# ---- design 1 ----
Figure 1. Signal wires on met1 (design 1).
The bar under the picture is 20 um long.
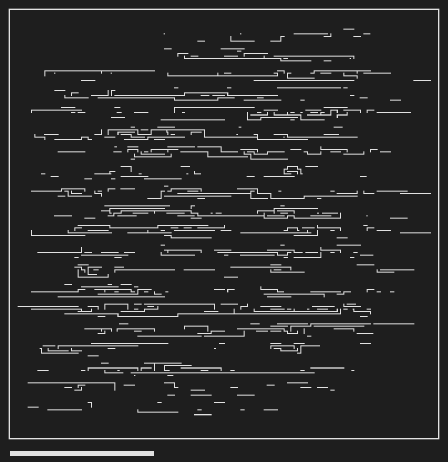

## config.mk

```make
export PLATFORM = sky130hd
export DESIGN_NAME = sipo_reg_loader
export DESIGN_NICKNAME = d
export VERILOG_FILES = /design/src/rtl/sipo_reg_loader.sv
export SDC_FILE = /design/constraint.sdc
export NUM_CORES = 1
export LEC_CHECK = 0
export ABC_AREA = 1
export CORE_MARGIN = 2
export CORE_UTILIZATION = 51
export DETAILED_ROUTE_END_ITERATION = 10
export PLACE_DENSITY_LB_ADDON = 0.15
export SYNTH_ARGS = -nofsm -noshare
export SYNTH_HDL_FRONTEND = slang
export SYNTH_SLANG_ARGS = --single-unit
```

## constraint.sdc

```tcl
create_clock -name CLK -period 1.5 [get_ports CLK]
set_input_delay 0.15 -clock CLK [delete_from_list [all_inputs] [get_ports CLK]]
set_output_delay 0.15 -clock CLK [all_outputs]
set_load 0.02 [all_outputs]
```

## src/rtl/sipo_reg_loader.sv

```systemverilog
// sipo_reg_loader
//   Serial-in / parallel-out front end for a load-enabled register bank.
//   Collects WIDTH serial bits, publishes the finished word on DATA_OUT and
//   raises LOAD for exactly one cycle (the DONE state) while it is valid.
//
// Ports
//   CLK      in   system clock, rising edge
//   RESET    in   synchronous active-high reset, overrides everything
//   START    in   frame request, honoured in IDLE or DONE
//   SIN      in   serial bit, sampled every SHIFT cycle
//   ABORT    in   cancels a frame, honoured in SHIFT only
//   BUSY     out  high while shifting
//   LOAD     out  one-cycle strobe, DATA_OUT valid
//   DATA_OUT out  last completed word (held across idle/aborted frames)
//   BIT_CNT  out  bits received so far in the current frame
module sipo_reg_loader #(
  parameter int WIDTH     = 16,
  parameter bit MSB_FIRST = 1'b1
) (
  input  logic                     CLK,
  input  logic                     RESET,
  input  logic                     START,
  input  logic                     SIN,
  input  logic                     ABORT,
  output logic                     BUSY,
  output logic                     LOAD,
  output logic [WIDTH-1:0]         DATA_OUT,
  output logic [$clog2(WIDTH)-1:0] BIT_CNT
);

  localparam int CW = $clog2(WIDTH);

  typedef enum logic [1:0] {
    S_IDLE  = 2'd0,
    S_SHIFT = 2'd1,
    S_DONE  = 2'd2
  } state_e;

  state_e           state_q, state_d;
  logic [CW-1:0]    cnt_q, cnt_d;
  logic [WIDTH-1:0] shreg_q, shreg_d;
  logic [WIDTH-1:0] data_q, data_d;
  logic [WIDTH-1:0] shifted;
  logic             last_bit;

  // Direction is fixed at elaboration: left shift puts the first bit at the
  // MSB once the frame is full, right shift puts it at the LSB.
  generate
    if (MSB_FIRST) begin : g_msb
      assign shifted = {shreg_q[WIDTH-2:0], SIN};
    end else begin : g_lsb
      assign shifted = {SIN, shreg_q[WIDTH-1:1]};
    end
  endgenerate

  assign last_bit = (cnt_q == CW'(WIDTH - 1));

  always_comb begin
    state_d = state_q;
    cnt_d   = cnt_q;
    shreg_d = shreg_q;
    data_d  = data_q;
    case (state_q)
      S_IDLE: begin
        if (START) begin
          state_d = S_SHIFT;
          cnt_d   = '0;
        end
      end
      S_SHIFT: begin
        // ABORT wins even on the final-bit edge; DATA_OUT is left alone.
        if (ABORT) begin
          state_d = S_IDLE;
          cnt_d   = '0;
        end else begin
          shreg_d = shifted;
          if (last_bit) begin
            data_d  = shifted;
            state_d = S_DONE;
            cnt_d   = '0;
          end else begin
            cnt_d = cnt_q + 1'b1;
          end
        end
      end
      S_DONE: begin
        // START here chains the next frame with no idle gap.
        state_d = START ? S_SHIFT : S_IDLE;
        cnt_d   = '0;
      end
      default: begin
        state_d = S_IDLE;
        cnt_d   = '0;
      end
    endcase
  end

  always_ff @(posedge CLK) begin
    if (RESET) begin
      state_q <= S_IDLE;
      cnt_q   <= '0;
      shreg_q <= '0;
      data_q  <= '0;
    end else begin
      state_q <= state_d;
      cnt_q   <= cnt_d;
      shreg_q <= shreg_d;
      data_q  <= data_d;
    end
  end

  // Outputs are flops or pure state decodes: no input-to-output paths.
  assign BUSY     = (state_q == S_SHIFT);
  assign LOAD     = (state_q == S_DONE);
  assign DATA_OUT = data_q;
  assign BIT_CNT  = cnt_q;

endmodule

```

# ---- design 2 ----
[src/rtl/mem_stage.sv]
// mem_stage: memory-access stage of the 5-stage RV32I pipeline.
//
// Sits behind the EX/MEM register. It issues byte-masked data-memory reads
// and writes, waits for the single-cycle dmem_resp pulse, aligns and extends
// load data, and loads the MEM/WB register.
//
// Ports:
//   clk, rst        clock; synchronous active-high reset
//   valid_in        EX/MEM holds a live instruction
//   ctrl_in         control word (opcode, funct3, rd, regfilemux_sel, pc, mem_read, mem_write)
//   alu_in          ALU result / effective address
//   wdata_in        rs2 store data
//   br_en_in        compare result
//   u_imm_in        U-type immediate
//   dmem_*          registered data-memory request, rdata/resp from the cache
//   stall           combinational hold for all upstream stage registers
//   wb_*            MEM/WB register outputs (valid, we, rd, data, trap)

package rv32i_types;
  typedef enum logic [6:0] {
    op_lui   = 7'b0110111,
    op_auipc = 7'b0010111,
    op_jal   = 7'b1101111,
    op_jalr  = 7'b1100111,
    op_br    = 7'b1100011,
    op_load  = 7'b0000011,
    op_store = 7'b0100011,
    op_imm   = 7'b0010011,
    op_reg   = 7'b0110011,
    op_csr   = 7'b1110011
  } rv32i_opcode;

  typedef enum logic [3:0] {
    alu_out  = 4'd0,
    br_en    = 4'd1,
    u_imm    = 4'd2,
    lw       = 4'd3,
    pc_plus4 = 4'd4,
    lb       = 4'd5,
    lbu      = 4'd6,
    lh       = 4'd7,
    lhu      = 4'd8
  } regfilemux_sel_t;

  typedef struct packed {
    rv32i_opcode     opcode;
    logic [2:0]      funct3;
    logic [4:0]      rd;
    regfilemux_sel_t regfilemux_sel;
    logic [31:0]     pc;
    logic            mem_read;
    logic            mem_write;
  } rv32i_control_word;
endpackage

module mem_stage
  import rv32i_types::*;
(
  input  logic              clk,
  input  logic              rst,
  input  logic              valid_in,
  input  rv32i_control_word ctrl_in,
  input  logic [31:0]       alu_in,
  input  logic [31:0]       wdata_in,
  input  logic              br_en_in,
  input  logic [31:0]       u_imm_in,
  output logic              dmem_read,
  output logic              dmem_write,
  output logic [31:0]       dmem_addr,
  output logic [3:0]        dmem_wmask,
  output logic [31:0]       dmem_wdata,
  input  logic [31:0]       dmem_rdata,
  input  logic              dmem_resp,
  output logic              stall,
  output logic              wb_valid,
  output logic              wb_we,
  output logic [4:0]        wb_rd,
  output logic [31:0]       wb_data,
  output logic              wb_trap
);

  typedef enum logic {IDLE, BUSY} state_t;

  state_t      state_q, state_d;
  logic        dmem_read_q, dmem_read_d;
  logic        dmem_write_q, dmem_write_d;
  logic [31:0] dmem_addr_q, dmem_addr_d;
  logic [3:0]  dmem_wmask_q, dmem_wmask_d;
  logic [31:0] dmem_wdata_q, dmem_wdata_d;
  logic        wb_valid_q, wb_valid_d;
  logic        wb_we_q, wb_we_d;
  logic [4:0]  wb_rd_q, wb_rd_d;
  logic [31:0] wb_data_q, wb_data_d;
  logic        wb_trap_q, wb_trap_d;

  logic [1:0]  a;
  logic [1:0]  sz;       // funct3[1:0]: 00 byte, 01 half, 10 word
  logic        mem_op;
  logic        misalign;
  logic [3:0]  st_mask;
  logic [31:0] st_data;
  logic [7:0]  ld_byte;
  logic [15:0] ld_half;
  logic [31:0] res;
  logic        capture;

  assign a      = alu_in[1:0];
  assign sz     = ctrl_in.funct3[1:0];
  assign mem_op = valid_in && (ctrl_in.mem_read || ctrl_in.mem_write);

  always_comb begin
    misalign = 1'b0;
    if (mem_op) begin
      case (sz)
        2'b10:   misalign = (a != 2'b00);
        2'b01:   misalign = a[0];
        default: misalign = 1'b0;
      endcase
    end
  end

  // Store lane steering; reads never assert byte enables.
  always_comb begin
    st_mask = 4'b0000;
    st_data = wdata_in;
    if (ctrl_in.mem_write) begin
      case (sz)
        2'b00: begin
          st_mask = 4'b0001 << a;
          st_data = wdata_in << {a, 3'b000};
        end
        2'b01: begin
          st_mask = 4'b0011 << {a[1], 1'b0};
          st_data = wdata_in << {a[1], 4'b0000};
        end
        default: begin
          st_mask = 4'b1111;
          st_data = wdata_in;
        end
      endcase
    end
  end

  // Load extraction and writeback source select.
  assign ld_byte = dmem_rdata[{a, 3'b000} +: 8];
  assign ld_half = a[1] ? dmem_rdata[31:16] : dmem_rdata[15:0];

  always_comb begin
    res = alu_in;
    case (ctrl_in.regfilemux_sel)
      alu_out:  res = alu_in;
      br_en:    res = {31'b0, br_en_in};
      u_imm:    res = u_imm_in;
      pc_plus4: res = ctrl_in.pc + 32'd4;
      lw:       res = dmem_rdata;
      lb:       res = {{24{ld_byte[7]}}, ld_byte};
      lbu:      res = {24'b0, ld_byte};
      lh:       res = {{16{ld_half[15]}}, ld_half};
      lhu:      res = {16'b0, ld_half};
      default:  res = alu_in;
    endcase
  end

  // FSM next-state, request latching and MEM/WB capture.
  always_comb begin
    state_d      = state_q;
    dmem_read_d  = dmem_read_q;
    dmem_write_d = dmem_write_q;
    dmem_addr_d  = dmem_addr_q;
    dmem_wmask_d = dmem_wmask_q;
    dmem_wdata_d = dmem_wdata_q;
    wb_valid_d   = wb_valid_q;
    wb_we_d      = wb_we_q;
    wb_rd_d      = wb_rd_q;
    wb_data_d    = wb_data_q;
    wb_trap_d    = wb_trap_q;
    stall        = 1'b0;
    capture      = 1'b0;

    case (state_q)
      IDLE: begin
        // A misaligned access traps straight through without touching memory.
        if (mem_op && !misalign) begin
          stall        = 1'b1;
          state_d      = BUSY;
          dmem_read_d  = ctrl_in.mem_read;
          dmem_write_d = ctrl_in.mem_write;
          dmem_addr_d  = {alu_in[31:2], 2'b00};
          dmem_wmask_d = st_mask;
          dmem_wdata_d = st_data;
        end else begin
          capture = 1'b1;
        end
      end
      BUSY: begin
        if (dmem_resp) begin
          capture      = 1'b1;
          dmem_read_d  = 1'b0;
          dmem_write_d = 1'b0;
          state_d      = IDLE;
        end else begin
          stall = 1'b1;
        end
      end
      default: state_d = IDLE;
    endcase

    if (capture) begin
      wb_valid_d = valid_in;
      wb_trap_d  = misalign;
      wb_rd_d    = valid_in ? ctrl_in.rd : 5'd0;
      wb_data_d  = res;
      wb_we_d    = valid_in && !misalign && (ctrl_in.rd != 5'd0) &&
                   (ctrl_in.opcode != op_store) && (ctrl_in.opcode != op_br);
    end
  end

  always_ff @(posedge clk) begin
    if (rst) begin
      state_q      <= IDLE;
      dmem_read_q  <= 1'b0;
      dmem_write_q <= 1'b0;
      dmem_addr_q  <= '0;
      dmem_wmask_q <= '0;
      dmem_wdata_q <= '0;
      wb_valid_q   <= 1'b0;
      wb_we_q      <= 1'b0;
      wb_rd_q      <= '0;
      wb_data_q    <= '0;
      wb_trap_q    <= 1'b0;
    end else begin
      state_q      <= state_d;
      dmem_read_q  <= dmem_read_d;
      dmem_write_q <= dmem_write_d;
      dmem_addr_q  <= dmem_addr_d;
      dmem_wmask_q <= dmem_wmask_d;
      dmem_wdata_q <= dmem_wdata_d;
      wb_valid_q   <= wb_valid_d;
      wb_we_q      <= wb_we_d;
      wb_rd_q      <= wb_rd_d;
      wb_data_q    <= wb_data_d;
      wb_trap_q    <= wb_trap_d;
    end
  end

  assign dmem_read  = dmem_read_q;
  assign dmem_write = dmem_write_q;
  assign dmem_addr  = dmem_addr_q;
  assign dmem_wmask = dmem_wmask_q;
  assign dmem_wdata = dmem_wdata_q;
  assign wb_valid   = wb_valid_q;
  assign wb_we      = wb_we_q;
  assign wb_rd      = wb_rd_q;
  assign wb_data    = wb_data_q;
  assign wb_trap    = wb_trap_q;

endmodule

[config.mk]
export PLATFORM = sky130hd
export DESIGN_NAME = mem_stage
export DESIGN_NICKNAME = d
export VERILOG_FILES = /design/src/rtl/mem_stage.sv
export SDC_FILE = /design/constraint.sdc
export NUM_CORES = 1
export LEC_CHECK = 0
export CORE_UTILIZATION = 43
export DETAILED_ROUTE_END_ITERATION = 7
export GPL_ROUTABILITY_DRIVEN = 0
export HOLD_SLACK_MARGIN = 0.05
export PLACE_DENSITY = 0.92
export SYNTH_ARGS = -nofsm -noshare
export SYNTH_HDL_FRONTEND = slang
export SYNTH_SLANG_ARGS = --single-unit
[constraint.sdc]
create_clock -name clk -period 3 [get_ports clk]
set_input_delay 0.6 -clock clk [delete_from_list [all_inputs] [get_ports clk]]
set_output_delay 0.6 -clock clk [all_outputs]
set_load 0.05 [all_outputs]
# ---- design 3 ----
### src/rtl/cp0_exc_ctrl.sv
// Exception/interrupt scheduler feeding CP0: synchronises hw interrupts, picks one exccode per cycle
// from MEM-stage flags and pending interrupts, and holds off new exceptions while CP0 updates.
module cp0_exc_ctrl #(
  parameter int HOLDOFF  = 2,
  parameter int SYNC_STG = 2
) (
  input  logic        cpu_clk_50M,
  input  logic        cpu_rst_n,
  input  logic [5:0]  hw_int_i,
  input  logic [31:0] status_i,
  input  logic [31:0] cause_i,
  input  logic        mem_valid_i,
  input  logic [7:0]  mem_exc_i,
  input  logic        stall_i,
  output logic [5:0]  int_o,
  output logic [4:0]  exccode_o,
  output logic        exc_taken_o,
  output logic        busy_o
);

  localparam int HC_W = $clog2(HOLDOFF) + 1;
  localparam logic [HC_W-1:0] HOLD_INIT = HC_W'(HOLDOFF - 1);

  localparam logic [4:0] C_INT  = 5'h00;
  localparam logic [4:0] C_ADEL = 5'h04;
  localparam logic [4:0] C_ADES = 5'h05;
  localparam logic [4:0] C_SYS  = 5'h08;
  localparam logic [4:0] C_BP   = 5'h09;
  localparam logic [4:0] C_RI   = 5'h0a;
  localparam logic [4:0] C_OV   = 5'h0c;
  localparam logic [4:0] C_ERET = 5'h11;
  localparam logic [4:0] C_NONE = 5'h10;

  typedef enum logic {S_RUN, S_HOLD} state_e;

  state_e                       state_q, state_d;
  logic [HC_W-1:0]              hold_cnt_q, hold_cnt_d;
  logic [SYNC_STG-1:0][5:0]     sync_q, sync_d;

  logic       int_req;
  logic       cand_vld;
  logic [4:0] cand_code;
  logic       accept;

  // Only the IE/EXL/IM fields of Status and the software IP bits of Cause matter here.
  logic unused_ok;
  assign unused_ok = ^{status_i[31:16], status_i[7:2], cause_i[31:10], cause_i[7:0]};

  assign int_o   = sync_q[SYNC_STG-1];
  assign int_req = status_i[0] & ~status_i[1] & (|({int_o, cause_i[9:8]} & status_i[15:8]));

  always_comb begin
    sync_d = {sync_q[SYNC_STG-2:0], hw_int_i};
  end

  // A bubble carries neither an instruction exception nor an interrupt slot.
  always_comb begin
    cand_vld  = 1'b0;
    cand_code = C_NONE;
    if (mem_valid_i) begin
      cand_vld = 1'b1;
      if      (int_req)      cand_code = C_INT;
      else if (mem_exc_i[0]) cand_code = C_ADEL;
      else if (mem_exc_i[1]) cand_code = C_RI;
      else if (mem_exc_i[2]) cand_code = C_OV;
      else if (mem_exc_i[3]) cand_code = C_SYS;
      else if (mem_exc_i[4]) cand_code = C_BP;
      else if (mem_exc_i[5]) cand_code = C_ADEL;
      else if (mem_exc_i[6]) cand_code = C_ADES;
      else if (mem_exc_i[7]) cand_code = C_ERET;
      else                   cand_vld  = 1'b0;
    end
  end

  // Handshake: the candidate is offered (cand_vld) and accepted only when ready
  // (RUN and not stalled); nothing is latched, so a refused candidate is simply re-offered.
  assign accept      = (state_q == S_RUN) & ~stall_i & cand_vld;
  assign exccode_o   = accept ? cand_code : C_NONE;
  assign exc_taken_o = accept;
  assign busy_o      = (state_q == S_HOLD);

  always_comb begin
    state_d    = state_q;
    hold_cnt_d = hold_cnt_q;
    case (state_q)
      S_RUN: begin
        if (accept) begin
          state_d    = S_HOLD;
          hold_cnt_d = HOLD_INIT;
        end
      end
      S_HOLD: begin
        if (!stall_i) begin
          if (hold_cnt_q == '0) state_d = S_RUN;
          else                  hold_cnt_d = hold_cnt_q - 1'b1;
        end
      end
      default: state_d = S_RUN;
    endcase
  end

  always_ff @(posedge cpu_clk_50M or negedge cpu_rst_n) begin
    if (!cpu_rst_n) begin
      state_q    <= S_RUN;
      hold_cnt_q <= '0;
      sync_q     <= '0;
    end else begin
      state_q    <= state_d;
      hold_cnt_q <= hold_cnt_d;
      sync_q     <= sync_d;
    end
  end

endmodule
### config.mk
export PLATFORM = sky130hd
export DESIGN_NAME = cp0_exc_ctrl
export DESIGN_NICKNAME = d
export VERILOG_FILES = /design/src/rtl/cp0_exc_ctrl.sv
export SDC_FILE = /design/constraint.sdc
export NUM_CORES = 1
export LEC_CHECK = 0
export CAP_MARGIN = 5
export CORE_UTILIZATION = 23
export DETAILED_ROUTE_END_ITERATION = 7
export PLACE_DENSITY = 0.83
export SLEW_MARGIN = 15
export SYNTH_ARGS = -nofsm -noshare
export SYNTH_HDL_FRONTEND = slang
export SYNTH_SLANG_ARGS = --single-unit
### constraint.sdc
create_clock -name cpu_clk_50M -period 2.57 [get_ports cpu_clk_50M]
set_clock_uncertainty 0.15 [all_clocks]
set_input_delay 0.514 -clock cpu_clk_50M [delete_from_list [all_inputs] [get_ports cpu_clk_50M]]
set_output_delay 0.514 -clock cpu_clk_50M [all_outputs]
set_load 0.02 [all_outputs]

## Gallery

Track usage over the die.
image #1
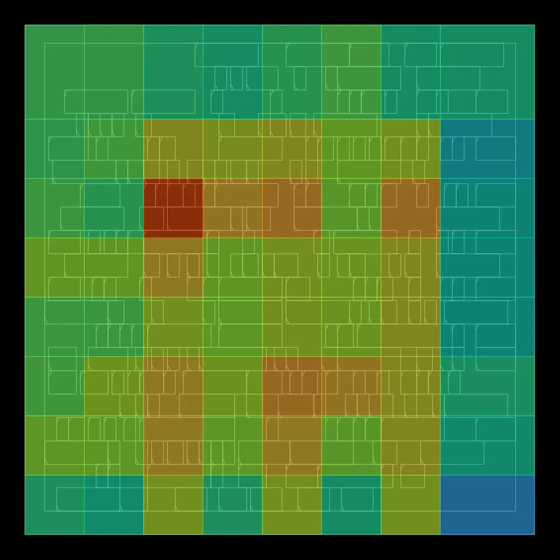
image #2
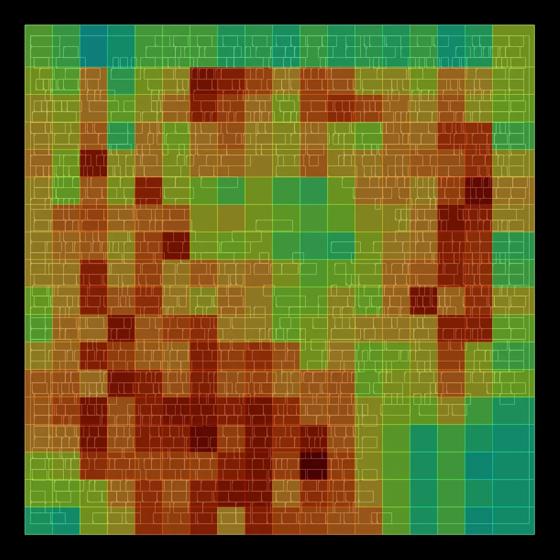
image #3
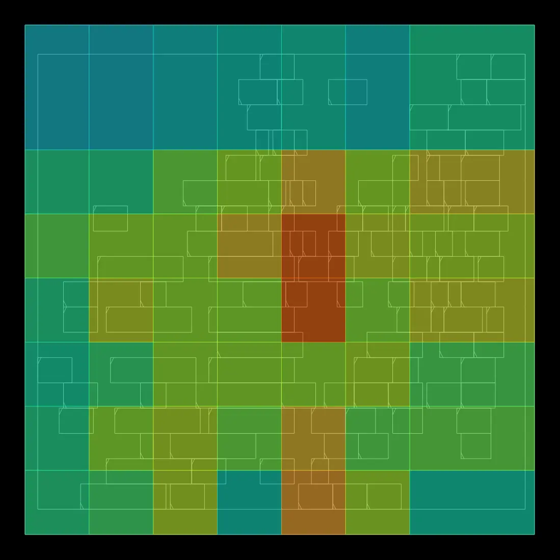
- lowest utilization: image #3
Image #2 is design 2.
Image #3 is design 3.
Image #1 is design 1.

Figure 2. Signal metal coverage by tile (design 2).
The bar under the picture is 50 um long. The die is cut into 26 by 26 equal tiles; black is low, pale yellow is high, scaled to the fullest tile. Values are wire area over tile area, all layers added.
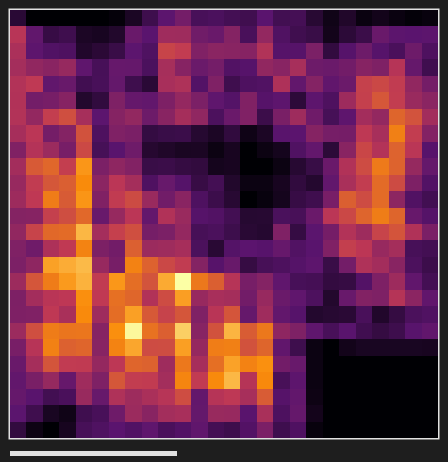
fullest tile: 0.87
nearly empty tiles: 7.1%
emptiest ninth of the die: bottom right
tiles over half the peak: 21%
mean over tiles: 0.29
densest ninth of the die: left middle

==> results.toml, design 2 <==
# physical design summary
[synth]
yosysSeqAreaShare = 0.320
common_cells = "nand2_1, dfxtp_1, a21oi_1"
ys.flops = 109
top_area_cell = "dfxtp_1"

[pwr]
pwr-share-seq = 0.358

[worst_setup_path]
startpoint_type = "primary input"
critPathSlowestCell = "clkdlybuf4s50_1"
r2r_end = "wb_data[26]"
r2r_setup_slack_ns = 1.12
r2r_start = "state_q"
path_depth = 9

[floorplan]
core_area_um2 = 15300
io_pins = 297

[global_routing]
overflow = 0

[drt]
first_pass_iters = 5

[sta]
skew_ns = 0.00666
fin_ws_ns = 0.164

[layout]
instances_no_fill = 1362

[worst_hold_path]
hold_path.class = "flip-flop to flip-flop"

[status]
status = "finished, final reports clean"
design 2: final cells by class:
cell class / instances / area (um^2)
clock buffer: 12 / 267
clock inverter: 4 / 30.0
fill: 1242 / 4940
inverter: 11 / 41.3
multi-input combinational: 668 / 4230
sequential: 109 / 2180
tap: 211 / 264
timing repair buffer: 347 / 3360
design 2: per-layer routing:
metal | share of wire | routed length (um) | vias up | global-route usage
li1 | - | - | 3811 | -
met1 | 0.36 | 9790 | 3744 | 0.351
met2 | 0.47 | 12700 | 498 | 0.552
met3 | 0.10 | 2720 | 116 | 0.0872
met4 | 0.063 | 1710 | 0 | 0.203
met5 | 0 | 0 | - | 0
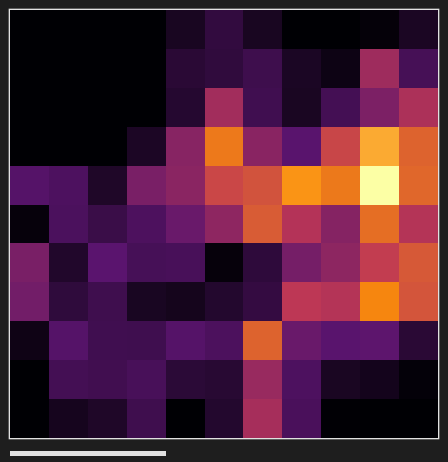
Figure 3: design 3, signal metal coverage by tile.
The bar under the picture is 20 um long. The die is cut into 11 by 11 equal tiles; black is low, pale yellow is high, scaled to the fullest tile. Values are wire area over tile area, all layers added.
densest ninth of the die: right middle
fullest tile: 0.39
nearly empty tiles: 22%
emptiest ninth of the die: top left
tiles over half the peak: 14%

Figure 4. Signal wires on met1 (design 3).
The bar under the picture is 20 um long.
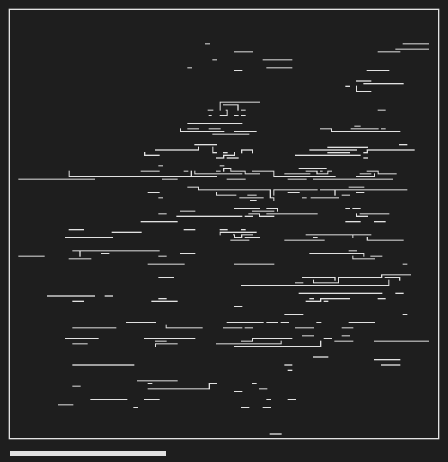
main direction: horizontal
share of all routed wire: 37%
wire length on this layer: 624 um

==> results.toml, design 3 <==
# physical design summary
[layout]
clkCellAreaFrac = 0.0214
seq_cell_count = 15
comb_area_frac = 0.235
fillers = 243
syn_to_final_growth_pct = 91.2
comb_area_um2 = 289
final_common_cell = "clkdlybuf4s50_1"

[floorplan]
fp_util = 0.250

[sta]
setup_tns_ns = -0.253
finalSetupViolations = 5
slew_violations = 0
slew_headroom = 0.596
fin_ws_ns = -0.0793
max_freq_mhz = 377

[synth]
common_cells = "dfrtp_1, nor2_1, inv_1"
yosys.cell_count.top_type = "dfrtp_1"
synth_nets = 140
top_cell_area_share = 0.585
postSynthCellCount = 57
synthArstFlopShare = 1.00
synth_stat.cells = 57

[status]
status = "complete, but fails checks"
violations = "setup timing"

[pwr]
ir_worst_vdd_uv = 329
intPower_mw = 0.466
pwr-share-seq = 0.443
power.total_mw = 0.676

[worst_setup_path]
path_depth = 5
r2r_start = "int_o[2]"
crit_required_ns = 1.91
reg2reg_depth = 6
worstPathArrival_ns = 1.99

[global_routing]
use_met1 = 0.103
grt_busiest_layer = "met2"

[drt]
routedLengthMet1_um = 624
first_pass_iters = 4

[cts]
cts_tree = "built"
root_buffer = "clkbuf_4"
cts.clk_slew.worst_paths_ns = 0.08
worstSkewPairLatency_ns = 0.26
-- design 3: power groups by stage --
| stage | combinational, mW | sequential, mW | clock [mW] |
|---|---|---|---|
| global route | 0.280 | 0.305 | 0.142 |
| detailed placement | 0.250 | 0.304 | 0 |
| finish | 0.254 | 0.300 | 0.122 |
| global placement | 0.236 | 0.300 | 0 |
| CTS | 0.251 | 0.299 | 0.129 |
| floorplan | 0.107 | 0.314 | 0 |
-- design 3: through the flow --
step	util	instance area (um^2)
2_1_floorplan	-	642
3_3_place_gp	0.446	1140
3_5_place_dp	0.446	1140
4_1_cts	0.465	1190
5_1_grt	0.478	1230
6_report	0.478	1230
Figure 5. The metal 2 layer (design 1).
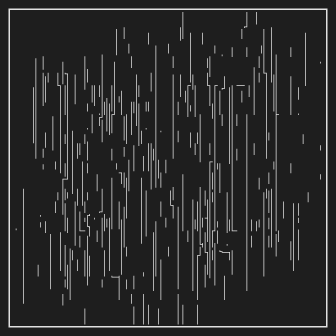
wire length on this layer: 1,290 um
longest straight run: 33.0 um
share of all routed wire: 46%
main direction: vertical
nets with wire on the layer: 184

Figure 6. Signal metal coverage by tile (design 1).
The bar under the picture is 20 um long. The die is cut into 12 by 12 equal tiles; black is low, pale yellow is high, scaled to the fullest tile. Values are wire area over tile area, all layers added.
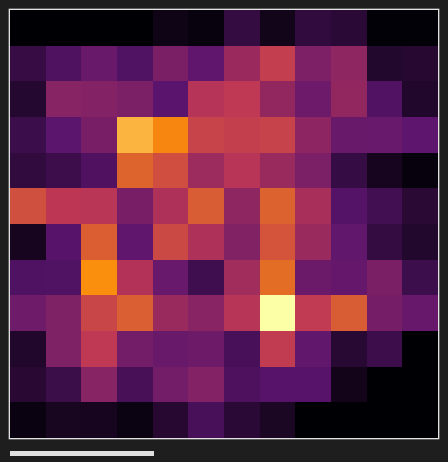
mean over tiles: 0.13
emptiest ninth of the die: bottom right
densest ninth of the die: middle
tiles over half the peak: 17%
nearly empty tiles: 9.7%

## Picture notes: Figure 1
share of all routed wire: 48%
longest straight run: 25.3 um
wire length on this layer: 1,340 um

==> results.toml, design 1 <==
# physical design summary
[sta]
max_freq_mhz = 688
timing.final.crit_period_ns = 1.45
hold_viol = 0

[layout]
nonClkBufAreaFrac = 0.167
syn_to_final_growth_pct = 26.0
comb_area_um2 = 653

[global_routing]
met3_usage = 0.0611

[status]
status = "finished, final reports clean"

[cts]
root_buffer = "clkbuf_4"
cts_tree = "built"

[drt]
vias = 1329
route.met2.wl_um = 1290

[synth]
synth_adder_area_share = 0.00804
synth_stat.cells = 214

[pwr]
leakagePower_nw = 0.954
powerComb_mw = 0.106
powerDensity_nw_per_um2 = 999
power.total_mw = 1.96

[floorplan]
fp_util = 0.523

[worst_setup_path]
r2r_setup_slack_ns = 0.17
path_delay_family = "buffers and inverters"
[design 1: per-stage QoR]
| step | cells | utilization | setup slack (ns) |
|---|---|---|---|
| after floorplan | 214 | - | 0.00198 |
| after global placement | 269 | 0.618 | 0.106 |
| after detailed placement | 269 | 0.618 | 0.0764 |
| after CTS | 277 | 0.650 | 0.0229 |
| after global routing | 277 | 0.658 | 0.000603 |
| final | 277 | 0.658 | 0.0469 |
[design 1: flip-flops by register name, summed over array words and instances, names as in the netlist]
register  flops
DATA_OUT     16
shreg_q      15
BIT_CNT       4
state_q       2

# ---- design 4 ----
Figure 7. Cell density map (design 4).
The bar under the picture is 20 um long. The die is cut into 12 by 12 equal tiles; black is low, pale yellow is high, 0 to 100% covered.
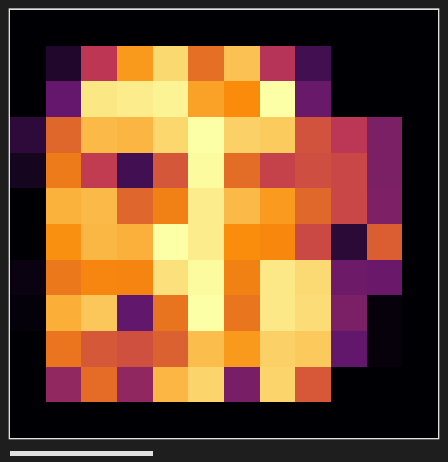

**config.mk**
```make
export PLATFORM = sky130hd
export DESIGN_NAME = control_unit_pipe_flat
export DESIGN_NICKNAME = d
export VERILOG_FILES = /design/src/rtl/control_unit_pipe_pkg.sv /design/src/rtl/control_unit_pipe_if.sv /design/src/rtl/control_unit_pipe_vec_seq.sv /design/src/rtl/control_unit_pipe.sv /design/src/flat_wrapper.sv
export SDC_FILE = /design/constraint.sdc
export NUM_CORES = 1
export LEC_CHECK = 0
export CORE_MARGIN = 4
export CORE_UTILIZATION = 45
export CTS_BUF_LIST = sky130_fd_sc_hd__clkbuf_16
export DETAILED_ROUTE_END_ITERATION = 6
export PLACE_DENSITY = 0.88
export SLEW_MARGIN = 15
export SYNTH_ARGS = -nofsm -noshare
export SYNTH_HDL_FRONTEND = slang
export SYNTH_SLANG_ARGS = --single-unit
```
**constraint.sdc**
```tcl
create_clock -name clk -period 4.61 [get_ports clk]
set_input_delay 0.922 -clock clk [delete_from_list [all_inputs] [get_ports clk]]
set_output_delay 0.922 -clock clk [all_outputs]
set_load 0.02 [all_outputs]
```
**src/rtl/control_unit_pipe_pkg.sv**
```systemverilog
// cu_pkg: opcodes, ALU op codes, pipelined control bundle and beat-sequencer state
//   Shared by control_unit_pipe, control_unit_pipe_if and cu_vec_seq.
package cu_pkg;
   localparam logic [5:0] OP_ALU  = 6'b000000;
   localparam logic [5:0] OP_ALUI = 6'b000001;
   localparam logic [5:0] OP_LDR  = 6'b000100;
   localparam logic [5:0] OP_STR  = 6'b000101;
   localparam logic [5:0] OP_VALU = 6'b001000;
   localparam logic [5:0] OP_VLDR = 6'b001100;
   localparam logic [5:0] OP_VSTR = 6'b001101;
   localparam logic [5:0] OP_B    = 6'b010000;
   localparam logic [2:0] ALU_ADD = 3'b000;
   typedef struct packed {
      logic       RegWrite;
      logic       RegWriteV;
      logic       MemtoReg;
      logic       MemWrite;
      logic       MemSrc;
      logic       MemData;
      logic       VecData;
      logic [1:0] InstrSel;
      logic [2:0] ALUControl;
      logic       Branch;
      logic       ALUSrc;
   } ctrl_bundle_t;
   typedef enum logic {IDLE, BURST} seq_state_t;
   function automatic int beat_bits(input int beats);
      return beats > 1 ? $clog2(beats) : 1;
   endfunction
endpackage

```
**src/rtl/control_unit_pipe_if.sv**
```systemverilog
// control_unit_pipe_if: decode inputs, hazard controls and pipelined control outputs
//   master: instruction/hazard side (drives Opcode..CondExE, reads controls)
//   slave : control unit (reads Opcode..CondExE, drives RegSrcD..PCSrcW)
interface control_unit_pipe_if #(parameter int R = 5, parameter int BEATS = 4);
   localparam int BW = cu_pkg::beat_bits(BEATS);
   logic [5:0]    Opcode;
   logic [2:0]    Func;
   logic [R-1:0]  Rd;
   logic          InstrValidD, StallE, FlushE, CondExE;
   logic [1:0]    RegSrcD, ImmSrcD;
   logic          IllegalD;
   logic [2:0]    ALUControlE;
   logic          ALUSrcE;
   logic [1:0]    InstrSelE;
   logic          BranchE, PCSrcE;
   logic          MemWriteM, MemSrcM, MemDataM, VecDataM;
   logic [BW-1:0] BeatIdxM;
   logic          VecBusy;
   logic          RegWriteW, RegWriteVW, MemtoRegW, PCSrcW;
   modport master (
      output Opcode, Func, Rd, InstrValidD, StallE, FlushE, CondExE,
      input  RegSrcD, ImmSrcD, IllegalD, ALUControlE, ALUSrcE, InstrSelE, BranchE, PCSrcE,
             MemWriteM, MemSrcM, MemDataM, VecDataM, BeatIdxM, VecBusy,
             RegWriteW, RegWriteVW, MemtoRegW, PCSrcW
   );
   modport slave (
      input  Opcode, Func, Rd, InstrValidD, StallE, FlushE, CondExE,
      output RegSrcD, ImmSrcD, IllegalD, ALUControlE, ALUSrcE, InstrSelE, BranchE, PCSrcE,
             MemWriteM, MemSrcM, MemDataM, VecDataM, BeatIdxM, VecBusy,
             RegWriteW, RegWriteVW, MemtoRegW, PCSrcW
   );
endinterface

```
**src/rtl/control_unit_pipe_vec_seq.sv**
```systemverilog
// cu_vec_seq: vector memory beat sequencer holding M for BEATS cycles per vector access
//   in : clk, rst_n (async, active-low), vecmemM (vector load/store in M)
//   out: BeatIdxM (current beat), VecBusy (stall request, low on the final beat)
module cu_vec_seq import cu_pkg::*; #(
   parameter int BEATS = 4,
   localparam int BW = beat_bits(BEATS)
) (
   input  logic          clk,
   input  logic          rst_n,
   input  logic          vecmemM,
   output logic [BW-1:0] BeatIdxM,
   output logic          VecBusy
);
   localparam logic [BW-1:0] LAST = BW'(BEATS - 1);
   seq_state_t state, state_nx;
   logic [BW-1:0] cnt, cnt_nx;
   logic last;
   always_ff @(posedge clk or negedge rst_n)
      if (!rst_n) begin
         state <= IDLE;
         cnt   <= '0;
      end else begin
         state <= state_nx;
         cnt   <= cnt_nx;
      end
   always_comb begin
      state_nx = state;
      cnt_nx   = cnt;
      last     = (state == BURST) && (cnt == LAST);
      case (state)
         IDLE:
            if (vecmemM && BEATS > 1) begin
               state_nx = BURST;
               cnt_nx   = BW'(1);
            end
         BURST:
            if (last) begin
               state_nx = IDLE;
               cnt_nx   = '0;
            end else
               cnt_nx = cnt + 1'b1;
         default: state_nx = IDLE;
      endcase
      BeatIdxM = (state == BURST) ? cnt : '0;
      // the final beat releases the stall so the access leaves M next edge
      VecBusy  = (BEATS > 1) && vecmemM && !last;
   end
endmodule

```
**src/rtl/control_unit_pipe.sv**
```systemverilog
// control_unit_pipe: pipelined SIMD control unit with D/E/M/W control bundle and vector beat sequencer
//   clk, rst_n (async, active-low); bus (control_unit_pipe_if.slave): decode fields,
//   hazard controls in; decode selects, E/M/W controls, BeatIdxM/VecBusy out.
//   Optional CU_PC_WRITE_EN: carries Rd to W and flags writes to register PC_IDX on PCSrcW.
module control_unit_pipe import cu_pkg::*; #(
   parameter int R      = 5,
   parameter int PC_IDX = 31,
   parameter int LANES  = 4,
   parameter int BEATS  = 4
) (
   input logic clk,
   input logic rst_n,
   control_unit_pipe_if.slave bus
);
   localparam int unused_lanes = LANES;
   ctrl_bundle_t d, e, m, w;
   logic vec_busy, pcsrc_e, vecmem_m, unused_bits;
   always_comb begin
      d            = '0;
      bus.IllegalD = 1'b0;
      bus.RegSrcD  = 2'b00;
      bus.ImmSrcD  = 2'b00;
      case (bus.Opcode)
         OP_ALU: begin
            d.RegWrite   = 1'b1;
            d.ALUControl = bus.Func;
         end
         OP_ALUI: begin
            d.RegWrite   = 1'b1;
            d.ALUSrc     = 1'b1;
            d.ALUControl = bus.Func;
         end
         OP_LDR: begin
            d.RegWrite   = 1'b1;
            d.MemtoReg   = 1'b1;
            d.MemSrc     = 1'b1;
            d.ALUSrc     = 1'b1;
            d.ALUControl = ALU_ADD;
            bus.ImmSrcD  = 2'b01;
         end
         OP_STR: begin
            d.MemWrite   = 1'b1;
            d.MemSrc     = 1'b1;
            d.MemData    = 1'b1;
            d.ALUSrc     = 1'b1;
            d.ALUControl = ALU_ADD;
            bus.RegSrcD  = 2'b10;
            bus.ImmSrcD  = 2'b01;
         end
         OP_VALU: begin
            d.RegWriteV  = 1'b1;
            d.ALUControl = bus.Func;
         end
         OP_VLDR: begin
            d.RegWriteV  = 1'b1;
            d.MemtoReg   = 1'b1;
            d.MemSrc     = 1'b1;
            d.VecData    = 1'b1;
            d.ALUSrc     = 1'b1;
            d.ALUControl = ALU_ADD;
            bus.ImmSrcD  = 2'b01;
         end
         OP_VSTR: begin
            d.MemWrite   = 1'b1;
            d.MemSrc     = 1'b1;
            d.MemData    = 1'b1;
            d.VecData    = 1'b1;
            d.ALUSrc     = 1'b1;
            d.ALUControl = ALU_ADD;
            bus.RegSrcD  = 2'b10;
            bus.ImmSrcD  = 2'b01;
         end
         OP_B: begin
            d.Branch     = 1'b1;
            d.ALUSrc     = 1'b1;
            d.ALUControl = ALU_ADD;
            bus.RegSrcD  = 2'b01;
            bus.ImmSrcD  = 2'b10;
         end
         default: bus.IllegalD = 1'b1;
      endcase
      if (!bus.IllegalD) d.InstrSel = bus.Opcode[1:0];
   end
   // a branch held behind a burst resolves only in the cycle it advances
   assign pcsrc_e  = e.Branch & bus.CondExE & ~vec_busy;
   assign vecmem_m = m.VecData & (m.MemWrite | m.MemtoReg);
   always_ff @(posedge clk or negedge rst_n)
      if (!rst_n) begin
         e <= '0;
         m <= '0;
         w <= '0;
      end else begin
         if (bus.FlushE || pcsrc_e) e <= '0;
         else if (!(bus.StallE || vec_busy)) e <= bus.InstrValidD ? d : '0;
         if (!vec_busy) m <= e;
         // W only sees a vector access once, after its last beat
         w <= vec_busy ? '0 : m;
      end
   cu_vec_seq #(.BEATS(BEATS)) u_seq (
      .clk      (clk),
      .rst_n    (rst_n),
      .vecmemM  (vecmem_m),
      .BeatIdxM (bus.BeatIdxM),
      .VecBusy  (vec_busy)
   );
`ifdef CU_PC_WRITE_EN
   logic [R-1:0] rd_e, rd_m, rd_w;
   always_ff @(posedge clk or negedge rst_n)
      if (!rst_n) begin
         rd_e <= '0;
         rd_m <= '0;
         rd_w <= '0;
      end else begin
         if (!(bus.StallE || vec_busy)) rd_e <= bus.Rd;
         if (!vec_busy) rd_m <= rd_e;
         rd_w <= rd_m;
      end
   assign bus.PCSrcW = w.RegWrite & (rd_w == R'(PC_IDX));
   assign unused_bits = 1'b0;
`else
   localparam int unused_pc_idx = PC_IDX;
   assign bus.PCSrcW  = 1'b0;
   assign unused_bits = ^bus.Rd;
`endif
   logic unused_w;
   assign unused_w = ^{w.MemWrite, w.MemSrc, w.MemData, w.VecData, w.InstrSel, w.ALUControl,
                       w.Branch, w.ALUSrc, unused_bits};
   assign bus.ALUControlE = e.ALUControl;
   assign bus.ALUSrcE     = e.ALUSrc;
   assign bus.InstrSelE   = e.InstrSel;
   assign bus.BranchE     = e.Branch;
   assign bus.PCSrcE      = pcsrc_e;
   assign bus.MemWriteM   = m.MemWrite;
   assign bus.MemSrcM     = m.MemSrc;
   assign bus.MemDataM    = m.MemData;
   assign bus.VecDataM    = m.VecData;
   assign bus.VecBusy     = vec_busy;
   assign bus.RegWriteW   = w.RegWrite;
   assign bus.RegWriteVW  = w.RegWriteV;
   assign bus.MemtoRegW   = w.MemtoReg;
endmodule

```
**src/flat_wrapper.sv**
```systemverilog
// flat-port wrapper written by rule: the top's interface ports become plain ports
module control_unit_pipe_flat import cu_pkg::*;
#(
   parameter int R      = 5,
   parameter int PC_IDX = 31,
   parameter int LANES  = 4,
   parameter int BEATS  = 4
)
  (clk, rst_n, bus_Opcode, bus_Func, bus_Rd, bus_InstrValidD, bus_StallE, bus_FlushE, bus_CondExE, bus_RegSrcD, bus_ImmSrcD, bus_IllegalD, bus_ALUControlE, bus_ALUSrcE, bus_InstrSelE, bus_BranchE, bus_PCSrcE, bus_MemWriteM, bus_MemSrcM, bus_MemDataM, bus_VecDataM, bus_BeatIdxM, bus_VecBusy, bus_RegWriteW, bus_RegWriteVW, bus_MemtoRegW, bus_PCSrcW);
  control_unit_pipe_if #(.R(R), .BEATS(BEATS)) bus_i ();
  input logic clk;
  input logic rst_n;
  input wire logic [$bits(bus_i.Opcode)-1:0] bus_Opcode;
  input wire logic [$bits(bus_i.Func)-1:0] bus_Func;
  input wire logic [$bits(bus_i.Rd)-1:0] bus_Rd;
  input wire logic [$bits(bus_i.InstrValidD)-1:0] bus_InstrValidD;
  input wire logic [$bits(bus_i.StallE)-1:0] bus_StallE;
  input wire logic [$bits(bus_i.FlushE)-1:0] bus_FlushE;
  input wire logic [$bits(bus_i.CondExE)-1:0] bus_CondExE;
  output wire logic [$bits(bus_i.RegSrcD)-1:0] bus_RegSrcD;
  output wire logic [$bits(bus_i.ImmSrcD)-1:0] bus_ImmSrcD;
  output wire logic [$bits(bus_i.IllegalD)-1:0] bus_IllegalD;
  output wire logic [$bits(bus_i.ALUControlE)-1:0] bus_ALUControlE;
  output wire logic [$bits(bus_i.ALUSrcE)-1:0] bus_ALUSrcE;
  output wire logic [$bits(bus_i.InstrSelE)-1:0] bus_InstrSelE;
  output wire logic [$bits(bus_i.BranchE)-1:0] bus_BranchE;
  output wire logic [$bits(bus_i.PCSrcE)-1:0] bus_PCSrcE;
  output wire logic [$bits(bus_i.MemWriteM)-1:0] bus_MemWriteM;
  output wire logic [$bits(bus_i.MemSrcM)-1:0] bus_MemSrcM;
  output wire logic [$bits(bus_i.MemDataM)-1:0] bus_MemDataM;
  output wire logic [$bits(bus_i.VecDataM)-1:0] bus_VecDataM;
  output wire logic [$bits(bus_i.BeatIdxM)-1:0] bus_BeatIdxM;
  output wire logic [$bits(bus_i.VecBusy)-1:0] bus_VecBusy;
  output wire logic [$bits(bus_i.RegWriteW)-1:0] bus_RegWriteW;
  output wire logic [$bits(bus_i.RegWriteVW)-1:0] bus_RegWriteVW;
  output wire logic [$bits(bus_i.MemtoRegW)-1:0] bus_MemtoRegW;
  output wire logic [$bits(bus_i.PCSrcW)-1:0] bus_PCSrcW;
  assign bus_i.Opcode = bus_Opcode;
  assign bus_i.Func = bus_Func;
  assign bus_i.Rd = bus_Rd;
  assign bus_i.InstrValidD = bus_InstrValidD;
  assign bus_i.StallE = bus_StallE;
  assign bus_i.FlushE = bus_FlushE;
  assign bus_i.CondExE = bus_CondExE;
  assign bus_RegSrcD = bus_i.RegSrcD;
  assign bus_ImmSrcD = bus_i.ImmSrcD;
  assign bus_IllegalD = bus_i.IllegalD;
  assign bus_ALUControlE = bus_i.ALUControlE;
  assign bus_ALUSrcE = bus_i.ALUSrcE;
  assign bus_InstrSelE = bus_i.InstrSelE;
  assign bus_BranchE = bus_i.BranchE;
  assign bus_PCSrcE = bus_i.PCSrcE;
  assign bus_MemWriteM = bus_i.MemWriteM;
  assign bus_MemSrcM = bus_i.MemSrcM;
  assign bus_MemDataM = bus_i.MemDataM;
  assign bus_VecDataM = bus_i.VecDataM;
  assign bus_BeatIdxM = bus_i.BeatIdxM;
  assign bus_VecBusy = bus_i.VecBusy;
  assign bus_RegWriteW = bus_i.RegWriteW;
  assign bus_RegWriteVW = bus_i.RegWriteVW;
  assign bus_MemtoRegW = bus_i.MemtoRegW;
  assign bus_PCSrcW = bus_i.PCSrcW;
  control_unit_pipe #(.R(R), .PC_IDX(PC_IDX), .LANES(LANES), .BEATS(BEATS)) u_core (.clk(clk), .rst_n(rst_n), .bus(bus_i));
endmodule
```
# ---- design 5 ----
`src/rtl/mimc_round_ctrl.sv`:
```
// mimc_round_ctrl: MiMC-x^3 round sequencer over the BN254 scalar field, feeding an external cube core and reading a round-constant ROM.
// Latency: N_ROUNDS*(2+L)+2 cycles from the accepted start edge to done, where L is the cube-core latency.
// Backpressure: waits indefinitely on pow_done; start is only accepted in IDLE and never on the done cycle.
//
// Ports:
//   clk, rst         rising-edge clock, asynchronous active-low reset
//   start, msg, key  job request; msg/key latched when start is accepted
//   busy, done, hash job status and result (hash held until the next accepted start)
//   rc_addr, rc_data round-constant ROM address (registered) and data (valid one cycle later)
//   pow_en, pow_base cube-core enable and base (both registered)
//   pow_result, pow_done cube-core result and completion
module mimc_round_ctrl #(
    parameter int                N_BITS   = 254,
    parameter int                N_ROUNDS = 91,
    parameter logic [N_BITS-1:0] PRIME    = 254'h30644e72e131a029b85045b68181585d2833e84879b9709143e1f593f0000001,
    // A single-round build still needs a one-bit address port.
    parameter int                RC_AW    = (N_ROUNDS > 1) ? $clog2(N_ROUNDS) : 1
) (
    input  logic              clk,
    input  logic              rst,
    input  logic              start,
    input  logic [N_BITS-1:0] msg,
    input  logic [N_BITS-1:0] key,
    output logic              busy,
    output logic              done,
    output logic [N_BITS-1:0] hash,
    output logic [RC_AW-1:0]  rc_addr,
    input  logic [N_BITS-1:0] rc_data,
    output logic              pow_en,
    output logic [N_BITS-1:0] pow_base,
    input  logic [N_BITS-1:0] pow_result,
    input  logic              pow_done
);

    typedef enum logic [2:0] {
        S_IDLE,
        S_FETCH,
        S_ADD,
        S_WAIT_POW,
        S_FINAL
    } state_t;

    localparam logic [RC_AW-1:0] LAST_ROUND = RC_AW'(N_ROUNDS - 1);

    state_t              state_q,    state_d;
    logic [N_BITS-1:0]   x_q,        x_d;
    logic [N_BITS-1:0]   k_q,        k_d;
    logic [RC_AW-1:0]    round_q,    round_d;
    logic [RC_AW-1:0]    rc_addr_q,  rc_addr_d;
    logic                busy_q,     busy_d;
    logic                done_q,     done_d;
    logic [N_BITS-1:0]   hash_q,     hash_d;
    logic                pow_en_q,   pow_en_d;
    logic [N_BITS-1:0]   pow_base_q, pow_base_d;

    logic [N_BITS-1:0]   sum_xk;
    logic [N_BITS-1:0]   sum_xkc;

    // Operands are assumed reduced, so one conditional subtract suffices.
    function automatic logic [N_BITS-1:0] mod_add(input logic [N_BITS-1:0] a,
                                                  input logic [N_BITS-1:0] b);
        logic [N_BITS:0] s;
        s = {1'b0, a} + {1'b0, b};
        if (s >= {1'b0, PRIME}) begin
            s = s - {1'b0, PRIME};
        end
        return s[N_BITS-1:0];
    endfunction

    // Both adds chained in one cycle; sum_xk is also the final hash.
    assign sum_xk  = mod_add(x_q, k_q);
    assign sum_xkc = mod_add(sum_xk, rc_data);

    always_comb begin
        state_d    = state_q;
        x_d        = x_q;
        k_d        = k_q;
        round_d    = round_q;
        rc_addr_d  = rc_addr_q;
        busy_d     = busy_q;
        done_d     = 1'b0;
        hash_d     = hash_q;
        pow_en_d   = pow_en_q;
        pow_base_d = pow_base_q;

        unique case (state_q)
            S_IDLE: begin
                busy_d   = 1'b0;
                pow_en_d = 1'b0;
                // The done cycle is spent in IDLE; a start there is dropped.
                if (start && !done_q) begin
                    x_d       = msg;
                    k_d       = key;
                    round_d   = '0;
                    rc_addr_d = '0;
                    busy_d    = 1'b1;
                    state_d   = S_FETCH;
                end
            end
            S_FETCH: begin
                // Guaranteed low cycle on pow_en so the core restarts cleanly.
                pow_en_d = 1'b0;
                state_d  = S_ADD;
            end
            S_ADD: begin
                pow_base_d = sum_xkc;
                pow_en_d   = 1'b1;
                state_d    = S_WAIT_POW;
            end
            S_WAIT_POW: begin
                if (pow_done) begin
                    x_d      = pow_result;
                    pow_en_d = 1'b0;
                    if (round_q == LAST_ROUND) begin
                        state_d = S_FINAL;
                    end else begin
                        round_d   = round_q + 1'b1;
                        rc_addr_d = round_q + 1'b1;
                        state_d   = S_FETCH;
                    end
                end
            end
            S_FINAL: begin
                // busy stays up through the done cycle and drops in IDLE.
                hash_d  = sum_xk;
                done_d  = 1'b1;
                state_d = S_IDLE;
            end
            default: begin
                state_d = S_IDLE;
            end
        endcase
    end

    always_ff @(posedge clk or negedge rst) begin
        if (!rst) begin
            state_q    <= S_IDLE;
            x_q        <= '0;
            k_q        <= '0;
            round_q    <= '0;
            rc_addr_q  <= '0;
            busy_q     <= 1'b0;
            done_q     <= 1'b0;
            hash_q     <= '0;
            pow_en_q   <= 1'b0;
            pow_base_q <= '0;
        end else begin
            state_q    <= state_d;
            x_q        <= x_d;
            k_q        <= k_d;
            round_q    <= round_d;
            rc_addr_q  <= rc_addr_d;
            busy_q     <= busy_d;
            done_q     <= done_d;
            hash_q     <= hash_d;
            pow_en_q   <= pow_en_d;
            pow_base_q <= pow_base_d;
        end
    end

    assign busy     = busy_q;
    assign done     = done_q;
    assign hash     = hash_q;
    assign rc_addr  = rc_addr_q;
    assign pow_en   = pow_en_q;
    assign pow_base = pow_base_q;

endmodule

```
`config.mk`:
```
export PLATFORM = sky130hd
export DESIGN_NAME = mimc_round_ctrl
export DESIGN_NICKNAME = d
export VERILOG_FILES = /design/src/rtl/mimc_round_ctrl.sv
export SDC_FILE = /design/constraint.sdc
export NUM_CORES = 2
export LEC_CHECK = 0
export CORE_AREA = 2 2 602 604
export DETAILED_ROUTE_END_ITERATION = 8
export DIE_AREA = 0 0 604 606
export PLACE_DENSITY_LB_ADDON = 0.3
export SLEW_MARGIN = 20
export SYNTH_ARGS = -nofsm -noshare
export SYNTH_HDL_FRONTEND = slang
export SYNTH_SLANG_ARGS = --single-unit
```
`constraint.sdc`:
```
create_clock -name clk -period 21.4 [get_ports clk]
set_clock_uncertainty 0.15 [all_clocks]
set_input_delay 5.35 -clock clk [delete_from_list [all_inputs] [get_ports clk]]
set_output_delay 5.35 -clock clk [all_outputs]
set_load 0.02 [all_outputs]
```
# ---- design 6 ----
===== src/rtl/dual_cam_frame_arbiter_pkg.sv =====
// dual_cam_pkg: shared state/mode types, default virtual-channel IDs and the
// mode-eligibility rule used by the dual-camera frame arbiter.
package dual_cam_pkg;

    typedef enum logic [1:0] {
        IDLE   = 2'd0,
        STREAM = 2'd1,
        GAP    = 2'd2
    } state_t;

    typedef enum logic [1:0] {
        MODE_C0  = 2'b00,
        MODE_C1  = 2'b01,
        MODE_ALT = 2'b10,
        MODE_RR  = 2'b11
    } mode_t;

    localparam logic [1:0] VC0_DEFAULT = 2'd0;
    localparam logic [1:0] VC1_DEFAULT = 2'd1;

    // Whether the operating mode lets camera `cam` take the next grant.
    // In alternate mode the very first grant after reset must go to cam0.
    function automatic logic mode_permits(input mode_t mode, input logic cam,
                                          input logic last_sel, input logic granted_before);
        case (mode)
            MODE_C0:  return !cam;
            MODE_C1:  return cam;
            MODE_ALT: return granted_before ? (cam != last_sel) : !cam;
            default:  return 1'b1;
        endcase
    endfunction

endpackage


===== src/rtl/dual_cam_frame_arbiter_fv_edge_watch.sv =====
// fv_edge_watch: per-camera FV history, rising-edge detect and stale flag.
// A camera marked stale (its frame was aborted by the watchdog) stays stale
// until its FV is seen low, so it cannot be re-granted mid-frame.
module fv_edge_watch
    import dual_cam_pkg::*;
(
    input  logic clock_in,
    input  logic reset_n,
    input  logic fv,
    input  logic set_stale,
    output logic rise,
    output logic stale
);

    logic fv_q;
    // The first sample after reset only loads history, so an FV that was
    // already high across reset is not mistaken for a new frame start.
    logic armed;

    // FV history, arming and stale flag; a low FV sample wins over set_stale.
    always_ff @(posedge clock_in or negedge reset_n) begin
        if (!reset_n) begin
            fv_q  <= 1'b0;
            armed <= 1'b0;
            stale <= 1'b0;
        end else begin
            // NOTE: non-blocking assignments in clocked blocks so every
            // register samples the pre-edge values of its neighbours.
            fv_q  <= fv;
            armed <= 1'b1;
            if (!fv) begin
                stale <= 1'b0;
            end else if (set_stale) begin
                stale <= 1'b1;
            end
        end
    end

    assign rise = fv & ~fv_q & armed;

endmodule


===== src/rtl/dual_cam_frame_arbiter.sv =====
// dual_cam_frame_arbiter: shares one CSI-2 packetizer between two BT.656
// decoder outputs, granting whole frames, tagging them with a VC ID and
// enforcing an idle gap between frames. A watchdog aborts over-long frames.
// Optional build macro: DUAL_CAM_DROP_COUNT_EN adds saturating per-camera
// counters of rising edges that were not granted.
module dual_cam_frame_arbiter
    import dual_cam_pkg::*;
#(
    parameter int unsigned GAP_CYCLES       = 64,
    parameter int unsigned MAX_FRAME_CYCLES = 2000000,
    parameter logic [1:0]  VC0              = VC0_DEFAULT,
    parameter logic [1:0]  VC1              = VC1_DEFAULT
) (
    input  logic       clock_in,
    input  logic       reset_n,
    input  logic [1:0] mode,
    input  logic [7:0] c0_data,
    input  logic       c0_fv,
    input  logic       c0_lv,
    input  logic [7:0] c1_data,
    input  logic       c1_fv,
    input  logic       c1_lv,
    output logic [7:0] out_data,
    output logic       out_fv,
    output logic       out_lv,
    output logic [1:0] out_vc,
    output logic       sel,
    output logic       busy,
    output logic       timeout
`ifdef DUAL_CAM_DROP_COUNT_EN
    ,
    output logic [7:0] drop0_cnt,
    output logic [7:0] drop1_cnt
`endif
);

    localparam int unsigned    FCW        = $clog2(MAX_FRAME_CYCLES + 1);
    localparam logic [FCW-1:0] FRAME_LAST = FCW'(MAX_FRAME_CYCLES - 1);
    localparam logic [7:0]     GAP_LAST   = 8'(GAP_CYCLES - 1);

    state_t         state, state_d;
    logic [FCW-1:0] frame_cnt, frame_cnt_d;
    logic [7:0]     gap_cnt, gap_cnt_d;
    logic           rr_ptr, rr_ptr_d;
    logic           first_done, first_done_d;
    logic           sel_d;
    logic [1:0]     vc_d;
    logic [7:0]     data_d;
    logic           fv_d, lv_d;

    logic [1:0] fv_in, rise, stale, set_stale, elig;
    logic       wd_fire, grant, gsel;

    assign fv_in     = {c1_fv, c0_fv};
    assign wd_fire   = (state == STREAM) && (frame_cnt == FRAME_LAST);
    assign set_stale = {wd_fire & sel, wd_fire & ~sel};

    fv_edge_watch u_watch0 (
        .clock_in  (clock_in),
        .reset_n   (reset_n),
        .fv        (fv_in[0]),
        .set_stale (set_stale[0]),
        .rise      (rise[0]),
        .stale     (stale[0])
    );

    fv_edge_watch u_watch1 (
        .clock_in  (clock_in),
        .reset_n   (reset_n),
        .fv        (fv_in[1]),
        .set_stale (set_stale[1]),
        .rise      (rise[1]),
        .stale     (stale[1])
    );

    assign elig[0] = rise[0] & ~stale[0] & mode_permits(mode_t'(mode), 1'b0, sel, first_done);
    assign elig[1] = rise[1] & ~stale[1] & mode_permits(mode_t'(mode), 1'b1, sel, first_done);
    assign grant   = (state == IDLE) && (|elig);
    // Simultaneous eligible rises are settled by the round-robin pointer.
    assign gsel    = (&elig) ? rr_ptr : elig[1];

    assign busy    = (state != IDLE);
    // Decoded from registered state only: high in the last STREAM cycle
    // before the watchdog forces the output low.
    assign timeout = wd_fire;

    // Next-state and next-output decode for the grant/stream/gap FSM.
    always_comb begin
        // NOTE: every signal written here gets a default first, so no path
        // leaves one unassigned and no latch is inferred.
        state_d      = state;
        frame_cnt_d  = frame_cnt;
        gap_cnt_d    = gap_cnt;
        rr_ptr_d     = rr_ptr;
        first_done_d = first_done;
        sel_d        = sel;
        vc_d         = out_vc;
        data_d       = 8'h00;
        fv_d         = 1'b0;
        lv_d         = 1'b0;

        case (state)
            IDLE: begin
                if (grant) begin
                    state_d      = STREAM;
                    frame_cnt_d  = '0;
                    sel_d        = gsel;
                    vc_d         = gsel ? VC1 : VC0;
                    rr_ptr_d     = ~gsel;
                    first_done_d = 1'b1;
                    data_d       = gsel ? c1_data : c0_data;
                    fv_d         = gsel ? c1_fv   : c0_fv;
                    lv_d         = gsel ? c1_lv   : c0_lv;
                end
            end
            STREAM: begin
                if (wd_fire) begin
                    state_d   = GAP;
                    gap_cnt_d = 8'd0;
                end else begin
                    frame_cnt_d = frame_cnt + FCW'(1);
                    data_d      = sel ? c1_data : c0_data;
                    fv_d        = sel ? c1_fv   : c0_fv;
                    lv_d        = sel ? c1_lv   : c0_lv;
                    if (!fv_d) begin
                        state_d   = GAP;
                        gap_cnt_d = 8'd0;
                    end
                end
            end
            GAP: begin
                gap_cnt_d = gap_cnt + 8'd1;
                if (gap_cnt == GAP_LAST) begin
                    state_d = IDLE;
                end
            end
            default: state_d = IDLE;
        endcase
    end

    // State, counters and registered outputs.
    always_ff @(posedge clock_in or negedge reset_n) begin
        if (!reset_n) begin
            state      <= IDLE;
            frame_cnt  <= '0;
            gap_cnt    <= 8'd0;
            rr_ptr     <= 1'b0;
            first_done <= 1'b0;
            sel        <= 1'b0;
            out_vc     <= 2'd0;
            out_data   <= 8'h00;
            out_fv     <= 1'b0;
            out_lv     <= 1'b0;
        end else begin
            state      <= state_d;
            frame_cnt  <= frame_cnt_d;
            gap_cnt    <= gap_cnt_d;
            rr_ptr     <= rr_ptr_d;
            first_done <= first_done_d;
            sel        <= sel_d;
            out_vc     <= vc_d;
            out_data   <= data_d;
            out_fv     <= fv_d;
            out_lv     <= lv_d;
        end
    end

`ifdef DUAL_CAM_DROP_COUNT_EN
    logic [1:0] lost;
    assign lost[0] = rise[0] & ~(grant & ~gsel);
    assign lost[1] = rise[1] & ~(grant & gsel);

    // Saturating counts of frame starts that did not win the output.
    always_ff @(posedge clock_in or negedge reset_n) begin
        if (!reset_n) begin
            drop0_cnt <= 8'd0;
            drop1_cnt <= 8'd0;
        end else begin
            if (lost[0] && (drop0_cnt != 8'hFF)) drop0_cnt <= drop0_cnt + 8'd1;
            if (lost[1] && (drop1_cnt != 8'hFF)) drop1_cnt <= drop1_cnt + 8'd1;
        end
    end
`endif

endmodule

===== config.mk =====
export PLATFORM = sky130hd
export DESIGN_NAME = dual_cam_frame_arbiter
export DESIGN_NICKNAME = d
export VERILOG_FILES = /design/src/rtl/dual_cam_frame_arbiter_pkg.sv /design/src/rtl/dual_cam_frame_arbiter_fv_edge_watch.sv /design/src/rtl/dual_cam_frame_arbiter.sv
export SDC_FILE = /design/constraint.sdc
export NUM_CORES = 1
export LEC_CHECK = 0
export CAP_MARGIN = 20
export CORE_MARGIN = 2
export CORE_UTILIZATION = 31
export DETAILED_ROUTE_END_ITERATION = 8
export PLACE_DENSITY = 0.62
export SLEW_MARGIN = 10
export SYNTH_ARGS = -nofsm -noshare
export SYNTH_HDL_FRONTEND = slang
export SYNTH_SLANG_ARGS = --single-unit
export TNS_END_PERCENT = 10

===== constraint.sdc =====
create_clock -name clock_in -period 4.6 [get_ports clock_in]
set_input_delay 0.92 -clock clock_in [delete_from_list [all_inputs] [get_ports clock_in]]
set_output_delay 0.92 -clock clock_in [all_outputs]
set_load 0.1 [all_outputs]

Figure 8. Signal wires on met1 (design 6).
The bar under the picture is 20 um long.
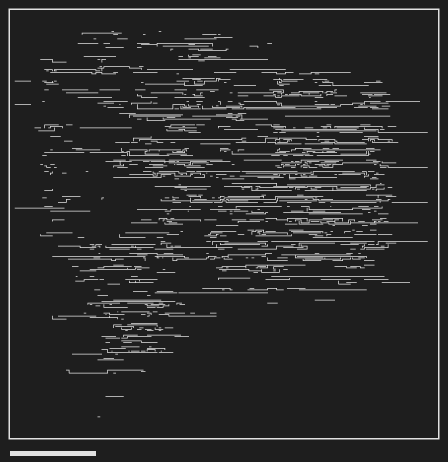
longest straight run: 26.2 um
share of all routed wire: 47%
main direction: horizontal

==> results.toml, design 6 <==
# physical design summary
[synth]
yosysSeqAreaShare = 0.432
synthArstFlopShare = 1.00
yosys.area_share.simple = 0.220
synth_nets = 321
ys_sh_mux = 0.0322
synth_warnings = 0
yosysChipArea_um2 = 2840
synthXorXnorAreaFrac = 0
area_leaders = "dfrtp_1, o31ai_1, nand3_1"

[worst_setup_path]
path_depth = 4
path_buffers = 3
critPathKind = "flip-flop to output pin"
crit_end = "busy"
path_common_cell = "inv_1"
crit_required_ns = 3.68
r2r_setup_slack_ns = 1.91
critPathLaunch = "state[0]"

[floorplan]
io_pins = 39
num_tap_cells = 108

[layout]
seq_cell_count = 49
largest_reg_flops = 21
postLayoutCellArea_um2 = 3370
fillers = 870
antenna_cells = 0
n_clock_buffer = 5
final_util = 0.382

[flow_run]
max_cap_viol_count = 0

[sta]
hold_viol = 0
max_freq_mhz = 296

[drt]
via_per_inst = 5.70
wire_per_inst_um = 16.0
routed_wl_um = 6870

[global_routing]
grt_busiest_layer = "met2"
use_met1 = 0.196
overflow = 0
met3_usage = 0.0422

[status]
status = "finished, final reports clean"

[worst_hold_path]
hold_depth = 1
min_from = "first_done"

[place]
dp.cells = 422

[cts]
worstSkewPairLatency_ns = 0.31
-- design 6: worst reg2reg max path, cell delays in order (launching register included) --
cell and delay [ns]:
dfrtp_1 0.39, inv_1 0.10, ha_1 0.54, clkinv_1 0.21, buf_4 0.25, a31oi_1 0.45
nand2_1 0.34, o41ai_1 0.31
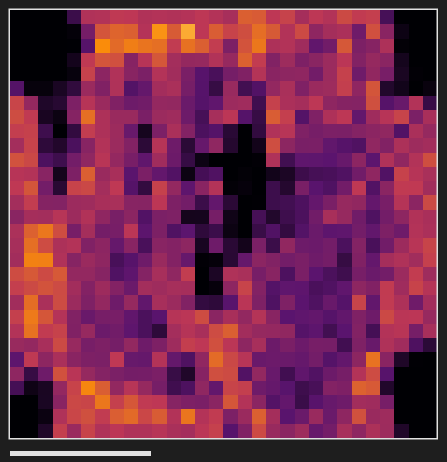
Figure 9: design 5, cell density map.
The bar under the picture is 200 um long. The die is cut into 30 by 30 equal tiles; black is low, pale yellow is high, 0 to 100% covered.
tiles over 75% full: 0.20%
fullest tile: 82%
nearly empty tiles: 9.0%
mean over tiles: 34%

Figure 10. Signal wires on met1 (design 5).
The bar under the picture is 200 um long.
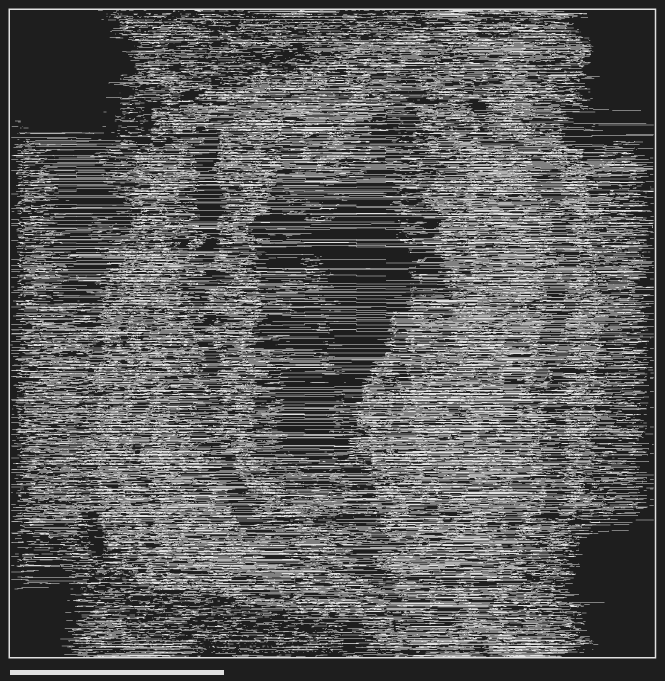
longest straight run: 146 um
main direction: horizontal
wire length on this layer: 284 mm
nets with wire on the layer: 15,894

==> results.toml, design 5 <==
# physical design summary
[status]
status = "complete, but fails checks"
violations = "DRC"

[drt]
first_pass_iters = 8
via_per_inst = 6.05
drc = 3

[worst_setup_path]
r2r_setup_slack_ns = 1.29

[synth]
synth-edff-count = 0
synth_nets = 15600
yosysSeqAreaShare = 0.245

[floorplan]
die_h_um = 606
num_tap_cells = 4794

[layout]
final_layout_top_logic_cells = "nand2_1, clkdlybuf4s50_1, nor2_1"
inverters = 195

[sta]
finalSetupViolations = 0
-- design 5: stage by stage --
step / utilization / setup WS, ns / hold slack, ns
6_report: 0.361 / 1.29 / 0.324
3_5_place_dp: 0.347 / 1.98 / 0.319
4_1_cts: 0.360 / 1.94 / 0.332
3_3_place_gp: 0.347 / 1.73 / 0.310
2_1_floorplan: - / 8.25 / 0.335
5_1_grt: 0.361 / 0.835 / 0.347
Figure 11. The metal 2 layer (design 4).
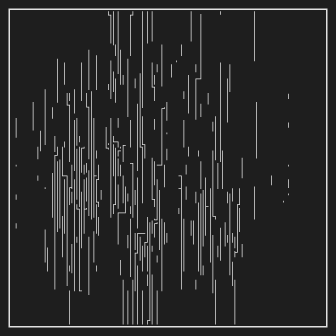
wire length on this layer: 1,300 um
share of all routed wire: 56%
main direction: vertical
nets with wire on the layer: 133

About Figure 7:
nearly empty tiles: 34%
mean over tiles: 44%
densest ninth of the die: middle
emptiest ninth of the die: top right
fullest tile: 100%

==> results.toml, design 4 <==
# physical design summary
[synth]
synth_warnings = 0
synth_stat.cells = 103
synth_nets = 124

[drt]
initialDrtViolationCount = 16
wire_per_inst_um = 14.2

[floorplan]
die_area_um2 = 3580
fp_util = 0.479
num_tap_cells = 30

[worst_setup_path]
crit_chain = "clkdlybuf4s50_1 -> nor2_1 -> nand2_1 -> or4_1 -> inv_1 -> clkdlybuf4s50_1"
startpoint_type = "primary input"
endpoint_kind = "output pin"

[layout]
postLayoutCellArea_um2 = 1600
regArea_um2 = 626
comb_area_frac = 0.300
seq-cell-share = 0.390
antenna_cells = 0
fin_nets = 155

[sta]
hold_ws_ns = 0.473
rsz0062_at_grt = "no"
hold_viol = 0

[global_routing]
met3_usage = 0.0194
use_met1 = 0.151
grt_max_degree = 26

[status]
status = "finished, final reports clean"

[worst_hold_path]
min_to = "u_core.e[9]"
==> design 4: cells by family (layout without fill, tap and decap cells) <==
kind of cell,count (synthesis),count (layout),share of synthesized area
buffers and inverters,15,45,0.0839
other,1,1,0.00311
AOI/OAI and AO/OA,22,22,0.167
and+or+nand+nor,32,32,0.154
muxes,7,7,0.0632
DFF,25,25,0.518
adders and majority gates,1,1,0.0104


## Gallery

Signal metal coverage by tile.
shot_01.png
The bar under the picture is 20 um long. The die is cut into 20 by 20 equal tiles; black is low, pale yellow is high, scaled to the fullest tile. Values are wire area over tile area, all layers added.
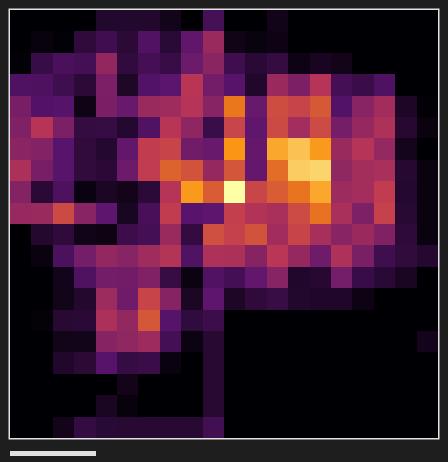
shot_02.png
The bar under the picture is 200 um long. The die is cut into 30 by 30 equal tiles; black is low, pale yellow is high, scaled to the fullest tile. Values are wire area over tile area, all layers added.
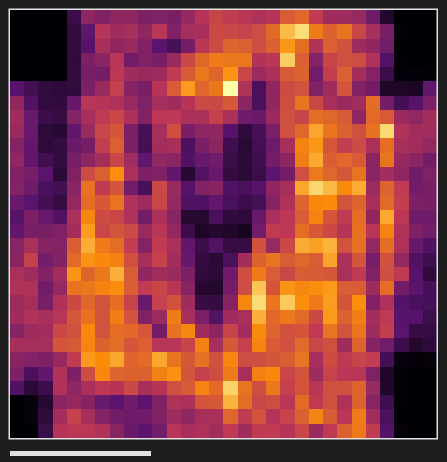
shot_03.png
The bar under the picture is 20 um long. The die is cut into 12 by 12 equal tiles; black is low, pale yellow is high, scaled to the fullest tile. Values are wire area over tile area, all layers added.
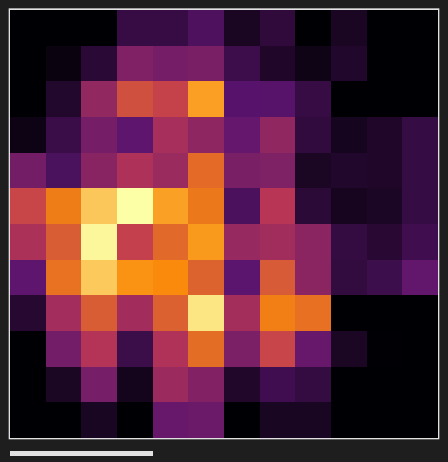
| picture | from |
|---|---|
| shot_02.png | design 5 |
| shot_03.png | design 4 |
| shot_01.png | design 6 |
The one with the smallest die is shot_03.png.
The one with the largest die is shot_02.png.


==> gallery <==
Cell density map.
panel A
The bar under the picture is 20 um long. The die is cut into 11 by 11 equal tiles; black is low, pale yellow is high, 0 to 100% covered.
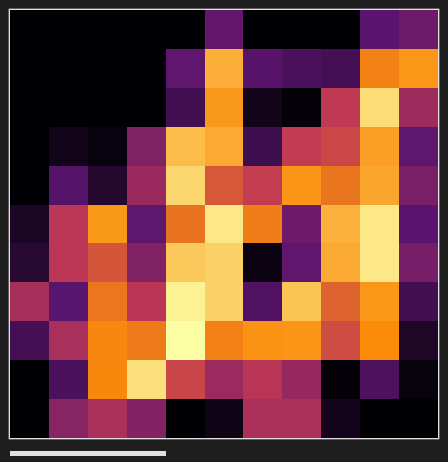
panel B
The bar under the picture is 20 um long. The die is cut into 10 by 10 equal tiles; black is low, pale yellow is high, 0 to 100% covered.
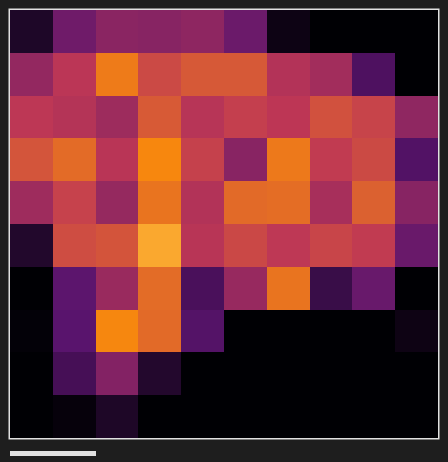
panel C
The bar under the picture is 50 um long. The die is cut into 13 by 13 equal tiles; black is low, pale yellow is high, 0 to 100% covered.
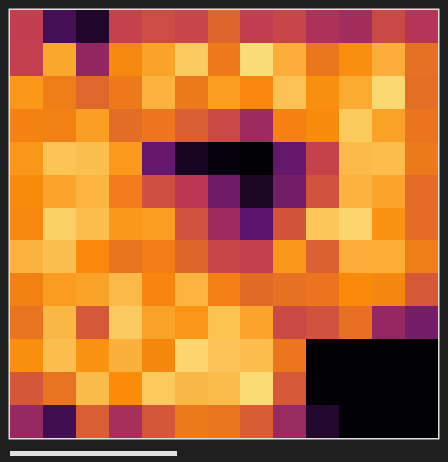
panel D
The bar under the picture is 20 um long. The die is cut into 12 by 12 equal tiles; black is low, pale yellow is high, 0 to 100% covered.
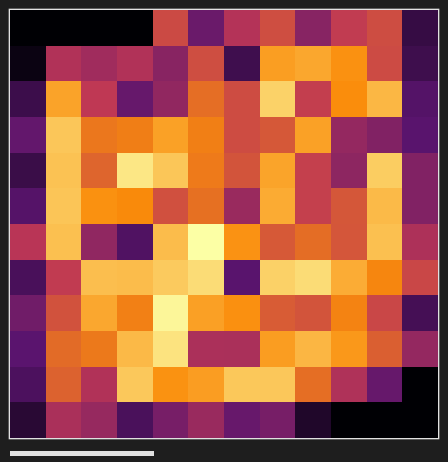
design 1: panel D
design 6: panel B
design 2: panel C
design 3: panel A
Of these, lowest utilization: panel B

Key to panel A:
nearly empty tiles: 21%
tiles over 75% full: 22%
fullest tile: 100%
mean over tiles: 40%
emptiest ninth of the die: top left

Power is estimated from default activity; no workload was simulated.
